==================== int_to_float_conv
### config.mk
export PLATFORM = sky130hd
export DESIGN_NAME = int_to_float_conv
export DESIGN_NICKNAME = d
export VERILOG_FILES = /design/src/rtl/fp32_pkg.sv /design/src/rtl/fp32_round_pack.sv /design/src/rtl/int_to_float_conv.sv
export SDC_FILE = /design/constraint.sdc
export NUM_CORES = 1
export LEC_CHECK = 0
export CAP_MARGIN = 20
export CORE_UTILIZATION = 35
export DETAILED_ROUTE_END_ITERATION = 6
export PLACE_DENSITY_LB_ADDON = 0.05
export RECOVER_POWER = 100
export SETUP_SLACK_MARGIN = 0.5
export SKIP_CTS_REPAIR_TIMING = 1
export SYNTH_ARGS = -nofsm -noshare
export SYNTH_HDL_FRONTEND = slang
export SYNTH_SLANG_ARGS = --single-unit
### constraint.sdc
create_clock -name clk -period 4.71 [get_ports clk]
set_input_delay 0.942 -clock clk [delete_from_list [all_inputs] [get_ports clk]]
set_output_delay 0.942 -clock clk [all_outputs]
set_load 0.02 [all_outputs]
### src/rtl/fp32_pkg.sv
// Shared fp32 field widths, converter state encoding and word packing.
package fp32_pkg;

  localparam int unsigned FP32_EXP_W  = 8;
  localparam int unsigned FP32_MANT_W = 23;
  localparam int unsigned FP32_BIAS   = 127;

  typedef enum logic [1:0] {
    IDLE,
    NORM,
    ROUND,
    DONE
  } conv_state_t;

  function automatic logic [31:0] fp32_pack(input logic                   sign,
                                            input logic [FP32_EXP_W-1:0]  exp,
                                            input logic [FP32_MANT_W-1:0] mant);
    return {sign, exp, mant};
  endfunction

endpackage

### src/rtl/fp32_round_pack.sv
// Round-nearest-even of a normalized 32-bit magnitude into a packed fp32 word.
module fp32_round_pack
  import fp32_pkg::*;
(
  input  logic                  sign,
  input  logic [FP32_EXP_W-1:0] exp,
  input  logic [31:0]           mag,
  output logic [31:0]           result,
  output logic                  inexact
);

  logic [FP32_MANT_W-1:0] mant;
  logic                   guard;
  logic                   sticky;
  logic                   round_up;
  logic [FP32_MANT_W:0]   mant_inc;
  logic [FP32_EXP_W-1:0]  exp_adj;

  always_comb begin
    mant     = mag[30:8];
    guard    = mag[7];
    sticky   = |mag[6:0];
    round_up = guard & (sticky | mant[0]);
    mant_inc = {1'b0, mant} + (FP32_MANT_W + 1)'(round_up);
    // Carry out of the mantissa leaves it all-zero; bump the exponent instead.
    exp_adj  = exp + FP32_EXP_W'(mant_inc[FP32_MANT_W]);
    inexact  = guard | sticky;
    // A clear hidden bit means a zero magnitude, which packs as +0.
    result   = mag[31] ? fp32_pack(sign, exp_adj, mant_inc[FP32_MANT_W-1:0]) : 32'h0;
  end

endmodule

### src/rtl/int_to_float_conv.sv
// Sequential int32 -> fp32 converter: one-bit-per-cycle normalize, then RNE rounding.
module int_to_float_conv
  import fp32_pkg::*;
#(
  parameter int unsigned XLEN    = 32,
  parameter int unsigned FP_BIAS = 127
) (
  input  logic            clk,
  input  logic            rst_n,
  input  logic            in_valid,
  output logic            in_ready,
  input  logic [XLEN-1:0] in_data,
  input  logic            in_signed,
  output logic            out_valid,
  input  logic            out_ready,
  output logic [31:0]     result,
  output logic            out_inexact
);

  // Exponent of a value whose leading one sits at bit XLEN-1.
  localparam logic [FP32_EXP_W-1:0] ExpInit = FP32_EXP_W'(FP_BIAS + XLEN - 1);

  conv_state_t           state_q;
  logic [XLEN-1:0]       mag_q;
  logic [FP32_EXP_W-1:0] exp_q;
  logic                  sign_q;
  logic [31:0]           result_q;
  logic                  inexact_q;
  logic                  out_valid_q;

  logic                  in_sign;
  logic [XLEN-1:0]       in_mag;
  logic [31:0]           rp_result;
  logic                  rp_inexact;

  // 0x80000000 signed negates to itself, which is the correct unsigned magnitude.
  always_comb begin
    in_sign = in_signed & in_data[XLEN-1];
    in_mag  = in_sign ? (~in_data + XLEN'(1)) : in_data;
  end

  fp32_round_pack u_round_pack (
    .sign    (sign_q),
    .exp     (exp_q),
    .mag     (mag_q),
    .result  (rp_result),
    .inexact (rp_inexact)
  );

  always_ff @(posedge clk) begin
    if (!rst_n) begin
      state_q     <= IDLE;
      mag_q       <= '0;
      exp_q       <= '0;
      sign_q      <= 1'b0;
      result_q    <= 32'h0;
      inexact_q   <= 1'b0;
      out_valid_q <= 1'b0;
    end else begin
      unique case (state_q)
        IDLE: begin
          if (in_valid) begin
            sign_q <= in_sign;
            mag_q  <= in_mag;
            exp_q  <= ExpInit;
            if (in_mag == '0) begin
              result_q    <= 32'h0;
              inexact_q   <= 1'b0;
              out_valid_q <= 1'b1;
              state_q     <= DONE;
            end else begin
              state_q <= NORM;
            end
          end
        end
        NORM: begin
          if (!mag_q[XLEN-1]) begin
            mag_q <= mag_q << 1;
            exp_q <= exp_q - FP32_EXP_W'(1);
          end else begin
            state_q <= ROUND;
          end
        end
        ROUND: begin
          result_q    <= rp_result;
          inexact_q   <= rp_inexact;
          out_valid_q <= 1'b1;
          state_q     <= DONE;
        end
        DONE: begin
          if (out_ready) begin
            out_valid_q <= 1'b0;
            state_q     <= IDLE;
          end
        end
      endcase
    end
  end

  assign in_ready    = (state_q == IDLE);
  assign out_valid   = out_valid_q;
  assign result      = result_q;
  assign out_inexact = inexact_q;

endmodule

==================== seg_scan_driver
`config.mk`:
```
export PLATFORM = sky130hd
export DESIGN_NAME = seg_scan_driver
export DESIGN_NICKNAME = d
export VERILOG_FILES = /design/src/rtl/seg_scan_driver.sv
export SDC_FILE = /design/constraint.sdc
export NUM_CORES = 1
export LEC_CHECK = 0
export CAP_MARGIN = 20
export CORE_MARGIN = 5
export CORE_UTILIZATION = 30
export CTS_BUF_LIST = sky130_fd_sc_hd__clkbuf_4
export DETAILED_ROUTE_END_ITERATION = 10
export PLACE_DENSITY_LB_ADDON = 0.1
export SLEW_MARGIN = 20
export SYNTH_ARGS = -nofsm -noshare
export SYNTH_HDL_FRONTEND = slang
export SYNTH_SLANG_ARGS = --single-unit
```
`constraint.sdc`:
```
create_clock -name clk -period 2.6 [get_ports clk]
set_input_delay 0.39 -clock clk [delete_from_list [all_inputs] [get_ports clk]]
set_output_delay 0.39 -clock clk [all_outputs]
set_load 0.02 [all_outputs]
```
`src/rtl/seg_scan_driver.sv`:
```
// Multiplexed 4-digit 7-segment scan driver: walks units->thousands one slot at a time,
// decoding a per-frame snapshot of the BCD inputs with optional leading-zero blanking.
module seg_scan_driver #(
    parameter int SCAN_DIV = 5000
) (
    input  logic       clk,
    input  logic       rst,
    input  logic       en,
    input  logic       blank_en,
    input  logic [3:0] thousand,
    input  logic [3:0] hundred,
    input  logic [3:0] tens,
    input  logic [3:0] units,
    output logic [6:0] seg,
    output logic [3:0] an,
    output logic       frame_start
);

    localparam logic [15:0] PRESC_LAST = 16'(SCAN_DIV - 1);
    localparam logic [6:0]  SEG_OFF    = 7'b1111111;

    logic [15:0] presc;
    logic [1:0]  idx;
    logic [3:0]  snap_th, snap_hu, snap_te, snap_un;
    logic        tick;
    logic [3:0]  cur_digit;
    logic        blank_digit;
    logic [6:0]  seg_next;
    logic [3:0]  an_next;

    function automatic logic [6:0] decode(input logic [3:0] d);
        logic [6:0] s;
        case (d)
            4'd0:    s = 7'b0000001;
            4'd1:    s = 7'b1001111;
            4'd2:    s = 7'b0010010;
            4'd3:    s = 7'b0000110;
            4'd4:    s = 7'b1001100;
            4'd5:    s = 7'b0100100;
            4'd6:    s = 7'b0100000;
            4'd7:    s = 7'b0001111;
            4'd8:    s = 7'b0000000;
            4'd9:    s = 7'b0000100;
            default: s = 7'b1111110;
        endcase
        return s;
    endfunction

    assign tick = (presc == PRESC_LAST);

    // Decode always reads the snapshot so a frame never mixes two counter values.
    always_comb begin
        cur_digit   = snap_un;
        blank_digit = 1'b0;
        case (idx)
            2'd0: cur_digit = snap_un;
            2'd1: begin
                cur_digit   = snap_te;
                blank_digit = (snap_th == 4'd0) && (snap_hu == 4'd0) && (snap_te == 4'd0);
            end
            2'd2: begin
                cur_digit   = snap_hu;
                blank_digit = (snap_th == 4'd0) && (snap_hu == 4'd0);
            end
            default: begin
                cur_digit   = snap_th;
                blank_digit = (snap_th == 4'd0);
            end
        endcase
        seg_next = (blank_en && blank_digit) ? SEG_OFF : decode(cur_digit);
        an_next  = 4'b0001 << idx;
    end

    always_ff @(posedge clk) begin
        if (rst) begin
            presc       <= '0;
            idx         <= '0;
            snap_th     <= '0;
            snap_hu     <= '0;
            snap_te     <= '0;
            snap_un     <= '0;
            an          <= '0;
            seg         <= SEG_OFF;
            frame_start <= 1'b0;
        end else if (!en) begin
            // Disabled: blank and keep the snapshot tracking so re-enable shows fresh digits.
            presc       <= '0;
            idx         <= '0;
            snap_th     <= thousand;
            snap_hu     <= hundred;
            snap_te     <= tens;
            snap_un     <= units;
            an          <= '0;
            seg         <= SEG_OFF;
            frame_start <= 1'b0;
        end else begin
            an          <= an_next;
            seg         <= seg_next;
            frame_start <= tick && (idx == 2'd3);
            if (tick) begin
                presc <= '0;
                idx   <= idx + 2'd1;
                if (idx == 2'd3) begin
                    snap_th <= thousand;
                    snap_hu <= hundred;
                    snap_te <= tens;
                    snap_un <= units;
                end
            end else begin
                presc <= presc + 16'd1;
            end
        end
    end

endmodule

```
==================== dbus_arb_flat
==> config.mk <==
export PLATFORM = sky130hd
export DESIGN_NAME = dbus_arb_flat
export DESIGN_NICKNAME = d
export VERILOG_FILES = /design/src/rtl/dbus_arb_pkg.sv /design/src/rtl/dbus_arb_if.sv /design/src/rtl/dbus_arb_rr_arb2.sv /design/src/rtl/dbus_arb.sv /design/src/flat_wrapper.sv
export SDC_FILE = /design/constraint.sdc
export NUM_CORES = 1
export LEC_CHECK = 0
export CORE_AREA = 2 2 127 129
export DETAILED_ROUTE_END_ITERATION = 8
export DIE_AREA = 0 0 129 131
export PLACE_DENSITY = 0.7
export SLEW_MARGIN = 5
export SYNTH_ARGS = -nofsm -noshare
export SYNTH_HDL_FRONTEND = slang
export SYNTH_SLANG_ARGS = --single-unit
export TNS_END_PERCENT = 30
==> constraint.sdc <==
create_clock -name clk -period 4.1 [get_ports clk]
set_input_delay 0.82 -clock clk [delete_from_list [all_inputs] [get_ports clk]]
set_output_delay 0.82 -clock clk [all_outputs]
set_load 0.02 [all_outputs]
==> src/rtl/dbus_arb_pkg.sv <==
// Shared address map, FSM state type and slave-select decode for the data-bus arbiter.
package dbus_arb_pkg;

  localparam logic [15:0] RAM_PAGE  = 16'h0000;
  localparam logic [15:0] UART_PAGE = 16'hE000;
  localparam logic [31:0] LED_ADDR  = 32'hF0000000;

  typedef enum logic [1:0] {
    ST_IDLE,
    ST_XFER,
    ST_WAIT,
    ST_ACK
  } state_t;

  typedef enum logic [1:0] {
    SEL_NONE,
    SEL_RAM,
    SEL_UART,
    SEL_LED
  } sel_t;

  // Map a byte address onto the slave it selects
  function automatic sel_t decode(input logic [31:0] addr);
    sel_t sel;
    if (addr[31:16] == RAM_PAGE)       sel = SEL_RAM;
    else if (addr[31:16] == UART_PAGE) sel = SEL_UART;
    else if (addr == LED_ADDR)         sel = SEL_LED;
    else                               sel = SEL_NONE;
    return sel;
  endfunction

endpackage

==> src/rtl/dbus_arb_if.sv <==
// Data-bus bundle: both master request ports plus the RAM and UART slave sides.
// The slave modport is the arbiter's view; master is the view of the surrounding system.
interface dbus_arb_if #(
  parameter int unsigned RAM_AW = 9
) ();

  logic              m0_req;
  logic [31:0]       m0_addr;
  logic              m0_we;
  logic [31:0]       m0_wdata;
  logic [31:0]       m0_rdata;
  logic              m0_ack;

  logic              m1_req;
  logic [31:0]       m1_addr;
  logic              m1_we;
  logic [31:0]       m1_wdata;
  logic [31:0]       m1_rdata;
  logic              m1_ack;

  logic [RAM_AW-1:0] ram_addr;
  logic [31:0]       ram_wdata;
  logic              ram_we;
  logic [31:0]       ram_rdata;

  logic              uart_we;
  logic [31:0]       uart_wdata;
  logic [7:0]        uart_rdata;

  modport slave (
    input  m0_req, m0_addr, m0_we, m0_wdata,
    output m0_rdata, m0_ack,
    input  m1_req, m1_addr, m1_we, m1_wdata,
    output m1_rdata, m1_ack,
    output ram_addr, ram_wdata, ram_we,
    input  ram_rdata,
    output uart_we, uart_wdata,
    input  uart_rdata
  );

  modport master (
    output m0_req, m0_addr, m0_we, m0_wdata,
    input  m0_rdata, m0_ack,
    output m1_req, m1_addr, m1_we, m1_wdata,
    input  m1_rdata, m1_ack,
    input  ram_addr, ram_wdata, ram_we,
    output ram_rdata,
    input  uart_we, uart_wdata,
    output uart_rdata
  );

endinterface

==> src/rtl/dbus_arb_rr_arb2.sv <==
// Two-way round-robin grant: on a tie the master not served last wins.
module rr_arb2 (
  input  logic [1:0] i_req,
  input  logic       i_last_gnt,
  output logic       o_gnt,
  output logic       o_valid
);

  // Grant selection from the current requests and the previous winner
  always_comb begin
    o_valid = |i_req;
    o_gnt   = 1'b0;
    case (i_req)
      2'b01:   o_gnt = 1'b0;
      2'b10:   o_gnt = 1'b1;
      2'b11:   o_gnt = ~i_last_gnt;
      default: o_gnt = 1'b0;
    endcase
  end

endmodule

==> src/rtl/dbus_arb.sv <==
// Two-master data-bus arbiter and address decoder (RAM / UART / LED register).
// The granted master's request is captured in IDLE, so the slave side sees a stable
// address and data from XFER through ACK even if the master misbehaves.
module dbus_arb
  import dbus_arb_pkg::*;
#(
  parameter int unsigned RAM_AW   = 9,
  parameter int unsigned RAM_LAT  = 1,
  parameter logic [31:0] ERR_DATA = 32'h00000000
) (
  input  logic        clk,
  input  logic        reset_n,
  dbus_arb_if.slave   bus,
  output logic [7:0]  led,
  output logic        bus_err
);

  localparam logic [1:0] WAIT_INIT = 2'((RAM_LAT > 1) ? (RAM_LAT - 2) : 0);

  state_t      r_state;
  state_t      w_next;
  logic        r_gnt;
  logic        r_last_gnt;
  logic [31:0] r_addr;
  logic        r_we;
  logic [31:0] r_wdata;
  logic [1:0]  r_cnt;
  logic [7:0]  r_led;

  logic        w_gnt;
  logic        w_valid;
  sel_t        w_sel;
  logic [31:0] w_rdata;

  rr_arb2 u_rr_arb2 (
    .i_req      ({bus.m1_req, bus.m0_req}),
    .i_last_gnt (r_last_gnt),
    .o_gnt      (w_gnt),
    .o_valid    (w_valid)
  );

  assign w_sel          = decode(r_addr);
  assign bus.ram_addr   = r_addr[RAM_AW+1:2];
  assign bus.ram_wdata  = r_wdata;
  assign bus.uart_wdata = r_wdata;
  assign led            = r_led;

  // State register
  always_ff @(posedge clk or negedge reset_n) begin
    if (!reset_n) r_state <= ST_IDLE;
    else          r_state <= w_next;
  end

  // Next-state logic
  always_comb begin
    w_next = r_state;
    case (r_state)
      ST_IDLE: if (w_valid) w_next = ST_XFER;
      ST_XFER: w_next = (!r_we && (w_sel == SEL_RAM) && (RAM_LAT > 1)) ? ST_WAIT : ST_ACK;
      ST_WAIT: if (r_cnt == '0) w_next = ST_ACK;
      ST_ACK:  w_next = ST_IDLE;
      default: w_next = ST_IDLE;
    endcase
  end

  // Request capture, LED register, wait counter and round-robin history
  always_ff @(posedge clk or negedge reset_n) begin
    if (!reset_n) begin
      r_gnt      <= 1'b0;
      r_last_gnt <= 1'b1;
      r_addr     <= '0;
      r_we       <= 1'b0;
      r_wdata    <= '0;
      r_cnt      <= '0;
      r_led      <= '0;
    end else begin
      case (r_state)
        ST_IDLE: if (w_valid) begin
          r_gnt   <= w_gnt;
          r_addr  <= w_gnt ? bus.m1_addr  : bus.m0_addr;
          r_we    <= w_gnt ? bus.m1_we    : bus.m0_we;
          r_wdata <= w_gnt ? bus.m1_wdata : bus.m0_wdata;
        end
        ST_XFER: begin
          r_cnt <= WAIT_INIT;
          if (r_we && (w_sel == SEL_LED)) r_led <= r_wdata[7:0];
        end
        ST_WAIT: if (r_cnt != '0) r_cnt <= r_cnt - 2'd1;
        ST_ACK:  r_last_gnt <= r_gnt;
        default: ;
      endcase
    end
  end

  // Read-data selection from the decoded slave
  always_comb begin
    w_rdata = ERR_DATA;
    case (w_sel)
      SEL_RAM:  w_rdata = bus.ram_rdata;
      SEL_UART: w_rdata = {24'b0, bus.uart_rdata};
      SEL_LED:  w_rdata = {24'b0, r_led};
      default:  w_rdata = ERR_DATA;
    endcase
  end

  // Strobes, acks, gated read data and error pulse
  always_comb begin
    bus.ram_we   = 1'b0;
    bus.uart_we  = 1'b0;
    bus.m0_ack   = 1'b0;
    bus.m1_ack   = 1'b0;
    bus.m0_rdata = '0;
    bus.m1_rdata = '0;
    bus_err      = 1'b0;
    if (r_state == ST_XFER) begin
      bus.ram_we  = r_we && (w_sel == SEL_RAM);
      bus.uart_we = r_we && (w_sel == SEL_UART);
    end
    if (r_state == ST_ACK) begin
      bus.m0_ack = ~r_gnt;
      bus.m1_ack = r_gnt;
      if (r_gnt) bus.m1_rdata = w_rdata;
      else       bus.m0_rdata = w_rdata;
      bus_err = (w_sel == SEL_NONE);
    end
  end

endmodule

==> src/flat_wrapper.sv <==
// flat-port wrapper written by rule: the top's interface ports become plain ports
module dbus_arb_flat import dbus_arb_pkg::*;
#(
  parameter int unsigned RAM_AW   = 9,
  parameter int unsigned RAM_LAT  = 1,
  parameter logic [31:0] ERR_DATA = 32'h00000000
)
  (clk, reset_n, led, bus_err, bus_m0_req, bus_m0_addr, bus_m0_we, bus_m0_wdata, bus_m0_rdata, bus_m0_ack, bus_m1_req, bus_m1_addr, bus_m1_we, bus_m1_wdata, bus_m1_rdata, bus_m1_ack, bus_ram_addr, bus_ram_wdata, bus_ram_we, bus_ram_rdata, bus_uart_we, bus_uart_wdata, bus_uart_rdata);
  dbus_arb_if #(.RAM_AW(RAM_AW)) bus_i ();
  input  logic clk;
  input  logic reset_n;
  output logic [7:0] led;
  output logic bus_err;
  input wire logic [$bits(bus_i.m0_req)-1:0] bus_m0_req;
  input wire logic [$bits(bus_i.m0_addr)-1:0] bus_m0_addr;
  input wire logic [$bits(bus_i.m0_we)-1:0] bus_m0_we;
  input wire logic [$bits(bus_i.m0_wdata)-1:0] bus_m0_wdata;
  output wire logic [$bits(bus_i.m0_rdata)-1:0] bus_m0_rdata;
  output wire logic [$bits(bus_i.m0_ack)-1:0] bus_m0_ack;
  input wire logic [$bits(bus_i.m1_req)-1:0] bus_m1_req;
  input wire logic [$bits(bus_i.m1_addr)-1:0] bus_m1_addr;
  input wire logic [$bits(bus_i.m1_we)-1:0] bus_m1_we;
  input wire logic [$bits(bus_i.m1_wdata)-1:0] bus_m1_wdata;
  output wire logic [$bits(bus_i.m1_rdata)-1:0] bus_m1_rdata;
  output wire logic [$bits(bus_i.m1_ack)-1:0] bus_m1_ack;
  output wire logic [$bits(bus_i.ram_addr)-1:0] bus_ram_addr;
  output wire logic [$bits(bus_i.ram_wdata)-1:0] bus_ram_wdata;
  output wire logic [$bits(bus_i.ram_we)-1:0] bus_ram_we;
  input wire logic [$bits(bus_i.ram_rdata)-1:0] bus_ram_rdata;
  output wire logic [$bits(bus_i.uart_we)-1:0] bus_uart_we;
  output wire logic [$bits(bus_i.uart_wdata)-1:0] bus_uart_wdata;
  input wire logic [$bits(bus_i.uart_rdata)-1:0] bus_uart_rdata;
  assign bus_i.m0_req = bus_m0_req;
  assign bus_i.m0_addr = bus_m0_addr;
  assign bus_i.m0_we = bus_m0_we;
  assign bus_i.m0_wdata = bus_m0_wdata;
  assign bus_m0_rdata = bus_i.m0_rdata;
  assign bus_m0_ack = bus_i.m0_ack;
  assign bus_i.m1_req = bus_m1_req;
  assign bus_i.m1_addr = bus_m1_addr;
  assign bus_i.m1_we = bus_m1_we;
  assign bus_i.m1_wdata = bus_m1_wdata;
  assign bus_m1_rdata = bus_i.m1_rdata;
  assign bus_m1_ack = bus_i.m1_ack;
  assign bus_ram_addr = bus_i.ram_addr;
  assign bus_ram_wdata = bus_i.ram_wdata;
  assign bus_ram_we = bus_i.ram_we;
  assign bus_i.ram_rdata = bus_ram_rdata;
  assign bus_uart_we = bus_i.uart_we;
  assign bus_uart_wdata = bus_i.uart_wdata;
  assign bus_i.uart_rdata = bus_uart_rdata;
  dbus_arb #(.RAM_AW(RAM_AW), .RAM_LAT(RAM_LAT), .ERR_DATA(ERR_DATA)) u_core (.clk(clk), .reset_n(reset_n), .bus(bus_i), .led(led), .bus_err(bus_err));
endmodule
==================== sgpr_regfile_flat
## src/rtl/sgpr_pkg.sv

```systemverilog
// Shared widths and types for the general-purpose register file.
package sgpr_pkg;

  localparam int SGPR_ADDR_WIDTH = 5;
  localparam int SGPR_DATA_WIDTH = 32;
  localparam int SGPR_NUM_WORDS  = 32;

  typedef logic [SGPR_ADDR_WIDTH-1:0] sgpr_addr_t;
  typedef logic [SGPR_DATA_WIDTH-1:0] sgpr_data_t;

endpackage

```

## src/rtl/sgpr_regfile_if.sv

```systemverilog
// Operand read / writeback bus between the core and the register file.
interface sgpr_regfile_if;
  import sgpr_pkg::*;

  logic       test_en_i;
  sgpr_addr_t raddr_a_i;
  sgpr_data_t rdata_a_o;
  sgpr_addr_t raddr_b_i;
  sgpr_data_t rdata_b_o;
  sgpr_addr_t waddr_a_i;
  sgpr_data_t wdata_a_i;
  logic       we_a_i;

  modport master (
    output test_en_i, raddr_a_i, raddr_b_i, waddr_a_i, wdata_a_i, we_a_i,
    input  rdata_a_o, rdata_b_o
  );

  modport slave (
    input  test_en_i, raddr_a_i, raddr_b_i, waddr_a_i, wdata_a_i, we_a_i,
    output rdata_a_o, rdata_b_o
  );

endinterface

```

## src/rtl/sgpr_wdec.sv

```systemverilog
// One-hot write decoder; word 0 has no storage so its enable never fires.
module sgpr_wdec
  import sgpr_pkg::*;
(
  input  sgpr_addr_t                i_waddr,
  input  logic                      i_we,
  output logic [SGPR_NUM_WORDS-1:0] o_wen
);

  always_comb begin
    o_wen = '0;
    if (i_we && (i_waddr != '0)) begin
      o_wen[i_waddr] = 1'b1;
    end
  end

endmodule

```

## src/rtl/sgpr_regfile.sv

```systemverilog
// 32x32 register file: two combinational read ports, one synchronous write port,
// word 0 hard-wired to zero.
module sgpr_regfile
  import sgpr_pkg::*;
(
  input  logic           clk,
  input  logic           rst_n,
  sgpr_regfile_if.slave  bus
);

  sgpr_data_t                r_mem [1:SGPR_NUM_WORDS-1];
  sgpr_data_t                w_word [SGPR_NUM_WORDS];
  logic [SGPR_NUM_WORDS-1:0] w_wen;
  logic                      w_unused_test_en;

  // test_en_i only matters for a latch-based variant; flops ignore it.
  assign w_unused_test_en = bus.test_en_i;

  sgpr_wdec u_wdec (
    .i_waddr (bus.waddr_a_i),
    .i_we    (bus.we_a_i),
    .o_wen   (w_wen)
  );

  always_ff @(posedge clk or negedge rst_n) begin
    if (!rst_n) begin
      for (int i = 1; i < SGPR_NUM_WORDS; i++) begin
        r_mem[i] <= '0;
      end
    end else begin
      for (int i = 1; i < SGPR_NUM_WORDS; i++) begin
        if (w_wen[i]) begin
          r_mem[i] <= bus.wdata_a_i;
        end
      end
    end
  end

  assign w_word[0] = '0;
  for (genvar g = 1; g < SGPR_NUM_WORDS; g++) begin : g_word
    assign w_word[g] = r_mem[g];
  end

  // No write bypass: a same-cycle read sees the pre-edge contents.
  assign bus.rdata_a_o = w_word[bus.raddr_a_i];
  assign bus.rdata_b_o = w_word[bus.raddr_b_i];

endmodule

```

## src/flat_wrapper.sv

```systemverilog
// flat-port wrapper written by rule: the top's interface ports become plain ports
module sgpr_regfile_flat import sgpr_pkg::*;
  (clk, rst_n, bus_test_en_i, bus_raddr_a_i, bus_raddr_b_i, bus_waddr_a_i, bus_wdata_a_i, bus_we_a_i, bus_rdata_a_o, bus_rdata_b_o);
  sgpr_regfile_if bus_i ();
  input  logic clk;
  input  logic rst_n;
  input wire logic [$bits(bus_i.test_en_i)-1:0] bus_test_en_i;
  input wire logic [$bits(bus_i.raddr_a_i)-1:0] bus_raddr_a_i;
  input wire logic [$bits(bus_i.raddr_b_i)-1:0] bus_raddr_b_i;
  input wire logic [$bits(bus_i.waddr_a_i)-1:0] bus_waddr_a_i;
  input wire logic [$bits(bus_i.wdata_a_i)-1:0] bus_wdata_a_i;
  input wire logic [$bits(bus_i.we_a_i)-1:0] bus_we_a_i;
  output wire logic [$bits(bus_i.rdata_a_o)-1:0] bus_rdata_a_o;
  output wire logic [$bits(bus_i.rdata_b_o)-1:0] bus_rdata_b_o;
  assign bus_i.test_en_i = bus_test_en_i;
  assign bus_i.raddr_a_i = bus_raddr_a_i;
  assign bus_i.raddr_b_i = bus_raddr_b_i;
  assign bus_i.waddr_a_i = bus_waddr_a_i;
  assign bus_i.wdata_a_i = bus_wdata_a_i;
  assign bus_i.we_a_i = bus_we_a_i;
  assign bus_rdata_a_o = bus_i.rdata_a_o;
  assign bus_rdata_b_o = bus_i.rdata_b_o;
  sgpr_regfile u_core (.clk(clk), .rst_n(rst_n), .bus(bus_i));
endmodule
```

## config.mk

```make
export PLATFORM = sky130hd
export DESIGN_NAME = sgpr_regfile_flat
export DESIGN_NICKNAME = d
export VERILOG_FILES = /design/src/rtl/sgpr_pkg.sv /design/src/rtl/sgpr_regfile_if.sv /design/src/rtl/sgpr_wdec.sv /design/src/rtl/sgpr_regfile.sv /design/src/flat_wrapper.sv
export SDC_FILE = /design/constraint.sdc
export NUM_CORES = 2
export LEC_CHECK = 0
export CORE_ASPECT_RATIO = 1.75
export CORE_UTILIZATION = 57
export CTS_BUF_LIST = sky130_fd_sc_hd__clkbuf_4
export CTS_CLUSTER_DIAMETER = 30
export DETAILED_ROUTE_END_ITERATION = 16
export PLACE_DENSITY_LB_ADDON = 0.3
export REMOVE_ABC_BUFFERS = 1
export SLEW_MARGIN = 5
export SYNTH_ARGS = -nofsm -noshare
export SYNTH_HDL_FRONTEND = slang
export SYNTH_HIERARCHICAL = 1
export SYNTH_SLANG_ARGS = --single-unit
```

## constraint.sdc

```tcl
create_clock -name clk -period 2.7 [get_ports clk]
set_input_delay 0.54 -clock clk [delete_from_list [all_inputs] [get_ports clk]]
set_output_delay 0.54 -clock clk [all_outputs]
set_load 0.03 [all_outputs]
```

Fig. 1: sgpr_regfile_flat, placement density heat map
The die is cut into 12 by 20 equal tiles; white is low, dark blue is high, 0 to 100% covered.
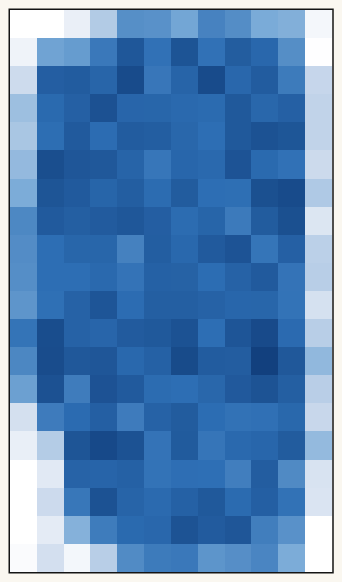
The mean over all tiles is 67%. The emptiest ninth of the die: south-west. 3.3% of the tiles are nearly empty. 57% of the tiles are over 75% full. The fullest tile reaches 93%.

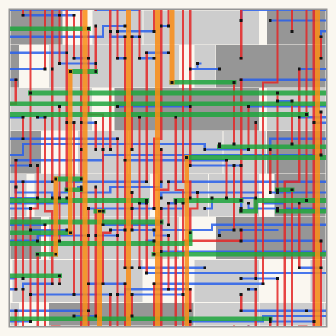
Fig. 2. Close-up of the layout (sgpr_regfile_flat).
Region (165, 295) to (185, 315) µm. Cells in grey, sequential cells in the stronger grey; small squares are vias.
Green is metal 3. Red is metal 2. Blue is metal 1. Orange is metal 4.
Netlist names of flops here include u_core/r_mem (4). 22 logic cells have their middle in the window. Most frequent: mux2_2 (5). Sequential cells in the window: 4.

==> flow_metrics.tcl, sgpr_regfile_flat <==
# collected from the flow reports
set metrics [dict create \
    outcome "finished with violations" \
    violations "setup timing" \
    path_buffers 1 \
    fin_ws_ns -0.827 \
    crit_required_ns 2.16 \
    setup_viol 64 \
    grt_pass1_vias 41700 \
    power_w 0.0446 \
    design.seq.count 992 \
    lay_top_count "mux2_2" \
    regMostFlops "u_core/r_mem" \
    buffers 564 \
    portBuffers 113 \
    finalHoldViolations 0 \
    clock-sinks 992 \
]
[sgpr_regfile_flat: through the flow]
stage / utilization / area [µm²] / setup WS [ns] / hold WS (ns) / TNS (ns)
4_1_cts: 0.697 / 64200 / -0.857 / 0.154 / -48.70
5_1_grt: 0.700 / 64500 / -0.849 / 0.246 / -48.36
2_1_floorplan: - / 51300 / -0.627 / 0.244 / -83.97
6_report: 0.700 / 64500 / -0.827 / 0.263 / -43.78
3_3_place_gp: 0.649 / 59800 / -0.502 / 0.501 / -20.61
3_5_place_dp: 0.649 / 59800 / -0.520 / 0.513 / -20.91
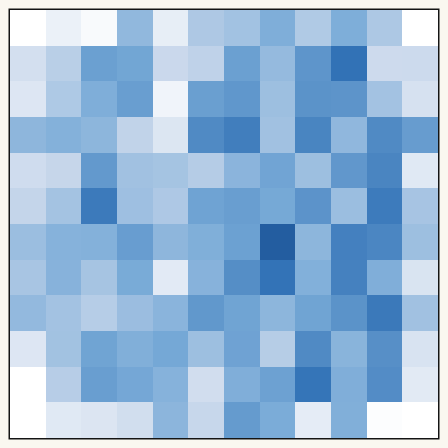
Fig. 3. Placement density heat map (int_to_float_conv).
The die is cut into 12 by 12 equal tiles; white is low, dark blue is high, 0 to 100% covered.
4.2% of the tiles are nearly empty. The mean over all tiles is 41%. The fullest tile reaches 82%. 0.70% of the tiles are over 75% full.
Finished Core Util: 0.453
core area: 14600 µm²
Initial Utilization: 0.361

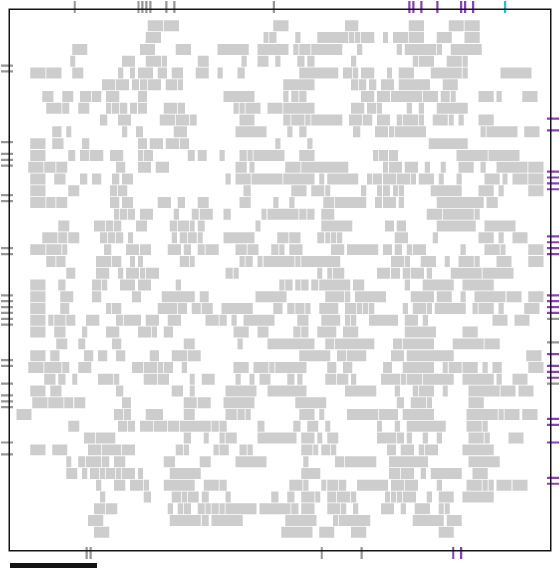
Fig. 4. Ports around the boundary (int_to_float_conv).
Bar = 20 µm. Pins as bars across the die edge, other pins in grey.
Purple is result, pins 32, direction output, edge 23 east, 7 north, 2 south. Cyan is clk, pins 1, direction input, edge north.
chip width: 125 µm
Port Buffers: 71

==> flow_metrics.tcl, int_to_float_conv <==
# collected from the flow reports
set metrics [dict create \
    outcome "finished clean" \
    synthMuxAreaShare 0.0646 \
    final_cells 942 \
    top_cell_area_share 0.293 \
    met2_usage 0.333 \
    grt_pass1_wl_um 25500 \
    ir_worst_vdd_v 0.000292 \
    n_antenna_cell 0 \
    grt_pass1_vias 4904 \
    cpMostUsedCell "clkbuf_1" \
    wl_met3_um 600 \
    switchingPower_w 0.00124 \
    ys_ff 77 \
    edf_count 0 \
    cts_max_path_buffers 2 \
    grt.busiest_layer "met2" \
    synthesis.area_um2 5270 \
]
-- int_to_float_conv: area by class of cell --
cell class | count | area, µm²
Clock buffer | 9 | 225
Clock inverter | 7 | 138
Fill cell | 1481 | 7980
Inverter | 15 | 56.3
Multi-Input combinational cell | 539 | 3400
Sequential cell | 77 | 1540
Tap cell | 184 | 230
Timing Repair Buffer | 111 | 1020
-- int_to_float_conv: final timing paths --
check        slack (ns)  startpoint  cells after the start         end
max                0.42  in_data[1]                     14   result[8]
max reg2reg        1.62    mag_q[0]                     15  result[30]
min                0.45  result[28]                      2  result[28]
min reg2reg        0.45  result[28]                      2  result[28]
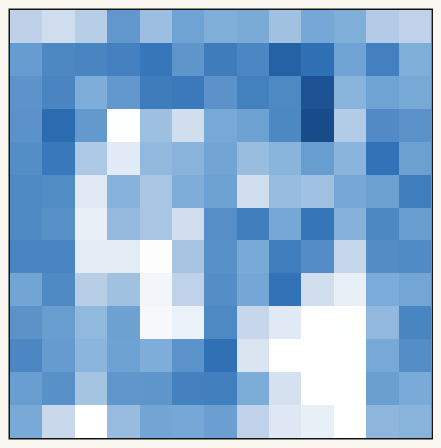
Fig. 5. Placement density heat map (dbus_arb_flat).
The die is cut into 13 by 13 equal tiles; white is low, dark blue is high, 0 to 100% covered.
The emptiest ninth of the die: south-east. The fullest tile reaches 89%. 6.5% of the tiles are nearly empty. The mean over all tiles is 46%. 2.4% of the tiles are over 75% full.
Finished Core Util: 0.515
core area: 15600 µm²
Initial Utilization: 0.295

==> flow_metrics.tcl, dbus_arb_flat <==
# collected from the flow reports
set metrics [dict create \
    chipArea_um2 16900 \
    buffers 331 \
    nNetsFinal 947 \
    grt_pass1_vias 4738 \
    seq_share 0.246 \
    comb_share 0.270 \
    path_buffers 2 \
    maxCapViolCount 0 \
    holdPathStages 2 \
    worstPathCellList "nor4_1, and4b_1, and2_1, buf_4, nand2_1, a31oi_1, clkdlybuf4s50_1" \
    netlist-cell-type-count 33 \
    maxPowerGroup "combinational logic" \
    synthesis.area_um2 4600 \
    outcome "finished clean" \
    clk_pin_slew_worst_paths_ns 0.06 \
    yosysWarnings 0 \
    n_antenna_cell 0 \
    hp-class "reg -> reg" \
    pwr-share-seq 0.324 \
    vias_per_cell 4.63 \
    h-tree-depth 3 \
]
-- dbus_arb_flat: through the flow --
| step | setup slack (ns) | hold WS (ns) | power (W) | cells |
|---|---|---|---|---|
| after global placement | 0.686 | 0.463 | 0.00352 | 972 |
| after floorplan | 1.44 | 0.450 | 0.00267 | 500 |
| after detailed placement | 0.659 | 0.474 | 0.00357 | 972 |
| final | 0.274 | 0.483 | 0.00430 | 988 |
| after CTS | 0.295 | 0.488 | 0.00436 | 988 |
| after global routing | 0.0315 | 0.513 | 0.00460 | 988 |
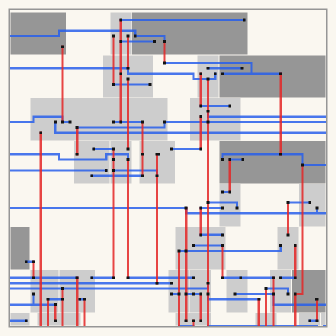
Fig. 6. Close-up of the layout (seg_scan_driver).
Region (59, 59) to (79, 79) µm. Cells in grey, sequential cells in the stronger grey; small squares are vias.
Red is metal 2. Blue is metal 1.
Most frequent: nor2_1 (6). Sequential cells in the window: 3. 21 logic cells have their middle in the window. Netlist names of flops here include presc (3).

==> flow_metrics.tcl, seg_scan_driver <==
# collected from the flow reports
set metrics [dict create \
    antenna_found_initial 0 \
    rrSetupSlack_ns 0.38 \
    syn2layout_area_growth_pct 21.8 \
    timing.rr.end "seg[2]" \
    avgSynthCellArea_um2 9.03 \
    drive_gt1_frac 0.0577 \
    synthMostInstantiatedCell "dfxtp_1" \
    clk_pin_slew_worst_paths_ns 0.14 \
    synthMuxAreaShare 0.0203 \
    cpMostUsedCell "inv_1" \
    maxCapViolCount 0 \
    min_delay_worst_endpoint "snap_un[2]" \
    wl_met3_um 186 \
    dp_hpwl_um 3220 \
    outcome "finished clean" \
    chipArea_um2 8520 \
    p_int_w 0.000899 \
    cp_max_fo 6 \
    grt_start_max_net_pins 18 \
    warnings 34 \
    critPathTopFamily "AND-OR/OR-AND gates" \
    final_cells 340 \
    setup-tns-final_ns 0 \
    worst_pin_slew_ns 0.582 \
    grtUsageMet3 0.0292 \
    cpMaxStageDelayCell "dfxtp_1" \
    routedWlPerCell_um 12.6 \
    crit_required_ns 2.85 \
    crit_path_end_kind "flop" \
]
==> seg_scan_driver: power by group through the flow <==
stage	Clock (W)	Combinational (W)	Sequential (W)
floorplan	0	0.0000679	0.000764
global placement	0	0.000139	0.000759
detailed placement	0	0.000138	0.000759
CTS	0.000358	0.000139	0.000743
global route	0.000383	0.000153	0.000746
finish	0.000335	0.000136	0.000742
==> seg_scan_driver: area by class of cell <==
cell class	instances	area, µm²
Fill cell	734	4210
Tap cell	80	100
Timing Repair Buffer	32	318
Clock inverter	3	16.3
Sequential cell	46	921
Inverter	8	30.0
Multi-Input combinational cell	166	1050
Clock buffer	5	37.5

==================== interrupt_sequencer
Fig. 7: interrupt_sequencer, cells by drive strength
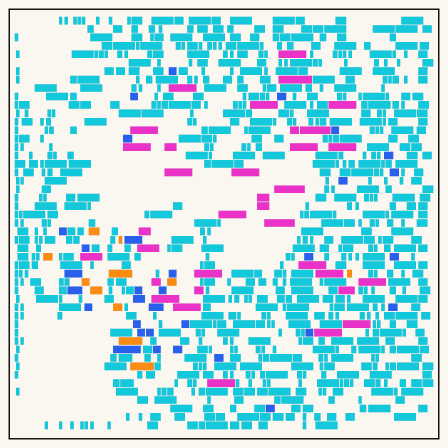

===== src/rtl/riscv_irq_pkg.sv =====
// Shared types and constants for the interrupt entry/return sequencer.
package riscv_irq_pkg;

  typedef enum logic [2:0] {
    ST_IDLE,
    ST_DRAIN,
    ST_SAVE,
    ST_VECTOR,
    ST_HANDLER,
    ST_RESTORE,
    ST_RESUME
  } irq_state_t;

  localparam int          MCAUSE_INT_BIT      = 63;
  localparam int          IRQ_ID_W            = 4;
  localparam logic [63:0] DEFAULT_VECTOR_BASE = 64'h0000_0000_0000_0100;

endpackage


===== src/rtl/irq_priority_encoder.sv =====
// Fixed-priority encoder: the lowest-numbered active request line wins.
module irq_priority_encoder
  import riscv_irq_pkg::*;
#(
  parameter int NUM_IRQ = 4
) (
  input  logic [NUM_IRQ-1:0]  i_req,
  output logic [IRQ_ID_W-1:0] o_id,
  output logic                o_valid
);

  always_comb begin
    o_id    = '0;
    o_valid = 1'b0;
    // Scan from the top down so the last hit is the lowest index.
    for (int i = NUM_IRQ - 1; i >= 0; i--) begin
      if (i_req[i]) begin
        o_id    = IRQ_ID_W'(i);
        o_valid = 1'b1;
      end
    end
  end

endmodule


===== src/rtl/interrupt_sequencer.sv =====
// Interrupt entry/return sequencer: drain, GPR save walk, vector, handler,
// GPR restore walk and resume. Every output is a register.
module interrupt_sequencer
  import riscv_irq_pkg::*;
#(
  parameter int          NUM_IRQ     = 4,
  parameter logic [63:0] VECTOR_BASE = DEFAULT_VECTOR_BASE,
  parameter int          NUM_SAVE    = 31
) (
  input  logic               clk_in,
  input  logic               rst_in,
  input  logic [NUM_IRQ-1:0] irq_in,
  input  logic               irq_enable_in,
  input  logic               mret_in,
  input  logic               stall_in,
  input  logic [63:0]        pc_in,
  output logic               interrupt_signal_out,
  output logic               return_interrupt_signal_out,
  output logic [4:0]         register_addres_out,
  output logic               flush_signal_out,
  output logic               stall_signal_out,
  output logic               pc_load_out,
  output logic [63:0]        pc_target_out,
  output logic [63:0]        csr_mepc_out,
  output logic [63:0]        mcause_out,
  output logic [NUM_IRQ-1:0] irq_ack_out,
  output logic               busy_out
);

  localparam logic [4:0] LAST_ADDR = 5'(NUM_SAVE);

  logic [IRQ_ID_W-1:0] w_irq_id;
  logic                w_irq_valid;

  irq_priority_encoder #(.NUM_IRQ(NUM_IRQ)) u_prio (
    .i_req   (irq_in),
    .o_id    (w_irq_id),
    .o_valid (w_irq_valid)
  );

  irq_state_t          r_state, w_state_nxt;
  logic [IRQ_ID_W-1:0] r_id, w_id_nxt;
  logic [4:0]          r_addr, w_addr_nxt;
  logic                r_int, w_int_nxt;
  logic                r_ret, w_ret_nxt;
  logic                r_flush, w_flush_nxt;
  logic                r_stall, w_stall_nxt;
  logic                r_pc_load, w_pc_load_nxt;
  logic [63:0]         r_pc_target, w_pc_target_nxt;
  logic [63:0]         r_mepc, w_mepc_nxt;
  logic [63:0]         r_mcause, w_mcause_nxt;
  logic [NUM_IRQ-1:0]  r_ack, w_ack_nxt;
  logic                r_busy, w_busy_nxt;

  // Outputs are decoded from the next state so they line up with r_state.
  always_comb begin
    w_state_nxt     = r_state;
    w_id_nxt        = r_id;
    w_addr_nxt      = '0;
    w_int_nxt       = 1'b0;
    w_ret_nxt       = 1'b0;
    w_flush_nxt     = 1'b0;
    w_stall_nxt     = 1'b0;
    w_pc_load_nxt   = 1'b0;
    w_pc_target_nxt = '0;
    w_mepc_nxt      = r_mepc;
    w_mcause_nxt    = r_mcause;
    w_ack_nxt       = '0;

    case (r_state)
      ST_IDLE: begin
        if (irq_enable_in && w_irq_valid) begin
          w_state_nxt = ST_DRAIN;
          w_id_nxt    = w_irq_id;
          w_flush_nxt = 1'b1;
          w_stall_nxt = 1'b1;
        end
      end
      ST_DRAIN: begin
        if (stall_in) begin
          w_flush_nxt = 1'b1;
          w_stall_nxt = 1'b1;
        end else begin
          w_state_nxt                  = ST_SAVE;
          w_mepc_nxt                   = pc_in;
          w_mcause_nxt                 = '0;
          w_mcause_nxt[MCAUSE_INT_BIT] = 1'b1;
          w_mcause_nxt[IRQ_ID_W-1:0]   = r_id;
          w_int_nxt                    = 1'b1;
          w_stall_nxt                  = 1'b1;
          w_addr_nxt                   = 5'd1;
        end
      end
      ST_SAVE: begin
        // Compare before incrementing so the 5-bit walk never wraps.
        if (r_addr == LAST_ADDR) begin
          w_state_nxt     = ST_VECTOR;
          w_pc_load_nxt   = 1'b1;
          w_pc_target_nxt = VECTOR_BASE + 64'({r_id, 2'b00});
          for (int i = 0; i < NUM_IRQ; i++) begin
            w_ack_nxt[i] = (r_id == IRQ_ID_W'(i));
          end
        end else begin
          w_int_nxt   = 1'b1;
          w_stall_nxt = 1'b1;
          w_addr_nxt  = r_addr + 5'd1;
        end
      end
      ST_VECTOR: w_state_nxt = ST_HANDLER;
      ST_HANDLER: begin
        if (mret_in) begin
          w_state_nxt = ST_RESTORE;
          w_ret_nxt   = 1'b1;
          w_stall_nxt = 1'b1;
          w_flush_nxt = 1'b1;
          w_addr_nxt  = 5'd1;
        end
      end
      ST_RESTORE: begin
        if (r_addr == LAST_ADDR) begin
          w_state_nxt     = ST_RESUME;
          w_pc_load_nxt   = 1'b1;
          w_pc_target_nxt = r_mepc;
        end else begin
          w_ret_nxt   = 1'b1;
          w_stall_nxt = 1'b1;
          w_addr_nxt  = r_addr + 5'd1;
        end
      end
      ST_RESUME: w_state_nxt = ST_IDLE;
      default:   w_state_nxt = ST_IDLE;
    endcase

    w_busy_nxt = (w_state_nxt != ST_IDLE);
  end

  always_ff @(posedge clk_in) begin
    if (rst_in) begin
      r_state     <= ST_IDLE;
      r_id        <= '0;
      r_addr      <= '0;
      r_int       <= 1'b0;
      r_ret       <= 1'b0;
      r_flush     <= 1'b0;
      r_stall     <= 1'b0;
      r_pc_load   <= 1'b0;
      r_pc_target <= '0;
      r_mepc      <= '0;
      r_mcause    <= '0;
      r_ack       <= '0;
      r_busy      <= 1'b0;
    end else begin
      r_state     <= w_state_nxt;
      r_id        <= w_id_nxt;
      r_addr      <= w_addr_nxt;
      r_int       <= w_int_nxt;
      r_ret       <= w_ret_nxt;
      r_flush     <= w_flush_nxt;
      r_stall     <= w_stall_nxt;
      r_pc_load   <= w_pc_load_nxt;
      r_pc_target <= w_pc_target_nxt;
      r_mepc      <= w_mepc_nxt;
      r_mcause    <= w_mcause_nxt;
      r_ack       <= w_ack_nxt;
      r_busy      <= w_busy_nxt;
    end
  end

  assign interrupt_signal_out        = r_int;
  assign return_interrupt_signal_out = r_ret;
  assign register_addres_out         = r_addr;
  assign flush_signal_out            = r_flush;
  assign stall_signal_out            = r_stall;
  assign pc_load_out                 = r_pc_load;
  assign pc_target_out               = r_pc_target;
  assign csr_mepc_out                = r_mepc;
  assign mcause_out                  = r_mcause;
  assign irq_ack_out                 = r_ack;
  assign busy_out                    = r_busy;

endmodule


===== config.mk =====
export PLATFORM = sky130hd
export DESIGN_NAME = interrupt_sequencer
export DESIGN_NICKNAME = d
export VERILOG_FILES = /design/src/rtl/riscv_irq_pkg.sv /design/src/rtl/irq_priority_encoder.sv /design/src/rtl/interrupt_sequencer.sv
export SDC_FILE = /design/constraint.sdc
export NUM_CORES = 1
export LEC_CHECK = 0
export CORE_UTILIZATION = 30
export DETAILED_ROUTE_END_ITERATION = 8
export RECOVER_POWER = 100
export SETUP_SLACK_MARGIN = 0.4
export SLEW_MARGIN = 5
export SYNTH_ARGS = -nofsm -noshare
export SYNTH_HDL_FRONTEND = slang
export SYNTH_HIERARCHICAL = 1
export SYNTH_SLANG_ARGS = --single-unit

===== constraint.sdc =====
create_clock -name clk_in -period 2.03 [get_ports clk_in]
set_input_delay 0.3045 -clock clk_in [delete_from_list [all_inputs] [get_ports clk_in]]
set_output_delay 0.3045 -clock clk_in [all_outputs]
set_load 0.05 [all_outputs]

==================== ptos_sched
$ cat config.mk
export PLATFORM = sky130hd
export DESIGN_NAME = ptos_sched
export DESIGN_NICKNAME = d
export VERILOG_FILES = /design/src/rtl/ptos_pkg.sv /design/src/rtl/ptos_sched_rr_arbiter.sv /design/src/rtl/ptos_sched.sv
export SDC_FILE = /design/constraint.sdc
export NUM_CORES = 1
export LEC_CHECK = 0
export ABC_AREA = 0
export CAP_MARGIN = 20
export CELL_PAD_IN_SITES_DETAIL_PLACEMENT = 0
export CELL_PAD_IN_SITES_GLOBAL_PLACEMENT = 2
export CORE_MARGIN = 4
export CORE_UTILIZATION = 30
export DETAILED_ROUTE_END_ITERATION = 7
export PLACE_DENSITY = 0.8
export RECOVER_POWER = 100
export SETUP_SLACK_MARGIN = 0.15
export SKIP_CTS_REPAIR_TIMING = 1
export SYNTH_ARGS = -nofsm -noshare
export SYNTH_HDL_FRONTEND = slang
export SYNTH_HIERARCHICAL = 1
export SYNTH_SLANG_ARGS = --single-unit
$ cat constraint.sdc
create_clock -name clk -period 5.26 [get_ports clk]
set_input_delay 0.789 -clock clk [delete_from_list [all_inputs] [get_ports clk]]
set_output_delay 0.789 -clock clk [all_outputs]
set_load 0.02 [all_outputs]
$ cat src/rtl/ptos_pkg.sv
// ---------------------------------------------------------------------------
// ptos_pkg
// Shared definitions for the parallel-to-serial byte scheduler.
// Contents:
//   COM            - comma/idle symbol the serializer sends when no payload
//   state_t        - scheduler state encoding (TRAIN, IDLE, BURST)
//   DEF_*          - default values of the scheduler parameters
//   wrap_inc()     - requester index increment with wrap to 0
// ---------------------------------------------------------------------------
package ptos_pkg;

  localparam logic [7:0] COM = 8'hBC;

  localparam int DEF_NREQ      = 4;
  localparam int DEF_MAX_BURST = 4;
  localparam int DEF_TRAIN_LEN = 4;

  typedef enum logic [1:0] {
    ST_TRAIN = 2'd0,
    ST_IDLE  = 2'd1,
    ST_BURST = 2'd2
  } state_t;

  // Next requester index after idx, wrapping from n-1 back to 0.
  function automatic logic [1:0] wrap_inc(input logic [1:0] idx, input int n);
    if (int'(idx) >= n - 1) begin
      return 2'd0;
    end
    return idx + 2'd1;
  endfunction

endpackage

$ cat src/rtl/ptos_sched_rr_arbiter.sv
// ---------------------------------------------------------------------------
// rr_arbiter
// Purely combinational round-robin selector. Searches the request vector
// starting at index ptr and wrapping, and returns the first set request.
// Ports:
//   req  [NREQ-1:0] in   request vector
//   ptr  [1:0]      in   index with highest priority this cycle
//   gnt  [NREQ-1:0] out  one-hot grant (all zero when no request)
//   idx  [1:0]      out  index of the granted request (0 when none)
//   any             out  at least one request is set
// ---------------------------------------------------------------------------
module rr_arbiter
  import ptos_pkg::*;
#(
  parameter int NREQ = DEF_NREQ
) (
  input  logic [NREQ-1:0] req,
  input  logic [1:0]      ptr,
  output logic [NREQ-1:0] gnt,
  output logic [1:0]      idx,
  output logic            any
);

  localparam int IW = (NREQ > 1) ? $clog2(NREQ) : 1;

  // Walk the requesters in priority order ptr, ptr+1, ... and keep the
  // first hit; later hits are ignored once any is set.
  always_comb begin
    int pos;
    logic [IW-1:0] pos_i;
    gnt   = '0;
    idx   = '0;
    any   = 1'b0;
    pos   = 0;
    pos_i = '0;
    for (int k = 0; k < NREQ; k++) begin
      pos = int'(ptr) + k;
      if (pos >= NREQ) begin
        pos = pos - NREQ;
      end
      pos_i = IW'(pos);
      if (!any && req[pos_i]) begin
        any        = 1'b1;
        gnt[pos_i] = 1'b1;
        idx        = 2'(pos);
      end
    end
  end

endmodule

$ cat src/rtl/ptos_sched.sv
// ---------------------------------------------------------------------------
// ptos_sched
// Schedules bytes from NREQ requesters onto a single parallel-to-serial
// serializer. After reset release or enable rise the link trains for
// TRAIN_LEN COM cycles, then grants requesters round-robin in bursts of up
// to MAX_BURST bytes with a COM cycle between bursts.
// Parameters:
//   NREQ (<=4), MAX_BURST, TRAIN_LEN
// Ports:
//   clk                  in   byte-rate clock, rising edge
//   reset                in   asynchronous, active-low reset
//   enable               in   run enable; low drops back to training
//   req_data [8*NREQ-1:0] in  byte of requester i in bits [8i+7:8i]
//   req_valid [NREQ-1:0] in   requester i holds a byte
//   req_ready [NREQ-1:0] out  byte of requester i taken this cycle
//   out_data [7:0]       out  registered byte to serializer (COM when idle)
//   out_valid            out  registered; out_data is payload
//   grant_id [1:0]       out  registered index of current/last grant
//   busy                 out  registered; scheduler is in BURST
// ---------------------------------------------------------------------------
module ptos_sched
  import ptos_pkg::*;
#(
  parameter int NREQ      = DEF_NREQ,
  parameter int MAX_BURST = DEF_MAX_BURST,
  parameter int TRAIN_LEN = DEF_TRAIN_LEN
) (
  input  logic                clk,
  input  logic                reset,
  input  logic                enable,
  input  logic [8*NREQ-1:0]   req_data,
  input  logic [NREQ-1:0]     req_valid,
  output logic [NREQ-1:0]     req_ready,
  output logic [7:0]          out_data,
  output logic                out_valid,
  output logic [1:0]          grant_id,
  output logic                busy
);

  localparam int BC_W = $clog2(MAX_BURST + 1);
  localparam int TC_W = (TRAIN_LEN > 1) ? $clog2(TRAIN_LEN) : 1;

  localparam logic [BC_W-1:0] BC_MAX  = BC_W'(MAX_BURST);
  localparam logic [BC_W-1:0] BC_LAST = BC_W'(MAX_BURST - 1);
  localparam logic [TC_W-1:0] TC_LAST = TC_W'(TRAIN_LEN - 1);

  state_t            state;
  logic [TC_W-1:0]   train_cnt;
  logic [BC_W-1:0]   burst_cnt;
  logic [1:0]        rr_ptr;
  logic [NREQ-1:0]   grant_oh;

  logic [NREQ-1:0]   arb_gnt;
  logic [1:0]        arb_idx;
  logic              arb_any;

  logic              grant_valid;
  logic [7:0]        grant_byte;
  logic              accept;

  rr_arbiter #(
    .NREQ (NREQ)
  ) u_arb (
    .req (req_valid),
    .ptr (rr_ptr),
    .gnt (arb_gnt),
    .idx (arb_idx),
    .any (arb_any)
  );

  // The granted requester's valid and byte. grant_oh mirrors grant_id as a
  // one-hot mask so the ready vector is a simple AND.
  assign grant_valid = |(req_valid & grant_oh);
  assign grant_byte  = req_data[{grant_id, 3'b000} +: 8];

  // A byte is taken only inside a burst that still has room and while the
  // link is enabled, so dropping enable withdraws ready in the same cycle.
  assign accept = (state == ST_BURST) && grant_valid &&
                  (burst_cnt < BC_MAX) && enable;

  // Ready goes only to the granted requester, and only when a byte moves.
  always_comb begin
    req_ready = '0;
    if (accept) begin
      req_ready = grant_oh;
    end
  end

  // Scheduler FSM with registered outputs. Out_data defaults to COM every
  // cycle; only an accepted byte overrides it, which gives the one-cycle
  // output latency and COM on every non-accepting cycle.
  always_ff @(posedge clk or negedge reset) begin
    if (!reset) begin
      state     <= ST_TRAIN;
      train_cnt <= '0;
      burst_cnt <= '0;
      rr_ptr    <= '0;
      grant_id  <= '0;
      grant_oh  <= NREQ'(1);
      out_data  <= COM;
      out_valid <= 1'b0;
      busy      <= 1'b0;
    end else if (!enable) begin
      state     <= ST_TRAIN;
      train_cnt <= '0;
      out_data  <= COM;
      out_valid <= 1'b0;
      busy      <= 1'b0;
    end else begin
      out_data  <= COM;
      out_valid <= 1'b0;
      unique case (state)
        ST_TRAIN: begin
          if (train_cnt == TC_LAST) begin
            state     <= ST_IDLE;
            train_cnt <= '0;
          end else begin
            train_cnt <= train_cnt + 1'b1;
          end
        end
        ST_IDLE: begin
          if (arb_any) begin
            grant_id  <= arb_idx;
            grant_oh  <= arb_gnt;
            rr_ptr    <= wrap_inc(arb_idx, NREQ);
            burst_cnt <= '0;
            state     <= ST_BURST;
            busy      <= 1'b1;
          end
        end
        ST_BURST: begin
          if (accept) begin
            out_data  <= grant_byte;
            out_valid <= 1'b1;
            burst_cnt <= burst_cnt + 1'b1;
            if (burst_cnt == BC_LAST) begin
              state <= ST_IDLE;
              busy  <= 1'b0;
            end
          end else begin
            state <= ST_IDLE;
            busy  <= 1'b0;
          end
        end
        default: begin
          state     <= ST_TRAIN;
          train_cnt <= '0;
          busy      <= 1'b0;
        end
      endcase
    end
  end

endmodule

Fig. 8: interrupt_sequencer, ports around the boundary
Bar = 50 µm. Pins as bars across the die edge, other pins in grey.
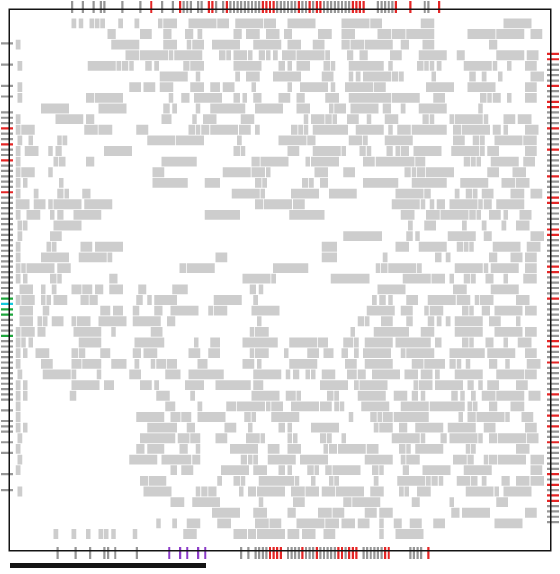
Red is csr_mepc_out, pins 64, direction output, edge 26 east, 20 north, 14 south, 4 west. Cyan is mret_in, pins 1, direction input, edge west. Green is irq_in, pins 4, direction input, edge west. Purple is register_addres_out, pins 5, direction output, edge south.
All pins by edge: 89 east, 69 north, 67 west, 55 south.
Port Buffers: 220
chip width: 138 µm
die height: 138 µm

Notes on Fig. 7 above:
Magenta is _6 and larger, cells 34, most used clkbuf_16. Cyan is _0 and _1 cells, cells 766, most used dfxtp_1. Orange is _2 cells, cells 11, most used dfxtp_2. Blue is _3 and _4 cells, cells 32, most used buf_4.

==> flow_metrics.tcl, interrupt_sequencer <==
# collected from the flow reports
set metrics [dict create \
    pre_cts_ws_ns 0.0988 \
    dp_hpwl_um 10100 \
    async_flop_share 0 \
    avgSynthCellArea_um2 9.19 \
    clk_pin_slew_worst_paths_ns 0.06 \
    holdBufCountCts 0 \
    p_int_w 0.00510 \
    cts_max_path_buffers 2 \
    worstPathCellList "ha_1, and3_1, ha_4, buf_4, nor2_4, nand2_1, a311o_1, a21oi_2" \
    min_period_over_period 0.867 \
    edf_count 0 \
    adder_share 0.00676 \
    outcome "finished clean" \
    syn_inst 604 \
    switchingPower_w 0.00212 \
]
interrupt_sequencer: kinds of logic (layout without fill, tap and decap cells):
group / after synthesis / count (layout)
mux: 6 / 6
flops: 155 / 155
buf+inv: 99 / 279
compound gates: 87 / 87
other cells: 2 / 61
xor+xnor: 2 / 2
simple gates: 250 / 250
fa+ha+maj: 3 / 3
interrupt_sequencer: routing by layer:
layer,vias to the layer above,part of all wire,track usage
met5,-,0,0
met4,0,0.024,0.0816
met3,23,0.054,0.0405
met2,185,0.48,0.269
met1,2077,0.44,0.203
li1,2261,-,-
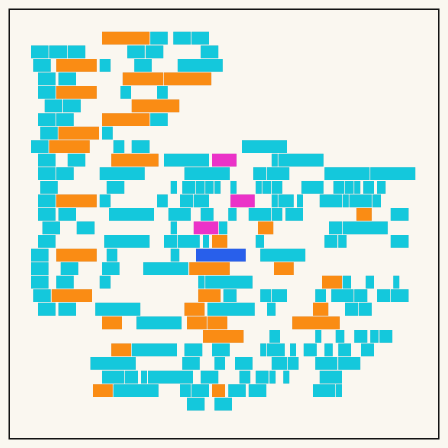
Fig. 9. Cells by drive strength (ptos_sched).
Orange is _2 cells, cells 30, most used mux4_2. Blue is _3 and _4 cells, cells 1, most used a2111oi_4. Cyan is _0 and _1 cells, cells 172, most used clkdlybuf4s50_1. Magenta is _6 and larger, cells 3, most used clkbuf_8.
final worst slack: 1.25 ns
synthesis-to-layout area growth: 33.2%
Final Cell Area: 2420 µm²
bufs w/o clock: 55

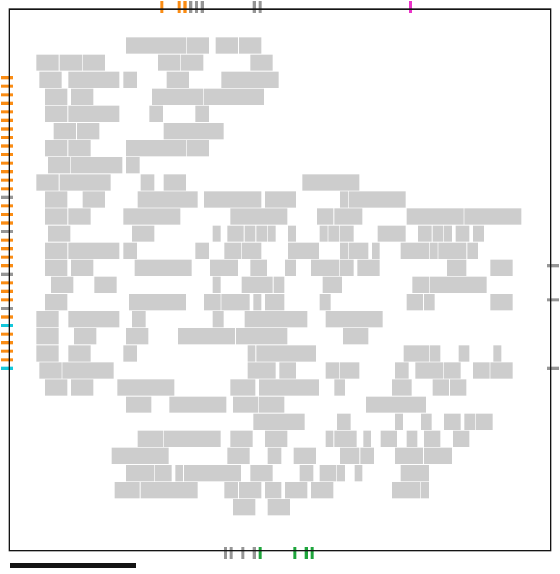
Fig. 10. Ports around the boundary (ptos_sched).
Bar = 20 µm. Pins as bars across the die edge, other pins in grey.
Magenta is clk, pins 1, direction input, edge north. Orange is req_data, pins 32, direction input, edge 29 west, 3 north. Cyan is grant_id, pins 2, direction output, edge west. Green is req_ready, pins 4, direction output, edge south.

==> flow_metrics.tcl, ptos_sched <==
# collected from the flow reports
set metrics [dict create \
    flop_area_um2 633 \
    drt_wl_total_um 4140 \
    outcome "finished clean" \
    n_antenna_cell 0 \
    crit_required_ns 4.47 \
    firstDrtPassIters 4 \
    fillCellCount 589 \
    crit_path_end_kind "primary output" \
    worstPathArrival_ns 3.22 \
    r2r_start "rr_ptr[0]" \
    postSynthSeqShare 0.348 \
    critical_path.endpoint "req_ready[2]" \
    maxCapViolCount 0 \
    clock-sinks 25 \
    power_w 0.000924 \
    num-clock-buffers 4 \
]
## ptos_sched: synthesized netlist by cell type, types with 2 or more instances
cell / number
a21oi_1: 2
a22oi_1: 9
and2_1: 2
and3_1: 6
buf_2: 2
buf_6: 3
clkbuf_1: 4
dfrtp_1: 19
dfstp_2: 6
ha_1: 13
inv_1: 7
mux2_2: 8
mux2i_1: 3
mux4_1: 2
mux4_2: 10
nand2_1: 7
nand2b_1: 7
nand3_1: 3
nand3b_1: 2
nand4_1: 2
nor2_1: 4
nor2b_1: 2
nor3_1: 2
o211ai_1: 3
o21ai_0: 10
o31ai_1: 4
or2b_2: 2

==> screenshots <==
Placement density heat map.
Plate I
The die is cut into 9 by 9 equal tiles; white is low, dark blue is high, 0 to 100% covered.
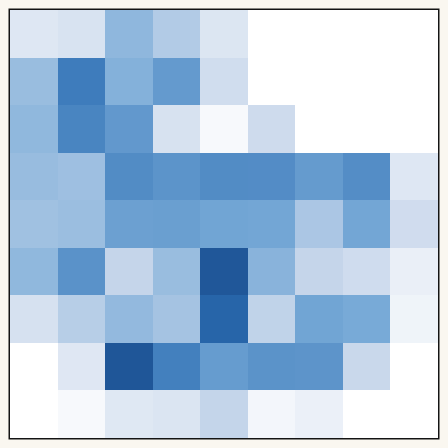
Plate II
The die is cut into 14 by 14 equal tiles; white is low, dark blue is high, 0 to 100% covered.
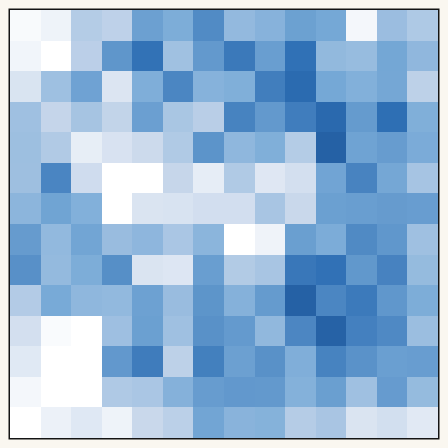
Plate I comes from ptos_sched.
Plate II comes from interrupt_sequencer.


==================== prog_writer_flat
Fig. 11: prog_writer_flat, close-up of the layout
Region (41, 41) to (61, 61) µm. Cells in grey, sequential cells in the stronger grey; small squares are vias.
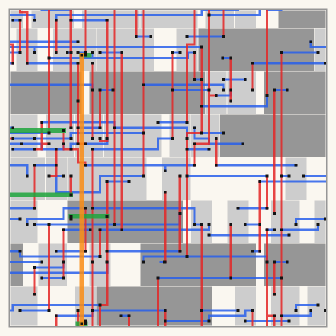

==> config.mk <==
export PLATFORM = sky130hd
export DESIGN_NAME = prog_writer_flat
export DESIGN_NICKNAME = d
export VERILOG_FILES = /design/src/rtl/prog_writer_pkg.sv /design/src/rtl/prog_writer_if.sv /design/src/rtl/prog_writer_instr_field_enc.sv /design/src/rtl/prog_writer.sv /design/src/flat_wrapper.sv
export SDC_FILE = /design/constraint.sdc
export NUM_CORES = 1
export LEC_CHECK = 0
export CAP_MARGIN = 20
export CORE_MARGIN = 1
export CORE_UTILIZATION = 50
export DETAILED_ROUTE_END_ITERATION = 10
export GPL_TIMING_DRIVEN = 1
export PLACE_DENSITY = 0.82
export SLEW_MARGIN = 5
export SYNTH_ARGS = -nofsm -noshare
export SYNTH_HDL_FRONTEND = slang
export SYNTH_HIERARCHICAL = 1
export SYNTH_SLANG_ARGS = --single-unit
==> constraint.sdc <==
create_clock -name clk -period 6.7 [get_ports clk]
set_clock_uncertainty 0.05 [all_clocks]
set_input_delay 1.34 -clock clk [delete_from_list [all_inputs] [get_ports clk]]
set_output_delay 1.34 -clock clk [all_outputs]
set_load 0.02 [all_outputs]
==> src/rtl/prog_writer_pkg.sv <==
// rtl/prog_writer_pkg.sv - shared types and constants for the program writer
package prog_writer_pkg;

  localparam int ADDR_W = 10;
  localparam logic [8:0] HALT_WORD = 9'h1FF;

  localparam logic [1:0] ERR_NONE     = 2'b00;
  localparam logic [1:0] ERR_ILLEGAL  = 2'b01;
  localparam logic [1:0] ERR_OVERFLOW = 2'b10;

  typedef enum logic [4:0] {
    OP_LSL  = 5'd0,  OP_LSR = 5'd1,  OP_ORR = 5'd2,  OP_XOR = 5'd3,
    OP_RXR  = 5'd4,  OP_ADD = 5'd5,  OP_SUB = 5'd6,  OP_MOV = 5'd7,
    OP_JE   = 5'd8,  OP_JNE = 5'd9,  OP_SPC = 5'd10, OP_LUT = 5'd11,
    OP_LDR  = 5'd12, OP_STR = 5'd13, OP_CPY = 5'd14, OP_CTC = 5'd15,
    OP_CTI  = 5'd16, OP_CTS = 5'd17, OP_CBF = 5'd18, OP_SBS = 5'd19,
    OP_DBS  = 5'd20, OP_HALT = 5'd21
  } op_kind_t;

  typedef enum logic [1:0] {S_IDLE, S_RUN, S_DONE, S_ERR} state_t;

endpackage

==> src/rtl/prog_writer_if.sv <==
// rtl/prog_writer_if.sv - instruction handshake channel into the program writer
interface prog_writer_if;
  logic       in_valid;
  logic       in_ready;
  logic [4:0] op;
  logic [2:0] rd;
  logic [2:0] rs;
  logic [4:0] imm;
  logic [1:0] sel;
  logic       flag;

  modport master (output in_valid, op, rd, rs, imm, sel, flag, input in_ready);
  modport slave  (input in_valid, op, rd, rs, imm, sel, flag, output in_ready);
endinterface

==> src/rtl/prog_writer_instr_field_enc.sv <==
// rtl/prog_writer_instr_field_enc.sv - combinational instruction encoder and legality check
module instr_field_enc
  import prog_writer_pkg::*;
(
  input  logic [4:0] op,
  input  logic [2:0] rd,
  input  logic [2:0] rs,
  input  logic [4:0] imm,
  input  logic [1:0] sel,
  input  logic       flag,
  output logic [8:0] word,
  output logic       illegal
);

  always_comb begin
    word    = '0;
    illegal = 1'b0;
    case (op)
      OP_LSL:  word = {3'b000, rd, rs};
      OP_LSR:  word = {3'b001, rd, rs};
      OP_ORR:  begin word = {4'b1101, rd, rs[1:0]}; illegal = ~rs[2]; end
      OP_XOR:  word = {4'b0110, rd, 2'b00};
      OP_RXR:  word = {4'b0111, rd, 2'b00};
      OP_ADD:  word = {4'b1110, rd, 2'b00};
      OP_SUB:  word = {4'b1110, rd, 2'b10};
      // Imm=31 would alias the HALT word
      OP_MOV:  begin word = {4'b1111, imm}; illegal = (imm == 5'd31); end
      OP_JE:   word = {4'b1000, 1'b0, sel, 2'b00};
      OP_JNE:  word = {4'b1000, 1'b1, sel, 2'b00};
      OP_SPC:  word = {4'b1001, sel, flag, 2'b00};
      OP_LUT:  word = {4'b1010, rd, flag, 1'b0};
      OP_LDR:  word = {5'b01000, rd, 1'b0};
      OP_STR:  word = {5'b01001, rd, 1'b0};
      OP_SBS:  word = {5'b01010, rd, 1'b0};
      OP_DBS:  word = {5'b01011, rd, 1'b0};
      OP_CPY:  word = {4'b1100, rd, 2'b00};
      OP_CTC:  word = {6'b101100, sel, 1'b0};
      OP_CTI:  word = {6'b101101, sel, 1'b0};
      OP_CTS:  begin word = {6'b101110, sel, 1'b0}; illegal = (sel == 2'd3); end
      OP_CBF:  word = 9'b101111000;
      OP_HALT: word = HALT_WORD;
      default: illegal = 1'b1;
    endcase
  end

endmodule

==> src/rtl/prog_writer.sv <==
// rtl/prog_writer.sv - session FSM writing encoded instructions into instruction memory
module prog_writer
  import prog_writer_pkg::*;
(
  input  logic              clk,
  input  logic              reset,
  input  logic              start,
  prog_writer_if.slave      bus,
  output logic              wr_en,
  output logic [ADDR_W-1:0] wr_addr,
  output logic [8:0]        wr_data,
  output logic [ADDR_W:0]   count,
  output logic              done,
  output logic [1:0]        err_code
);

  state_t     state, next_state;
  logic [8:0] word;
  logic       illegal;
  logic       xfer;
  logic       restart;

  instr_field_enc u_enc (
    .op      (bus.op),
    .rd      (bus.rd),
    .rs      (bus.rs),
    .imm     (bus.imm),
    .sel     (bus.sel),
    .flag    (bus.flag),
    .word    (word),
    .illegal (illegal)
  );

  assign bus.in_ready = (state == S_RUN);
  assign xfer         = bus.in_valid && bus.in_ready;
  assign restart      = start && (state != S_RUN);

  always_ff @(posedge clk) begin
    if (!reset) state <= S_IDLE;
    else        state <= next_state;
  end

  always_comb begin
    next_state = state;
    case (state)
      S_RUN: begin
        if (xfer) begin
          if (illegal)                           next_state = S_ERR;
          else if (bus.op == OP_HALT)            next_state = S_DONE;
          else if (count == (2**ADDR_W) - 1)     next_state = S_ERR;
        end
      end
      default: if (start) next_state = S_RUN;
    endcase
  end

  always_ff @(posedge clk) begin
    if (!reset) begin
      wr_en    <= 1'b0;
      wr_addr  <= '0;
      wr_data  <= '0;
      count    <= '0;
      done     <= 1'b0;
      err_code <= ERR_NONE;
    end else begin
      wr_en <= 1'b0;
      if (restart) begin
        wr_addr  <= '0;
        count    <= '0;
        done     <= 1'b0;
        err_code <= ERR_NONE;
      end else begin
        if (xfer && illegal) begin
          err_code <= ERR_ILLEGAL;
        end else if (xfer) begin
          wr_en   <= 1'b1;
          wr_addr <= count[ADDR_W-1:0];
          wr_data <= word;
          count   <= count + 1'b1;
        end
        // The state already left RUN at the accepting edge; flags land once the write completes
        if (wr_en && state == S_DONE) done     <= 1'b1;
        if (wr_en && state == S_ERR)  err_code <= ERR_OVERFLOW;
      end
    end
  end

endmodule

==> src/flat_wrapper.sv <==
// flat-port wrapper written by rule: the top's interface ports become plain ports
module prog_writer_flat import prog_writer_pkg::*;
  (clk, reset, start, wr_en, wr_addr, wr_data, count, done, err_code, bus_in_valid, bus_op, bus_rd, bus_rs, bus_imm, bus_sel, bus_flag, bus_in_ready);
  prog_writer_if bus_i ();
  input  logic clk;
  input  logic reset;
  input  logic start;
  output logic wr_en;
  output logic [ADDR_W-1:0] wr_addr;
  output logic [8:0] wr_data;
  output logic [ADDR_W:0] count;
  output logic done;
  output logic [1:0] err_code;
  input wire logic [$bits(bus_i.in_valid)-1:0] bus_in_valid;
  input wire logic [$bits(bus_i.op)-1:0] bus_op;
  input wire logic [$bits(bus_i.rd)-1:0] bus_rd;
  input wire logic [$bits(bus_i.rs)-1:0] bus_rs;
  input wire logic [$bits(bus_i.imm)-1:0] bus_imm;
  input wire logic [$bits(bus_i.sel)-1:0] bus_sel;
  input wire logic [$bits(bus_i.flag)-1:0] bus_flag;
  output wire logic [$bits(bus_i.in_ready)-1:0] bus_in_ready;
  assign bus_i.in_valid = bus_in_valid;
  assign bus_i.op = bus_op;
  assign bus_i.rd = bus_rd;
  assign bus_i.rs = bus_rs;
  assign bus_i.imm = bus_imm;
  assign bus_i.sel = bus_sel;
  assign bus_i.flag = bus_flag;
  assign bus_in_ready = bus_i.in_ready;
  prog_writer u_core (.clk(clk), .reset(reset), .start(start), .bus(bus_i), .wr_en(wr_en), .wr_addr(wr_addr), .wr_data(wr_data), .count(count), .done(done), .err_code(err_code));
endmodule
==================== uart_rx
<file path="config.mk">
export PLATFORM = sky130hd
export DESIGN_NAME = uart_rx
export DESIGN_NICKNAME = d
export VERILOG_FILES = /design/src/rtl/uart_pkg.sv /design/src/rtl/uart_rx_sync.sv /design/src/rtl/uart_rx.sv
export SDC_FILE = /design/constraint.sdc
export NUM_CORES = 1
export LEC_CHECK = 0
export CORE_ASPECT_RATIO = 1.75
export CORE_MARGIN = 1
export CORE_UTILIZATION = 45
export CTS_BUF_LIST = sky130_fd_sc_hd__clkbuf_4
export DETAILED_ROUTE_END_ITERATION = 8
export DONT_BUFFER_PORTS = 1
export GPL_ROUTABILITY_DRIVEN = 0
export PLACE_DENSITY = 0.72
export SLEW_MARGIN = 20
export SYNTH_ARGS = -nofsm -noshare
export SYNTH_HDL_FRONTEND = slang
export SYNTH_SLANG_ARGS = --single-unit
</file>
<file path="constraint.sdc">
create_clock -name clk_baud -period 1.9 [get_ports clk_baud]
set_input_delay 0.38 -clock clk_baud [delete_from_list [all_inputs] [get_ports clk_baud]]
set_output_delay 0.38 -clock clk_baud [all_outputs]
set_load 0.05 [all_outputs]
</file>
<file path="src/rtl/uart_pkg.sv">
// rtl/uart_pkg.sv - shared UART state encodings, default frame constants and line idle level
package uart_pkg;

  typedef enum logic [2:0] {
    IDLE      = 3'd0,
    START     = 3'd1,
    DATA      = 3'd2,
    STOP      = 3'd3,
    WAIT_IDLE = 3'd4
  } uart_state_t;

  localparam int   DEFAULT_OVERSAMPLE = 16;
  localparam int   DEFAULT_DATA_BITS  = 8;
  localparam logic LINE_IDLE          = 1'b1;

endpackage

</file>
<file path="src/rtl/uart_rx_sync.sv">
// rtl/uart_rx_sync.sv - two-flop synchronizer for the asynchronous rx line, resets to line idle
module uart_rx_sync
  import uart_pkg::*;
(
  input  logic clk_baud,
  input  logic rst,
  input  logic rx,
  output logic rx_s
);

  logic rx_meta;

  // Two flops in series; both preset to idle so reset never looks like a start bit
  always_ff @(posedge clk_baud) begin
    if (rst) begin
      rx_meta <= LINE_IDLE;
      rx_s    <= LINE_IDLE;
    end else begin
      rx_meta <= rx;
      rx_s    <= rx_meta;
    end
  end

endmodule

</file>
<file path="src/rtl/uart_rx.sv">
// rtl/uart_rx.sv - oversampling 8N1 UART receiver with one-entry valid/ready holding register
module uart_rx
  import uart_pkg::*;
#(
  parameter int OVERSAMPLE = DEFAULT_OVERSAMPLE,
  parameter int DATA_BITS  = DEFAULT_DATA_BITS
) (
  input  logic                 clk_baud,
  input  logic                 rst,
  input  logic                 rx,
  output logic [DATA_BITS-1:0] rx_byte,
  output logic                 rx_valid,
  input  logic                 rx_ready,
  output logic                 framing_err,
  output logic                 overrun
);

  localparam int CNT_W = $clog2(OVERSAMPLE);
  localparam int IDX_W = $clog2(DATA_BITS + 1);

  localparam logic [CNT_W-1:0] CNT_HALF = CNT_W'(OVERSAMPLE / 2 - 1);
  localparam logic [CNT_W-1:0] CNT_LAST = CNT_W'(OVERSAMPLE - 1);
  localparam logic [IDX_W-1:0] IDX_LAST = IDX_W'(DATA_BITS - 1);

  logic                 rx_s;
  uart_state_t          state;
  uart_state_t          state_nxt;
  logic [CNT_W-1:0]     cnt;
  logic [CNT_W-1:0]     cnt_nxt;
  logic [IDX_W-1:0]     bit_idx;
  logic [IDX_W-1:0]     bit_idx_nxt;
  logic [DATA_BITS-1:0] shreg;
  logic [DATA_BITS-1:0] shreg_nxt;
  logic                 deliver;
  logic                 ferr_set;

  uart_rx_sync u_sync (
    .clk_baud (clk_baud),
    .rst      (rst),
    .rx       (rx),
    .rx_s     (rx_s)
  );

  // Frame state, tick counter, bit index and shift register
  always_ff @(posedge clk_baud) begin
    if (rst) begin
      state   <= IDLE;
      cnt     <= '0;
      bit_idx <= '0;
      shreg   <= '0;
    end else begin
      state   <= state_nxt;
      cnt     <= cnt_nxt;
      bit_idx <= bit_idx_nxt;
      shreg   <= shreg_nxt;
    end
  end

  // Frame sequencing: validate start at its centre, then sample every bit centre
  always_comb begin
    state_nxt   = state;
    cnt_nxt     = cnt;
    bit_idx_nxt = bit_idx;
    shreg_nxt   = shreg;
    deliver     = 1'b0;
    ferr_set    = 1'b0;
    case (state)
      IDLE: begin
        if (rx_s != LINE_IDLE) begin
          state_nxt = START;
          cnt_nxt   = '0;
        end
      end
      START: begin
        if (cnt == CNT_HALF) begin
          cnt_nxt = '0;
          if (rx_s == LINE_IDLE) begin
            state_nxt = IDLE;
          end else begin
            state_nxt   = DATA;
            bit_idx_nxt = '0;
          end
        end else begin
          cnt_nxt = cnt + 1'b1;
        end
      end
      DATA: begin
        if (cnt == CNT_LAST) begin
          cnt_nxt     = '0;
          shreg_nxt   = {rx_s, shreg[DATA_BITS-1:1]};
          bit_idx_nxt = bit_idx + 1'b1;
          if (bit_idx == IDX_LAST) begin
            state_nxt = STOP;
          end
        end else begin
          cnt_nxt = cnt + 1'b1;
        end
      end
      STOP: begin
        if (cnt == CNT_LAST) begin
          cnt_nxt = '0;
          if (rx_s == LINE_IDLE) begin
            deliver   = 1'b1;
            state_nxt = IDLE;
          end else begin
            ferr_set  = 1'b1;
            state_nxt = WAIT_IDLE;
          end
        end else begin
          cnt_nxt = cnt + 1'b1;
        end
      end
      WAIT_IDLE: begin
        if (rx_s == LINE_IDLE) begin
          state_nxt = IDLE;
        end
      end
      default: begin
        state_nxt = IDLE;
        cnt_nxt   = '0;
      end
    endcase
  end

  // Holding register and one-cycle flags; an accept on the delivery edge reloads in place
  always_ff @(posedge clk_baud) begin
    if (rst) begin
      rx_byte     <= '0;
      rx_valid    <= 1'b0;
      framing_err <= 1'b0;
      overrun     <= 1'b0;
    end else begin
      framing_err <= ferr_set;
      overrun     <= 1'b0;
      if (deliver) begin
        if (!rx_valid || rx_ready) begin
          rx_byte  <= shreg;
          rx_valid <= 1'b1;
        end else begin
          overrun <= 1'b1;
        end
      end else if (rx_valid && rx_ready) begin
        rx_valid <= 1'b0;
      end
    end
  end

endmodule
</file>
Fig. 12: prog_writer_flat, cells by drive strength
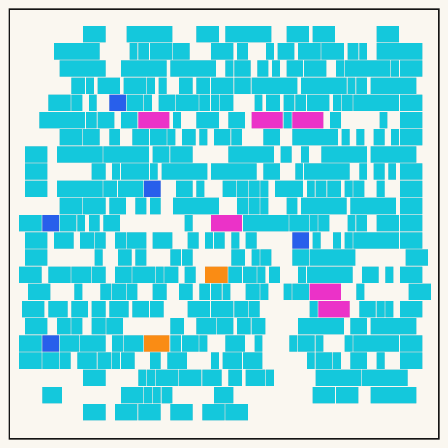
Blue is _3 and _4 cells, cells 5, most used buf_4. Orange is _2 cells, cells 2. Cyan is _0 and _1 cells, cells 317, most used clkdlybuf4s50_1. Magenta is _6 and larger, cells 6, most used clkbuf_8.

About Fig. 11:
Green is metal 3. Orange is metal 4. Red is metal 2. Blue is metal 1.
Sequential cells in the window: 9. Most frequent: nand2_1 (13), dfxtp_1 (9), a21oi_1 (7). Netlist names of flops here include u_core/wr_addr (6), u_core/count (3). 38 logic cells have their middle in the window.

==> flow_metrics.tcl, prog_writer_flat <==
# collected from the flow reports
set metrics [dict create \
    design.seq.count 36 \
    postCtsSetupRepairBufs 0 \
    die_w_um 67.7 \
    grt.busiest_layer "met1" \
    edf_count 0 \
    rows 23 \
    chipArea_um2 4590 \
    lay_top_count "clkdlybuf4s50_1" \
    syn_inst 284 \
    critPathKind "in -> reg" \
    worst-path-stages 8 \
    top_cell_area_share 0.334 \
    cpMaxStageDelayCell "clkdlybuf4s50_1" \
    grt_start_max_net_pins 37 \
    outcome "finished clean" \
    drt_wl_total_um 5180 \
    common_cells "nand2_1 (52), dfxtp_1 (36), a21oi_1 (27)" \
    largest_reg_flops 11 \
    routedWlPerCell_um 13.6 \
    holdWs_ns 0.406 \
    ir_worst_vdd_v 0.000112 \
    slew_violations 0 \
    clk_pin_slew_worst_paths_ns 0.08 \
    holdPathStages 2 \
    xor_area_frac 0.00811 \
    timing.rr.end "u_core/wr_data[5]" \
    area_leaders "dfxtp_1 (33%), nand2_1 (9.0%), a21oi_1 (6.3%), a21boi_0 (3.1%), buf_2 (3.0%)" \
    portBuffers 57 \
]
[prog_writer_flat: where the power goes]
| part | internal [W] | total (W) | switching (W) |
|---|---|---|---|
| clock network | 0.0000835 | 0.000160 | 0.0000761 |
| registers | 0.000217 | 0.000219 | 0.00000209 |
| logic | 0.0000352 | 0.0000799 | 0.0000447 |
| total | 0.000335 | 0.000458 | 0.000123 |
[prog_writer_flat: worst min-delay path, cell delays in order (launching register included)]
cell and delay, ns:
dfxtp_1 0.31, nand2_1 0.05, a21oi_1 0.05
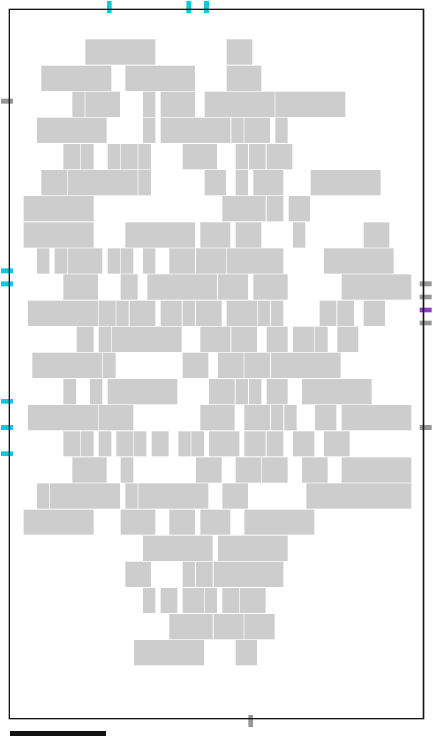
Fig. 13. Ports around the boundary (uart_rx).
Bar = 10 µm. Pins as bars across the die edge, other pins in grey.
Purple is rx_ready, pins 1, direction input, edge east. Cyan is rx_byte, pins 8, direction output, edge 5 west, 3 north.

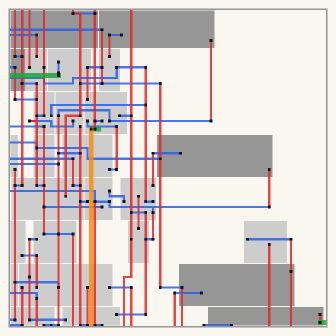
Fig. 14. Close-up of the layout (uart_rx).
Region (22, 45) to (42, 65) µm. Cells in grey, sequential cells in the stronger grey; small squares are vias.
Red is metal 2. Blue is metal 1. Orange is metal 4. Green is metal 3.
Netlist names of flops here include cnt (3), rx_valid (1). Most frequent: dfxtp_1 (4), nor2_1 (3). Sequential cells in the window: 4. 19 logic cells have their middle in the window.

==> flow_metrics.tcl, uart_rx <==
# collected from the flow reports
set metrics [dict create \
    outcome "finished clean" \
    h-tree-depth 2 \
    seq_share 0.445 \
    fillCellCount 280 \
    switchingPower_w 0.000250 \
    clockRootBuffer "clkbuf_4" \
    flop_area_um2 641 \
    postCtsSetupRepairBufs 0 \
    global_route.usage.met1 0.170 \
    cts_tree "done" \
    inv_count 3 \
    slowest_delay_ns 0.47 \
    io_pins 15 \
    clockNetworkAreaShare 0.0522 \
    slew_violations 0 \
    highest_layer "met4" \
    p_int_w 0.000959 \
    edf_count 0 \
    comb_share 0.440 \
    final_util 0.523 \
    yosys_cells 144 \
    rrSetupSlack_ns 0.13 \
]
## uart_rx: kinds of logic (layout without fill, tap and decap cells)
group | Yosys count | in the layout | share of synthesized area
AND/OR/NAND/NOR | 64 | 64 | 0.247
flip-flops | 32 | 32 | 0.484
AND-OR/OR-AND | 25 | 25 | 0.131
buffers and inverters | 10 | 17 | 0.0378
multiplexers | 9 | 9 | 0.0681
adder cells (fa/ha/maj) | 2 | 2 | 0.0189
XOR/XNOR | 2 | 2 | 0.0132

==> gallery <==
Placement view.
(a)
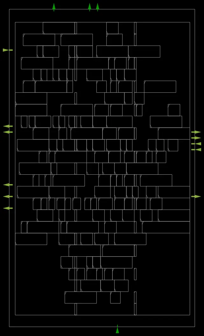
(b)
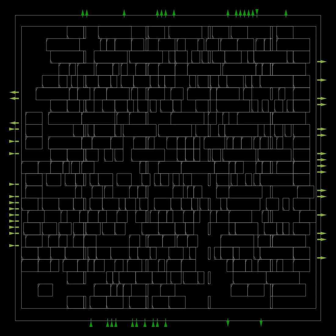
| picture | from |
|---|---|
| (b) | prog_writer_flat |
| (a) | uart_rx |


==================== mem_arbiter
Fig. 15: mem_arbiter, placement view
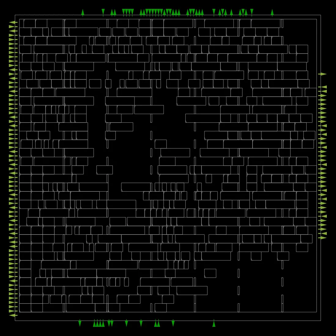

[src/rtl/mem_arbiter.sv]
// mem_arbiter: round-robin arbiter giving two masters (m0 = CPU, m1 = loader or
// debug port) access to a single RAM port, with a bounded wait on RAM_ready.
//
// Ports:
//   clk, rst                      clock, asynchronous active-high reset
//   mX_req/we/addr/wdata          master X request channel (held until mX_ready)
//   mX_ready, mX_rdata            master X completion pulse and read data
//   addr, ram_wdata, ram_we,      RAM-side command, held for the whole access
//   ram_en
//   data, RAM_ready               RAM read data and completion
//   grant                         master owning the current or last transaction
//   err                           one-cycle pulse when an access times out
module mem_arbiter #(
  parameter int unsigned AW      = 16,
  parameter int unsigned DW      = 16,
  parameter int unsigned TIMEOUT = 15
) (
  input  logic          clk,
  input  logic          rst,
  input  logic          m0_req,
  input  logic          m0_we,
  input  logic [AW-1:0] m0_addr,
  input  logic [DW-1:0] m0_wdata,
  input  logic          m1_req,
  input  logic          m1_we,
  input  logic [AW-1:0] m1_addr,
  input  logic [DW-1:0] m1_wdata,
  output logic          m0_ready,
  output logic [DW-1:0] m0_rdata,
  output logic          m1_ready,
  output logic [DW-1:0] m1_rdata,
  output logic [AW-1:0] addr,
  output logic [DW-1:0] ram_wdata,
  output logic          ram_we,
  output logic          ram_en,
  input  logic [DW-1:0] data,
  input  logic          RAM_ready,
  output logic          grant,
  output logic          err
);

  localparam int unsigned TW = 8;
  localparam logic [TW-1:0] TO_LAST = TW'(TIMEOUT - 1);
  localparam bit TO_EN = (TIMEOUT != 0);

  typedef enum logic [1:0] {
    S_IDLE   = 2'd0,
    S_ACCESS = 2'd1,
    S_RESP   = 2'd2
  } state_t;

  state_t        r_state;
  logic          r_last;
  logic [TW-1:0] r_timer;
  logic          r_ram_en;
  logic          r_ram_we;
  logic [AW-1:0] r_addr;
  logic [DW-1:0] r_wdata;
  logic          r_m0_ready;
  logic          r_m1_ready;
  logic [DW-1:0] r_m0_rdata;
  logic [DW-1:0] r_m1_rdata;
  logic          r_grant;
  logic          r_err;

  logic          w_any;
  logic          w_pick;
  logic          w_timeout;
  logic [DW-1:0] w_rd;

  // Winner selection: a lone requester wins; on a tie the master not served last wins.
  assign w_any     = m0_req | m1_req;
  assign w_pick    = (m0_req & m1_req) ? ~r_last : m1_req;
  assign w_timeout = TO_EN && (r_timer == TO_LAST);
  // Aborted reads return zero.
  assign w_rd      = RAM_ready ? data : '0;

  // Arbiter FSM with registered outputs.
  always_ff @(posedge clk or posedge rst) begin
    if (rst) begin
      r_state    <= S_IDLE;
      r_last     <= 1'b1;
      r_timer    <= '0;
      r_ram_en   <= 1'b0;
      r_ram_we   <= 1'b0;
      r_addr     <= '0;
      r_wdata    <= '0;
      r_m0_ready <= 1'b0;
      r_m1_ready <= 1'b0;
      r_m0_rdata <= '0;
      r_m1_rdata <= '0;
      r_grant    <= 1'b0;
      r_err      <= 1'b0;
    end else begin
      r_m0_ready <= 1'b0;
      r_m1_ready <= 1'b0;
      r_err      <= 1'b0;
      case (r_state)
        S_IDLE: begin
          if (w_any) begin
            r_grant  <= w_pick;
            r_addr   <= w_pick ? m1_addr  : m0_addr;
            r_wdata  <= w_pick ? m1_wdata : m0_wdata;
            r_ram_we <= w_pick ? m1_we    : m0_we;
            r_ram_en <= 1'b1;
            r_timer  <= '0;
            r_state  <= S_ACCESS;
          end
        end
        S_ACCESS: begin
          r_timer <= r_timer + TW'(1);
          // RAM_ready wins over a coincident timeout.
          if (RAM_ready || w_timeout) begin
            r_ram_en <= 1'b0;
            r_ram_we <= 1'b0;
            r_err    <= ~RAM_ready;
            r_state  <= S_RESP;
            if (r_grant) begin
              r_m1_ready <= 1'b1;
              if (!r_ram_we) r_m1_rdata <= w_rd;
            end else begin
              r_m0_ready <= 1'b1;
              if (!r_ram_we) r_m0_rdata <= w_rd;
            end
          end
        end
        S_RESP: begin
          r_last  <= r_grant;
          r_state <= S_IDLE;
        end
        default: r_state <= S_IDLE;
      endcase
    end
  end

  assign m0_ready  = r_m0_ready;
  assign m1_ready  = r_m1_ready;
  assign m0_rdata  = r_m0_rdata;
  assign m1_rdata  = r_m1_rdata;
  assign addr      = r_addr;
  assign ram_wdata = r_wdata;
  assign ram_we    = r_ram_we;
  assign ram_en    = r_ram_en;
  assign grant     = r_grant;
  assign err       = r_err;

endmodule

[config.mk]
export PLATFORM = sky130hd
export DESIGN_NAME = mem_arbiter
export DESIGN_NICKNAME = d
export VERILOG_FILES = /design/src/rtl/mem_arbiter.sv
export SDC_FILE = /design/constraint.sdc
export NUM_CORES = 1
export LEC_CHECK = 0
export CORE_UTILIZATION = 39
export CTS_BUF_LIST = sky130_fd_sc_hd__clkbuf_8
export DETAILED_ROUTE_END_ITERATION = 8
export GPL_ROUTABILITY_DRIVEN = 0
export PLACE_DENSITY = 0.87
export SKIP_CTS_REPAIR_TIMING = 1
export SLEW_MARGIN = 20
export SYNTH_ARGS = -nofsm -noshare
export SYNTH_HDL_FRONTEND = slang
export SYNTH_SLANG_ARGS = --single-unit
[constraint.sdc]
create_clock -name clk -period 2.6 [get_ports clk]
set_input_delay 0.52 -clock clk [delete_from_list [all_inputs] [get_ports clk]]
set_output_delay 0.52 -clock clk [all_outputs]
set_load 0.05 [all_outputs]
==================== image_stream_reader
## src/rtl/image_reader_pkg.sv

```systemverilog
// rtl/image_reader_pkg.sv - shared constants, state encoding and header helpers for the image stream reader
package image_reader_pkg;

    typedef logic [2:0] state_t;

    localparam state_t ST_IDLE   = 3'd0;
    localparam state_t ST_MAGIC  = 3'd1;
    localparam state_t ST_DIMS   = 3'd2;
    localparam state_t ST_CHECK  = 3'd3;
    localparam state_t ST_STREAM = 3'd4;
    localparam state_t ST_DONE   = 3'd5;
    localparam state_t ST_ERR    = 3'd6;

    localparam logic [31:0] MAGIC_WORD = 32'h4D4D002A;
    localparam logic [7:0]  XDIM_OFS   = 8'h1C;
    localparam logic [7:0]  YDIM_OFS   = 8'h28;
    localparam logic [7:0]  PIX_OFS    = 8'hC0;

    // idx 0 is the byte stored at address 0 (most significant byte of the word)
    function automatic logic [7:0] magic_byte(input logic [1:0] idx);
        return 8'(MAGIC_WORD >> {~idx, 3'b000});
    endfunction

endpackage

```

## src/rtl/rgb_packer.sv

```systemverilog
// rtl/rgb_packer.sv - packs R,G,B bytes into pixels behind a valid/ready output with a one-entry skid buffer
module rgb_packer (
    input  logic       clk,
    input  logic       rst,
    input  logic       clr,
    input  logic       in_valid,
    input  logic [7:0] in_data,
    output logic       room,
    output logic       out_valid,
    input  logic       out_ready,
    output logic [7:0] out_r,
    output logic [7:0] out_g,
    output logic [7:0] out_b
);

    logic [1:0]  phase;
    logic [7:0]  b0;
    logic [7:0]  b1;
    logic [23:0] out_px;
    logic [23:0] skid_px;
    logic        skid_valid;
    logic        pix_done;
    logic        out_free;
    logic [23:0] new_px;

    assign pix_done = in_valid && (phase == 2'd2);
    assign new_px   = {b0, b1, in_data};
    assign out_free = !out_valid || out_ready;

    // A read issued while the skid is empty can land at most one byte after the
    // skid fills, and that byte only starts a new pixel, so nothing overflows.
    assign room = !skid_valid;

    assign {out_r, out_g, out_b} = out_px;

    always_ff @(posedge clk) begin
        if (rst || clr) begin
            phase      <= 2'd0;
            b0         <= 8'd0;
            b1         <= 8'd0;
            out_px     <= 24'd0;
            skid_px    <= 24'd0;
            out_valid  <= 1'b0;
            skid_valid <= 1'b0;
        end else begin
            if (in_valid) begin
                case (phase)
                    2'd0: begin
                        b0    <= in_data;
                        phase <= 2'd1;
                    end
                    2'd1: begin
                        b1    <= in_data;
                        phase <= 2'd2;
                    end
                    default: phase <= 2'd0;
                endcase
            end

            if (out_free) begin
                if (skid_valid) begin
                    out_px     <= skid_px;
                    out_valid  <= 1'b1;
                    skid_valid <= pix_done;
                    if (pix_done) begin
                        skid_px <= new_px;
                    end
                end else if (pix_done) begin
                    out_px    <= new_px;
                    out_valid <= 1'b1;
                end else begin
                    out_valid <= 1'b0;
                end
            end else if (pix_done) begin
                skid_px    <= new_px;
                skid_valid <= 1'b1;
            end
        end
    end

endmodule

```

## src/rtl/image_stream_reader.sv

```systemverilog
// rtl/image_stream_reader.sv - decodes a big-endian RGB image from a synchronous ROM into a pixel stream
module image_stream_reader
    import image_reader_pkg::*;
#(
    parameter int ADDR_W  = 20,
    parameter int MAX_DIM = 1024
) (
    input  logic              pclk,
    input  logic              rst,
    input  logic              start,
    output logic [ADDR_W-1:0] rom_addr,
    input  logic [7:0]        rom_data,
    output logic [15:0]       xdim,
    output logic [15:0]       ydim,
    output logic              pix_valid,
    input  logic              pix_ready,
    output logic [7:0]        r,
    output logic [7:0]        g,
    output logic [7:0]        b,
    output logic              sof,
    output logic              eol,
    output logic              busy,
    output logic              done,
    output logic              error
);

    localparam logic [16:0] MAX_DIM_W = 17'(MAX_DIM);

    state_t      state;
    logic [2:0]  cnt;
    logic        rd_pending;
    logic [1:0]  iss_phase;
    logic [15:0] iss_col;
    logic [15:0] iss_row;
    logic        iss_done;
    logic [15:0] col;
    logic [15:0] row;
    logic        room;
    logic        start_ok;
    logic        issue;
    logic        hs;
    logic        last_col;
    logic        last_row;
    logic        dims_bad;

    assign start_ok = start && (state == ST_IDLE || state == ST_DONE || state == ST_ERR);
    assign issue    = (state == ST_STREAM) && room && !iss_done;
    assign hs       = pix_valid && pix_ready;
    assign last_col = (col == xdim - 16'd1);
    assign last_row = (row == ydim - 16'd1);
    assign dims_bad = (xdim == 16'd0) || (ydim == 16'd0) ||
                      ({1'b0, xdim} > MAX_DIM_W) || ({1'b0, ydim} > MAX_DIM_W);

    assign busy  = (state == ST_MAGIC) || (state == ST_DIMS) ||
                   (state == ST_CHECK) || (state == ST_STREAM);
    assign done  = (state == ST_DONE);
    assign error = (state == ST_ERR);
    assign sof   = pix_valid && (col == 16'd0) && (row == 16'd0);
    assign eol   = pix_valid && last_col;

    rgb_packer u_packer (
        .clk       (pclk),
        .rst       (rst),
        .clr       (start_ok),
        .in_valid  (rd_pending),
        .in_data   (rom_data),
        .room      (room),
        .out_valid (pix_valid),
        .out_ready (pix_ready),
        .out_r     (r),
        .out_g     (g),
        .out_b     (b)
    );

    always_ff @(posedge pclk) begin
        if (rst) begin
            state      <= ST_IDLE;
            rom_addr   <= '0;
            xdim       <= 16'd0;
            ydim       <= 16'd0;
            cnt        <= 3'd0;
            rd_pending <= 1'b0;
            iss_phase  <= 2'd0;
            iss_col    <= 16'd0;
            iss_row    <= 16'd0;
            iss_done   <= 1'b0;
            col        <= 16'd0;
            row        <= 16'd0;
        end else begin
            rd_pending <= issue;
            if (start_ok) begin
                state     <= ST_MAGIC;
                rom_addr  <= '0;
                xdim      <= 16'd0;
                ydim      <= 16'd0;
                cnt       <= 3'd0;
                iss_phase <= 2'd0;
                iss_col   <= 16'd0;
                iss_row   <= 16'd0;
                iss_done  <= 1'b0;
                col       <= 16'd0;
                row       <= 16'd0;
            end else begin
                case (state)
                    // ROM data lags the address by one cycle, so byte cnt-1 is checked at cnt
                    ST_MAGIC: begin
                        cnt <= cnt + 3'd1;
                        if (cnt < 3'd3) begin
                            rom_addr <= rom_addr + 1'b1;
                        end
                        if (cnt != 3'd0 && rom_data != magic_byte(2'(cnt - 3'd1))) begin
                            state <= ST_ERR;
                        end else if (cnt == 3'd4) begin
                            state    <= ST_DIMS;
                            cnt      <= 3'd0;
                            rom_addr <= ADDR_W'(XDIM_OFS);
                        end
                    end
                    ST_DIMS: begin
                        cnt <= cnt + 3'd1;
                        case (cnt)
                            3'd0: rom_addr <= rom_addr + 1'b1;
                            3'd1: begin
                                xdim[15:8] <= rom_data;
                                rom_addr   <= ADDR_W'(YDIM_OFS);
                            end
                            3'd2: begin
                                xdim[7:0] <= rom_data;
                                rom_addr  <= rom_addr + 1'b1;
                            end
                            3'd3: ydim[15:8] <= rom_data;
                            3'd4: begin
                                ydim[7:0] <= rom_data;
                                state     <= ST_CHECK;
                            end
                            default: ;
                        endcase
                    end
                    ST_CHECK: begin
                        if (dims_bad) begin
                            state <= ST_ERR;
                        end else begin
                            state    <= ST_STREAM;
                            rom_addr <= ADDR_W'(PIX_OFS);
                        end
                    end
                    ST_STREAM: begin
                        if (issue) begin
                            rom_addr <= rom_addr + 1'b1;
                            if (iss_phase == 2'd2) begin
                                iss_phase <= 2'd0;
                                if (iss_col == xdim - 16'd1) begin
                                    iss_col <= 16'd0;
                                    if (iss_row == ydim - 16'd1) begin
                                        iss_done <= 1'b1;
                                    end else begin
                                        iss_row <= iss_row + 16'd1;
                                    end
                                end else begin
                                    iss_col <= iss_col + 16'd1;
                                end
                            end else begin
                                iss_phase <= iss_phase + 2'd1;
                            end
                        end
                        if (hs) begin
                            if (last_col) begin
                                col <= 16'd0;
                                if (last_row) begin
                                    state <= ST_DONE;
                                end else begin
                                    row <= row + 16'd1;
                                end
                            end else begin
                                col <= col + 16'd1;
                            end
                        end
                    end
                    default: ;
                endcase
            end
        end
    end

endmodule

```

## config.mk

```make
export PLATFORM = sky130hd
export DESIGN_NAME = image_stream_reader
export DESIGN_NICKNAME = d
export VERILOG_FILES = /design/src/rtl/image_reader_pkg.sv /design/src/rtl/rgb_packer.sv /design/src/rtl/image_stream_reader.sv
export SDC_FILE = /design/constraint.sdc
export NUM_CORES = 1
export LEC_CHECK = 0
export ABC_AREA = 1
export CAP_MARGIN = 10
export CORE_UTILIZATION = 50
export CTS_CLUSTER_DIAMETER = 200
export DETAILED_ROUTE_END_ITERATION = 12
export GPL_TIMING_DRIVEN = 0
export PLACE_DENSITY_LB_ADDON = 0.12
export RECOVER_POWER = 100
export SLEW_MARGIN = 15
export SYNTH_ARGS = -nofsm -noshare
export SYNTH_HDL_FRONTEND = slang
export SYNTH_SLANG_ARGS = --single-unit
```

## constraint.sdc

```tcl
create_clock -name pclk -period 2.95 [get_ports pclk]
set_clock_uncertainty 0.1 [all_clocks]
set_input_delay 0.59 -clock pclk [delete_from_list [all_inputs] [get_ports pclk]]
set_output_delay 0.59 -clock pclk [all_outputs]
set_load 0.05 [all_outputs]
```

Fig. 16: image_stream_reader, placement density heat map
The die is cut into 16 by 16 equal tiles; white is low, dark blue is high, 0 to 100% covered.
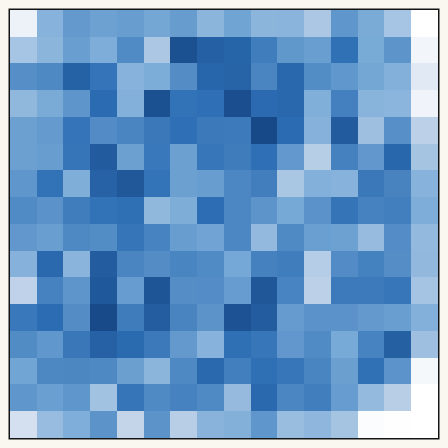
The mean over all tiles is 58%. The fullest tile reaches 90%. 14% of the tiles are over 75% full. 2.0% of the tiles are nearly empty.
Finished Core Util: 0.622
core area: 23500 µm²
Initial Utilization: 0.510

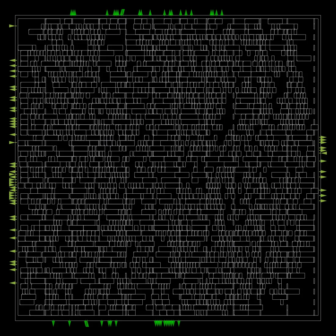
Fig. 17. Placement view (image_stream_reader).
Fillers: 2351
TAP cells: 319

==> flow_metrics.tcl, image_stream_reader <==
# collected from the flow reports
set metrics [dict create \
    warnings 36 \
    fin_ws_ns -0.154 \
    chipArea_um2 24600 \
    async_flop_share 0 \
    dieHeight_um 157 \
    routedWlPerCell_um 16.2 \
    outcome "finished with violations" \
    final-nonclk-buf-share 0.103 \
    synthMostInstantiatedCell "nand2_1" \
    setup_viol 26 \
    maxPowerGroup "sequential cells" \
    clock-sinks 194 \
    top_cell_area_share 0.324 \
    critPathKind "reg -> out" \
    pg_seq_w 0.00294 \
    largest_cell_class "logic gates" \
    rsz0062_at_grt "yes" \
    synthesis.area_um2 12000 \
    syn_nets 1965 \
    clockRootBuffer "clkbuf_16" \
    global_route.usage.met1 0.441 \
    portBuffers 93 \
    pwr-share-seq 0.363 \
    antenna_left 0 \
    max_clock_freq_mhz 322 \
    met2_usage 0.521 \
    violations "setup timing" \
    ys_area_um2 12000 \
    cpMaxStageDelayCell "dfxtp_4" \
    netlist-cell-type-count 48 \
]
==> image_stream_reader: stage by stage <==
step                      setup WS (ns)  cell area (µm²)
final                            -0.154            14600
after global routing             -0.313            14600
after CTS                        -0.174            14300
after detailed placement         -0.814            13300
after global placement           -0.773            13300
after floorplan                  0.0121            12000
==> image_stream_reader: final timing paths <==
check                           cells after the start                 from                   to  slack (ns)
worst max-delay path                               13              xdim[0]                  eol       -0.15
worst min-delay path                                2  u_packer.skid_px[4]  u_packer.skid_px[4]        0.37
worst max register to register                     23              xdim[0]          iss_col[11]       -0.09
worst min register to register                      2  u_packer.skid_px[4]  u_packer.skid_px[4]        0.37
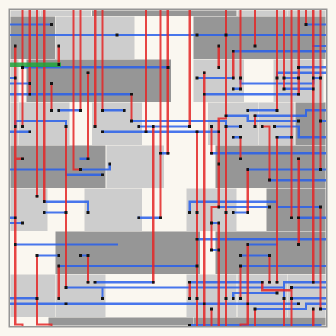
Fig. 18. Close-up of the layout (mem_arbiter).
Region (62, 62) to (82, 82) µm. Cells in grey, sequential cells in the stronger grey; small squares are vias.
Red is metal 2. Green is metal 3. Blue is metal 1.
Netlist names of flops here include m0_rdata (5), m1_rdata (1). Most frequent: o2bb2ai_1 (11), dfrtp_1 (6), clkdlybuf4s50_1 (2). 21 logic cells have their middle in the window. Sequential cells in the window: 6.

About Fig. 15:
Non-Filler Instances: 572
core area: 8680 µm²
TAP cells: 108

==> flow_metrics.tcl, mem_arbiter <==
# collected from the flow reports
set metrics [dict create \
    syn_nets 393 \
    worst_pin_slew_ns 0.600 \
    holdPathStages 2 \
    min_period_over_period 0.872 \
    ff_type "dfrtp_1" \
    cp-start-kind "flop" \
    drt_iter0_drc 116 \
    route.detailed.drc 0 \
    fp_util 0.401 \
    outcome "finished clean" \
    critPathKind "reg -> reg" \
    drt_wl_total_um 8630 \
    edf_count 0 \
    yosysWarnings 0 \
    critPathTopFamily "simple AND/OR/NAND/NOR gates" \
    highest_layer "met4" \
    global_route.usage.met1 0.231 \
    die_w_um 96.5 \
    crit_required_ns 2.80 \
    dieHeight_um 96.5 \
    largest_area_cell "dfrtp_1" \
]
## mem_arbiter: logic make-up (layout without fill, tap and decap cells)
| logic type | Yosys count | in the layout | synth area share |
|---|---|---|---|
| multiplexers | 37 | 37 | 0.107 |
| adder cells (fa/ha/maj) | 2 | 2 | 0.00718 |
| AND/OR/NAND/NOR | 78 | 78 | 0.113 |
| buffers and inverters | 25 | 185 | 0.0305 |
| flip-flops | 81 | 81 | 0.582 |
| XOR/XNOR | 1 | 1 | 0.00251 |
| AND-OR/OR-AND | 80 | 80 | 0.158 |

==> layout pictures side by side <==
Cells by drive strength.
panel A
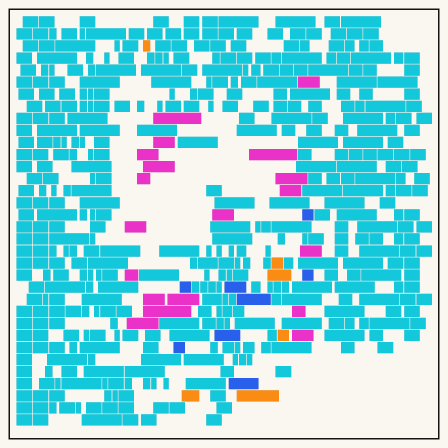
panel B
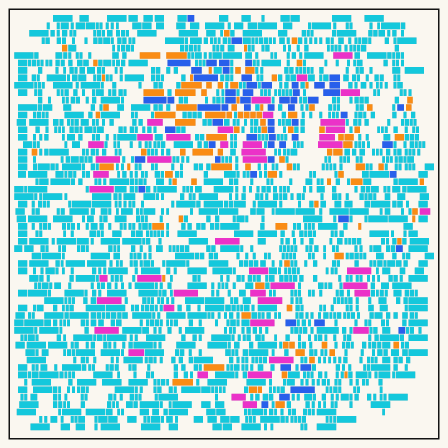
For image_stream_reader, see panel B.
For mem_arbiter, see panel A.
The one with the most cells is panel B.

Key to panel B:
Cyan is _0 and _1 cells, cells 1882, most used nand2_1. Orange is _2 cells, cells 103, most used nand2_2. Blue is _3 and _4 cells, cells 62, most used buf_4. Magenta is _6 and larger, cells 45, most used clkbuf_16.


==================== muldiv_unit_flat
Fig. 19: muldiv_unit_flat, ports around the boundary
Bar = 50 µm. Pins as bars across the die edge, other pins in grey.
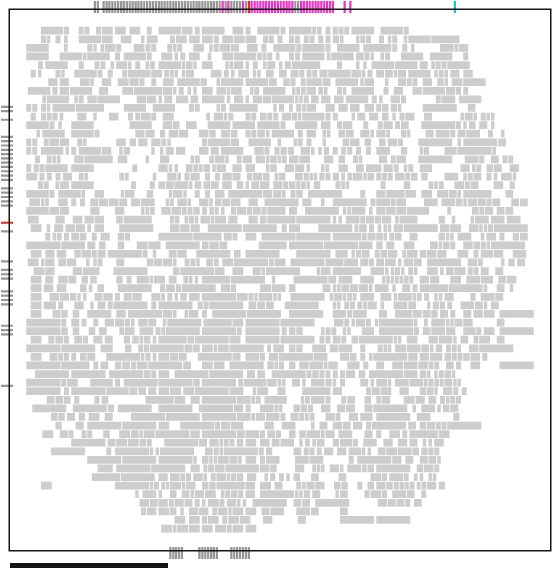
Fig. 20: muldiv_unit_flat, placement density heat map
The die is cut into 17 by 17 equal tiles; white is low, dark blue is high, 0 to 100% covered.
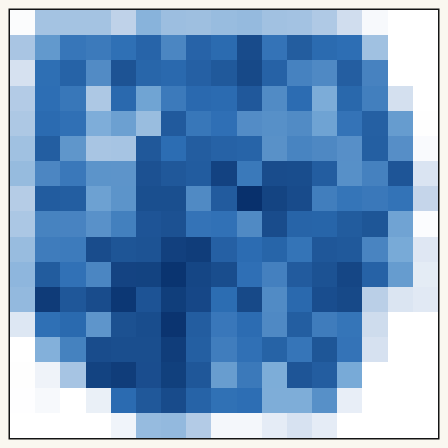
Fig. 21: muldiv_unit_flat, close-up of the layout
Region (118, 118) to (138, 138) µm. Cells in grey, sequential cells in the stronger grey; small squares are vias.
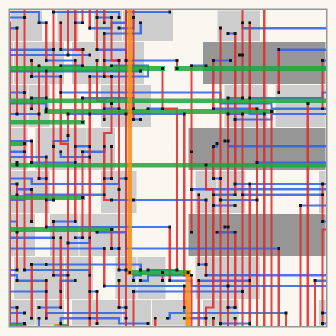
**src/rtl/muldiv_pkg.sv**
```systemverilog
// Shared encodings and defaults for the iterative multiply/divide unit.
package muldiv_pkg;

    localparam int WIDTH_DEF = 32;

    typedef enum logic [1:0] {
        OP_MULT  = 2'b00,
        OP_MULTU = 2'b01,
        OP_DIV   = 2'b10,
        OP_DIVU  = 2'b11
    } op_e;

    typedef enum logic [1:0] {
        IDLE   = 2'b00,
        RUN    = 2'b01,
        FINISH = 2'b10
    } state_e;

endpackage

```
**src/rtl/muldiv_if.sv**
```systemverilog
// Request/result bundle between the controller/datapath and the muldiv unit.
interface muldiv_if
    import muldiv_pkg::*;
#(
    parameter int WIDTH = WIDTH_DEF
) ();
    logic             start;
    logic [1:0]       op;
    logic [WIDTH-1:0] SrcA;
    logic [WIDTH-1:0] SrcB;
    logic             HiWrite;
    logic             LoWrite;
    logic             busy;
    logic             done;
    logic [WIDTH-1:0] HI;
    logic [WIDTH-1:0] LO;

    modport master (
        output start, op, SrcA, SrcB, HiWrite, LoWrite,
        input  busy, done, HI, LO
    );

    modport slave (
        input  start, op, SrcA, SrcB, HiWrite, LoWrite,
        output busy, done, HI, LO
    );
endinterface

```
**src/rtl/muldiv_unit.sv**
```systemverilog
// Iterative MULT/MULTU/DIV/DIVU with HI/LO: shift-add multiply, restoring divide,
// one bit per cycle on magnitudes, sign correction applied when the result is written.
module muldiv_unit
    import muldiv_pkg::*;
#(
    parameter int WIDTH = WIDTH_DEF
) (
    input  logic     clk,
    input  logic     reset,
    muldiv_if.slave  bus
);

    localparam int W2    = 2 * WIDTH;
    localparam int CNT_W = $clog2(WIDTH);

    function automatic logic [WIDTH-1:0] cond_neg(input logic [WIDTH-1:0] x, input logic n);
        return n ? (WIDTH'(0) - x) : x;
    endfunction

    function automatic logic [W2-1:0] cond_neg2(input logic [W2-1:0] x, input logic n);
        return n ? (W2'(0) - x) : x;
    endfunction

    state_e             r_state;
    state_e             w_next;
    op_e                r_op;
    logic [WIDTH-1:0]   r_a;
    logic [WIDTH-1:0]   r_b;
    logic               r_neg_q;
    logic               r_neg_r;
    logic [CNT_W-1:0]   r_cnt;
    logic [W2-1:0]      r_acc;
    logic [WIDTH-1:0]   r_hi;
    logic [WIDTH-1:0]   r_lo;
    logic               r_done;

    op_e                w_op_in;
    logic               w_signed_in;
    logic               w_sa;
    logic               w_sb;
    logic [WIDTH-1:0]   w_mag_a;
    logic [WIDTH-1:0]   w_mag_b;
    logic [WIDTH:0]     w_msum;
    logic [WIDTH:0]     w_rsh;
    logic [WIDTH:0]     w_diff;
    logic [W2-1:0]      w_step;
    logic [W2-1:0]      w_prod;
    logic [WIDTH-1:0]   w_quo;
    logic [WIDTH-1:0]   w_rem;

    assign w_op_in     = op_e'(bus.op);
    assign w_signed_in = ~bus.op[0];
    assign w_sa        = w_signed_in & bus.SrcA[WIDTH-1];
    assign w_sb        = w_signed_in & bus.SrcB[WIDTH-1];
    assign w_mag_a     = cond_neg(bus.SrcA, w_sa);
    assign w_mag_b     = cond_neg(bus.SrcB, w_sb);

    // Multiply: acc = {partial product, remaining multiplier bits}, shifted right.
    // Divide: acc = {partial remainder, dividend bits / quotient bits}, shifted left.
    assign w_msum = {1'b0, r_acc[W2-1:WIDTH]} + {1'b0, r_a};
    assign w_rsh  = r_acc[W2-1:WIDTH-1];
    assign w_diff = w_rsh - {1'b0, r_b};

    always_comb begin
        w_step = r_acc;
        if (r_op == OP_DIV || r_op == OP_DIVU) begin
            if (w_diff[WIDTH])
                w_step = {w_rsh[WIDTH-1:0], r_acc[WIDTH-2:0], 1'b0};
            else
                w_step = {w_diff[WIDTH-1:0], r_acc[WIDTH-2:0], 1'b1};
        end else begin
            if (r_acc[0])
                w_step = {w_msum, r_acc[WIDTH-1:1]};
            else
                w_step = {1'b0, r_acc[W2-1:1]};
        end
    end

    // A zero divisor leaves the dividend magnitude as remainder, so the normal
    // remainder sign fix already restores the raw SrcA; only LO needs forcing.
    assign w_prod = cond_neg2(r_acc, r_neg_q);
    assign w_quo  = (r_b == '0) ? '1 : cond_neg(r_acc[WIDTH-1:0], r_neg_q);
    assign w_rem  = cond_neg(r_acc[W2-1:WIDTH], r_neg_r);

    always_ff @(posedge clk) begin
        if (reset)
            r_state <= IDLE;
        else
            r_state <= w_next;
    end

    always_comb begin
        w_next = r_state;
        case (r_state)
            IDLE:    if (bus.start) w_next = RUN;
            RUN:     if (r_cnt == '0) w_next = FINISH;
            FINISH:  w_next = IDLE;
            default: w_next = IDLE;
        endcase
    end

    always_ff @(posedge clk) begin
        if (reset) begin
            r_cnt <= '0;
        end else if (r_state == IDLE && bus.start) begin
            r_cnt <= CNT_W'(WIDTH - 1);
        end else if (r_state == RUN && r_cnt != '0) begin
            r_cnt <= r_cnt - CNT_W'(1);
        end
    end

    always_ff @(posedge clk) begin
        if (r_state == IDLE && bus.start) begin
            r_op    <= w_op_in;
            r_a     <= w_mag_a;
            r_b     <= w_mag_b;
            r_neg_q <= w_sa ^ w_sb;
            r_neg_r <= w_sa;
            if (bus.op[1])
                r_acc <= {{WIDTH{1'b0}}, w_mag_a};
            else
                r_acc <= {{WIDTH{1'b0}}, w_mag_b};
        end else if (r_state == RUN) begin
            r_acc <= w_step;
        end
    end

    always_ff @(posedge clk) begin
        if (reset) begin
            r_hi   <= '0;
            r_lo   <= '0;
            r_done <= 1'b0;
        end else begin
            r_done <= (r_state == FINISH);
            if (r_state == FINISH) begin
                if (r_op == OP_DIV || r_op == OP_DIVU) begin
                    r_hi <= w_rem;
                    r_lo <= w_quo;
                end else begin
                    r_hi <= w_prod[W2-1:WIDTH];
                    r_lo <= w_prod[WIDTH-1:0];
                end
            end else if (r_state == IDLE) begin
                if (bus.HiWrite) r_hi <= bus.SrcA;
                if (bus.LoWrite) r_lo <= bus.SrcA;
            end
        end
    end

    assign bus.busy = (r_state != IDLE);
    assign bus.done = r_done;
    assign bus.HI   = r_hi;
    assign bus.LO   = r_lo;

endmodule

```
**src/flat_wrapper.sv**
```systemverilog
// flat-port wrapper written by rule: the top's interface ports become plain ports
module muldiv_unit_flat import muldiv_pkg::*;
#(
    parameter int WIDTH = WIDTH_DEF
)
  (clk, reset, bus_start, bus_op, bus_SrcA, bus_SrcB, bus_HiWrite, bus_LoWrite, bus_busy, bus_done, bus_HI, bus_LO);
  muldiv_if #(.WIDTH(WIDTH)) bus_i ();
  input  logic clk;
  input  logic reset;
  input wire logic [$bits(bus_i.start)-1:0] bus_start;
  input wire logic [$bits(bus_i.op)-1:0] bus_op;
  input wire logic [$bits(bus_i.SrcA)-1:0] bus_SrcA;
  input wire logic [$bits(bus_i.SrcB)-1:0] bus_SrcB;
  input wire logic [$bits(bus_i.HiWrite)-1:0] bus_HiWrite;
  input wire logic [$bits(bus_i.LoWrite)-1:0] bus_LoWrite;
  output wire logic [$bits(bus_i.busy)-1:0] bus_busy;
  output wire logic [$bits(bus_i.done)-1:0] bus_done;
  output wire logic [$bits(bus_i.HI)-1:0] bus_HI;
  output wire logic [$bits(bus_i.LO)-1:0] bus_LO;
  assign bus_i.start = bus_start;
  assign bus_i.op = bus_op;
  assign bus_i.SrcA = bus_SrcA;
  assign bus_i.SrcB = bus_SrcB;
  assign bus_i.HiWrite = bus_HiWrite;
  assign bus_i.LoWrite = bus_LoWrite;
  assign bus_busy = bus_i.busy;
  assign bus_done = bus_i.done;
  assign bus_HI = bus_i.HI;
  assign bus_LO = bus_i.LO;
  muldiv_unit #(.WIDTH(WIDTH)) u_core (.clk(clk), .reset(reset), .bus(bus_i));
endmodule
```
**config.mk**
```make
export PLATFORM = sky130hd
export DESIGN_NAME = muldiv_unit_flat
export DESIGN_NICKNAME = d
export VERILOG_FILES = /design/src/rtl/muldiv_pkg.sv /design/src/rtl/muldiv_if.sv /design/src/rtl/muldiv_unit.sv /design/src/flat_wrapper.sv
export SDC_FILE = /design/constraint.sdc
export NUM_CORES = 1
export LEC_CHECK = 0
export ABC_CLOCK_PERIOD_IN_PS = 4880
export CAP_MARGIN = 20
export CORE_MARGIN = 5
export CORE_UTILIZATION = 59
export DETAILED_ROUTE_END_ITERATION = 10
export HOLD_SLACK_MARGIN = 0.15
export PLACE_DENSITY = 0.92
export SLEW_MARGIN = 40
export SYNTH_ARGS = -nofsm -noshare
export SYNTH_HDL_FRONTEND = slang
export SYNTH_SLANG_ARGS = --single-unit
```
**constraint.sdc**
```tcl
create_clock -name clk -period 4.88 [get_ports clk]
set_input_delay 0.976 -clock clk [delete_from_list [all_inputs] [get_ports clk]]
set_output_delay 0.976 -clock clk [all_outputs]
set_load 0.1 [all_outputs]
```
==> flow_metrics.tcl <==
# collected from the flow reports
set metrics [dict create \
    outcome "finished clean" \
    switchingPower_w 0.00380 \
    n_antenna_cell 0 \
    insertion_delay_ns 0.53 \
    critPathLaunch "u_core.r_acc[32]" \
    routabilityCongestion 1.01 \
    yosys.area_share.simple 0.160 \
    wl_met3_um 5930 \
    grt-ovfl-total 0 \
    max_clock_freq_mhz 253 \
    rows 59 \
    postSynthSeqShare 0.351 \
    pwr_density_cell_nw_per_um2 499 \
    clockRootBuffer "clkbuf_16" \
    yosys_cells 1751 \
    clock-sinks 203 \
    flop_area_um2 5380 \
    comb_cells 1379 \
    largest_area_cell "edfxtp_1" \
]
About Fig. 19:
Cyan is clk, pins 1, direction input, edge north. Red is bus_op, pins 2, direction input, edge 1 west, 1 north. Magenta is bus_HI, pins 32, direction output, edge north.
die height: 171 µm
chip width: 171 µm
Port Buffers: 136

About Fig. 20:
11% of the tiles are nearly empty. The fullest tile reaches 100%. 39% of the tiles are over 75% full. The emptiest ninth of the die: south-east. The densest ninth of the die: centre. The mean over all tiles is 58%.
core area: 25800 µm²
Finished Core Util: 0.672
Initial Utilization: 0.593

About Fig. 21:
Orange is metal 4. Red is metal 2. Blue is metal 1. Green is metal 3.
36 logic cells have their middle in the window. Netlist names of flops here include u_core.r_acc (3). Sequential cells in the window: 3. Most frequent: nor3_1 (4).

-- Yosys cell counts (32+ instances only) --
library cell and number:
a211oi_1 69, a21o_1 32, a21oi_1 188, clkbuf_1 79, dfxtp_1 72, edfxtp_1 131, ha_1 70, inv_1 66
mux2i_1 57, nand2_1 135, nor2_1 147, nor2b_1 39, o21ai_0 108, xnor2_1 111, xor2_1 61
-- tightest hold or removal path: stages (launching register included) --
cell and delay (ns):
dfxtp_1 0.31, nand2_1 0.05, a21oi_1 0.05


==> layout pictures side by side <==
Close-up of the layout.
image #1
Region (108, 108) to (128, 128) µm. Cells in grey, sequential cells in the stronger grey; small squares are vias.
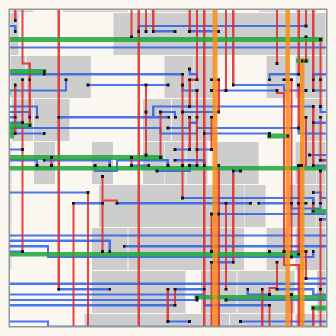
image #2
Region (94, 94) to (114, 114) µm. Cells in grey, sequential cells in the stronger grey; small squares are vias.
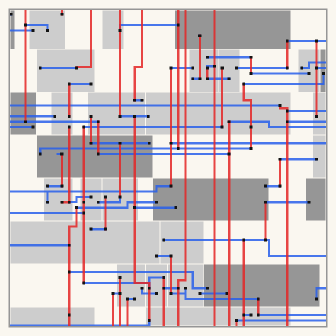
image #3
Region (87, 88) to (107, 108) µm. Cells in grey, sequential cells in the stronger grey; small squares are vias.
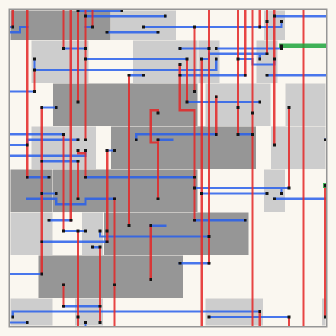
image #4
Region (84, 84) to (104, 104) µm. Cells in grey, sequential cells in the stronger grey; small squares are vias.
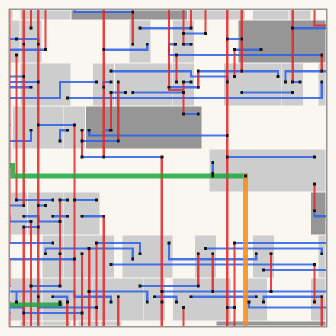
image_stream_reader -> image #1
interrupt_sequencer -> image #2
dbus_arb_flat -> image #3
int_to_float_conv -> image #4


==> screenshots <==
Placement view.
picture 1
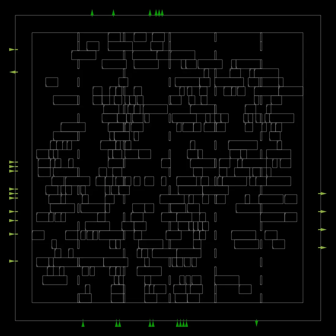
picture 2
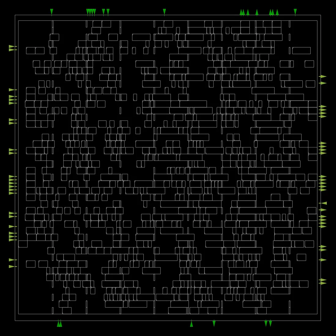
picture 3
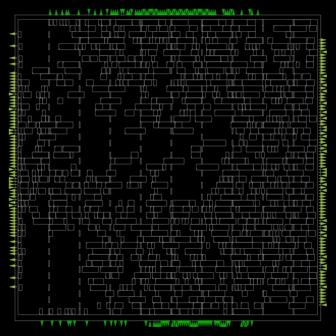
picture 4
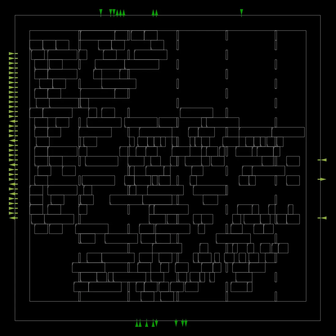
picture 5
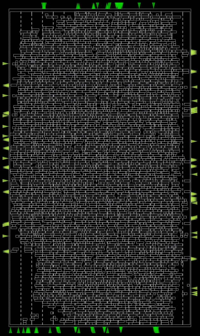
picture 6
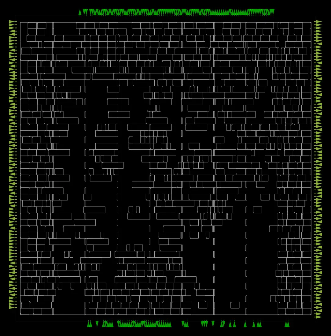
Picture 4 comes from ptos_sched.
Picture 1 comes from seg_scan_driver.
Picture 5 comes from sgpr_regfile_flat.
Picture 2 comes from int_to_float_conv.
Picture 6 comes from dbus_arb_flat.
Picture 3 comes from interrupt_sequencer.

Power is estimated from default activity; no workload was simulated.
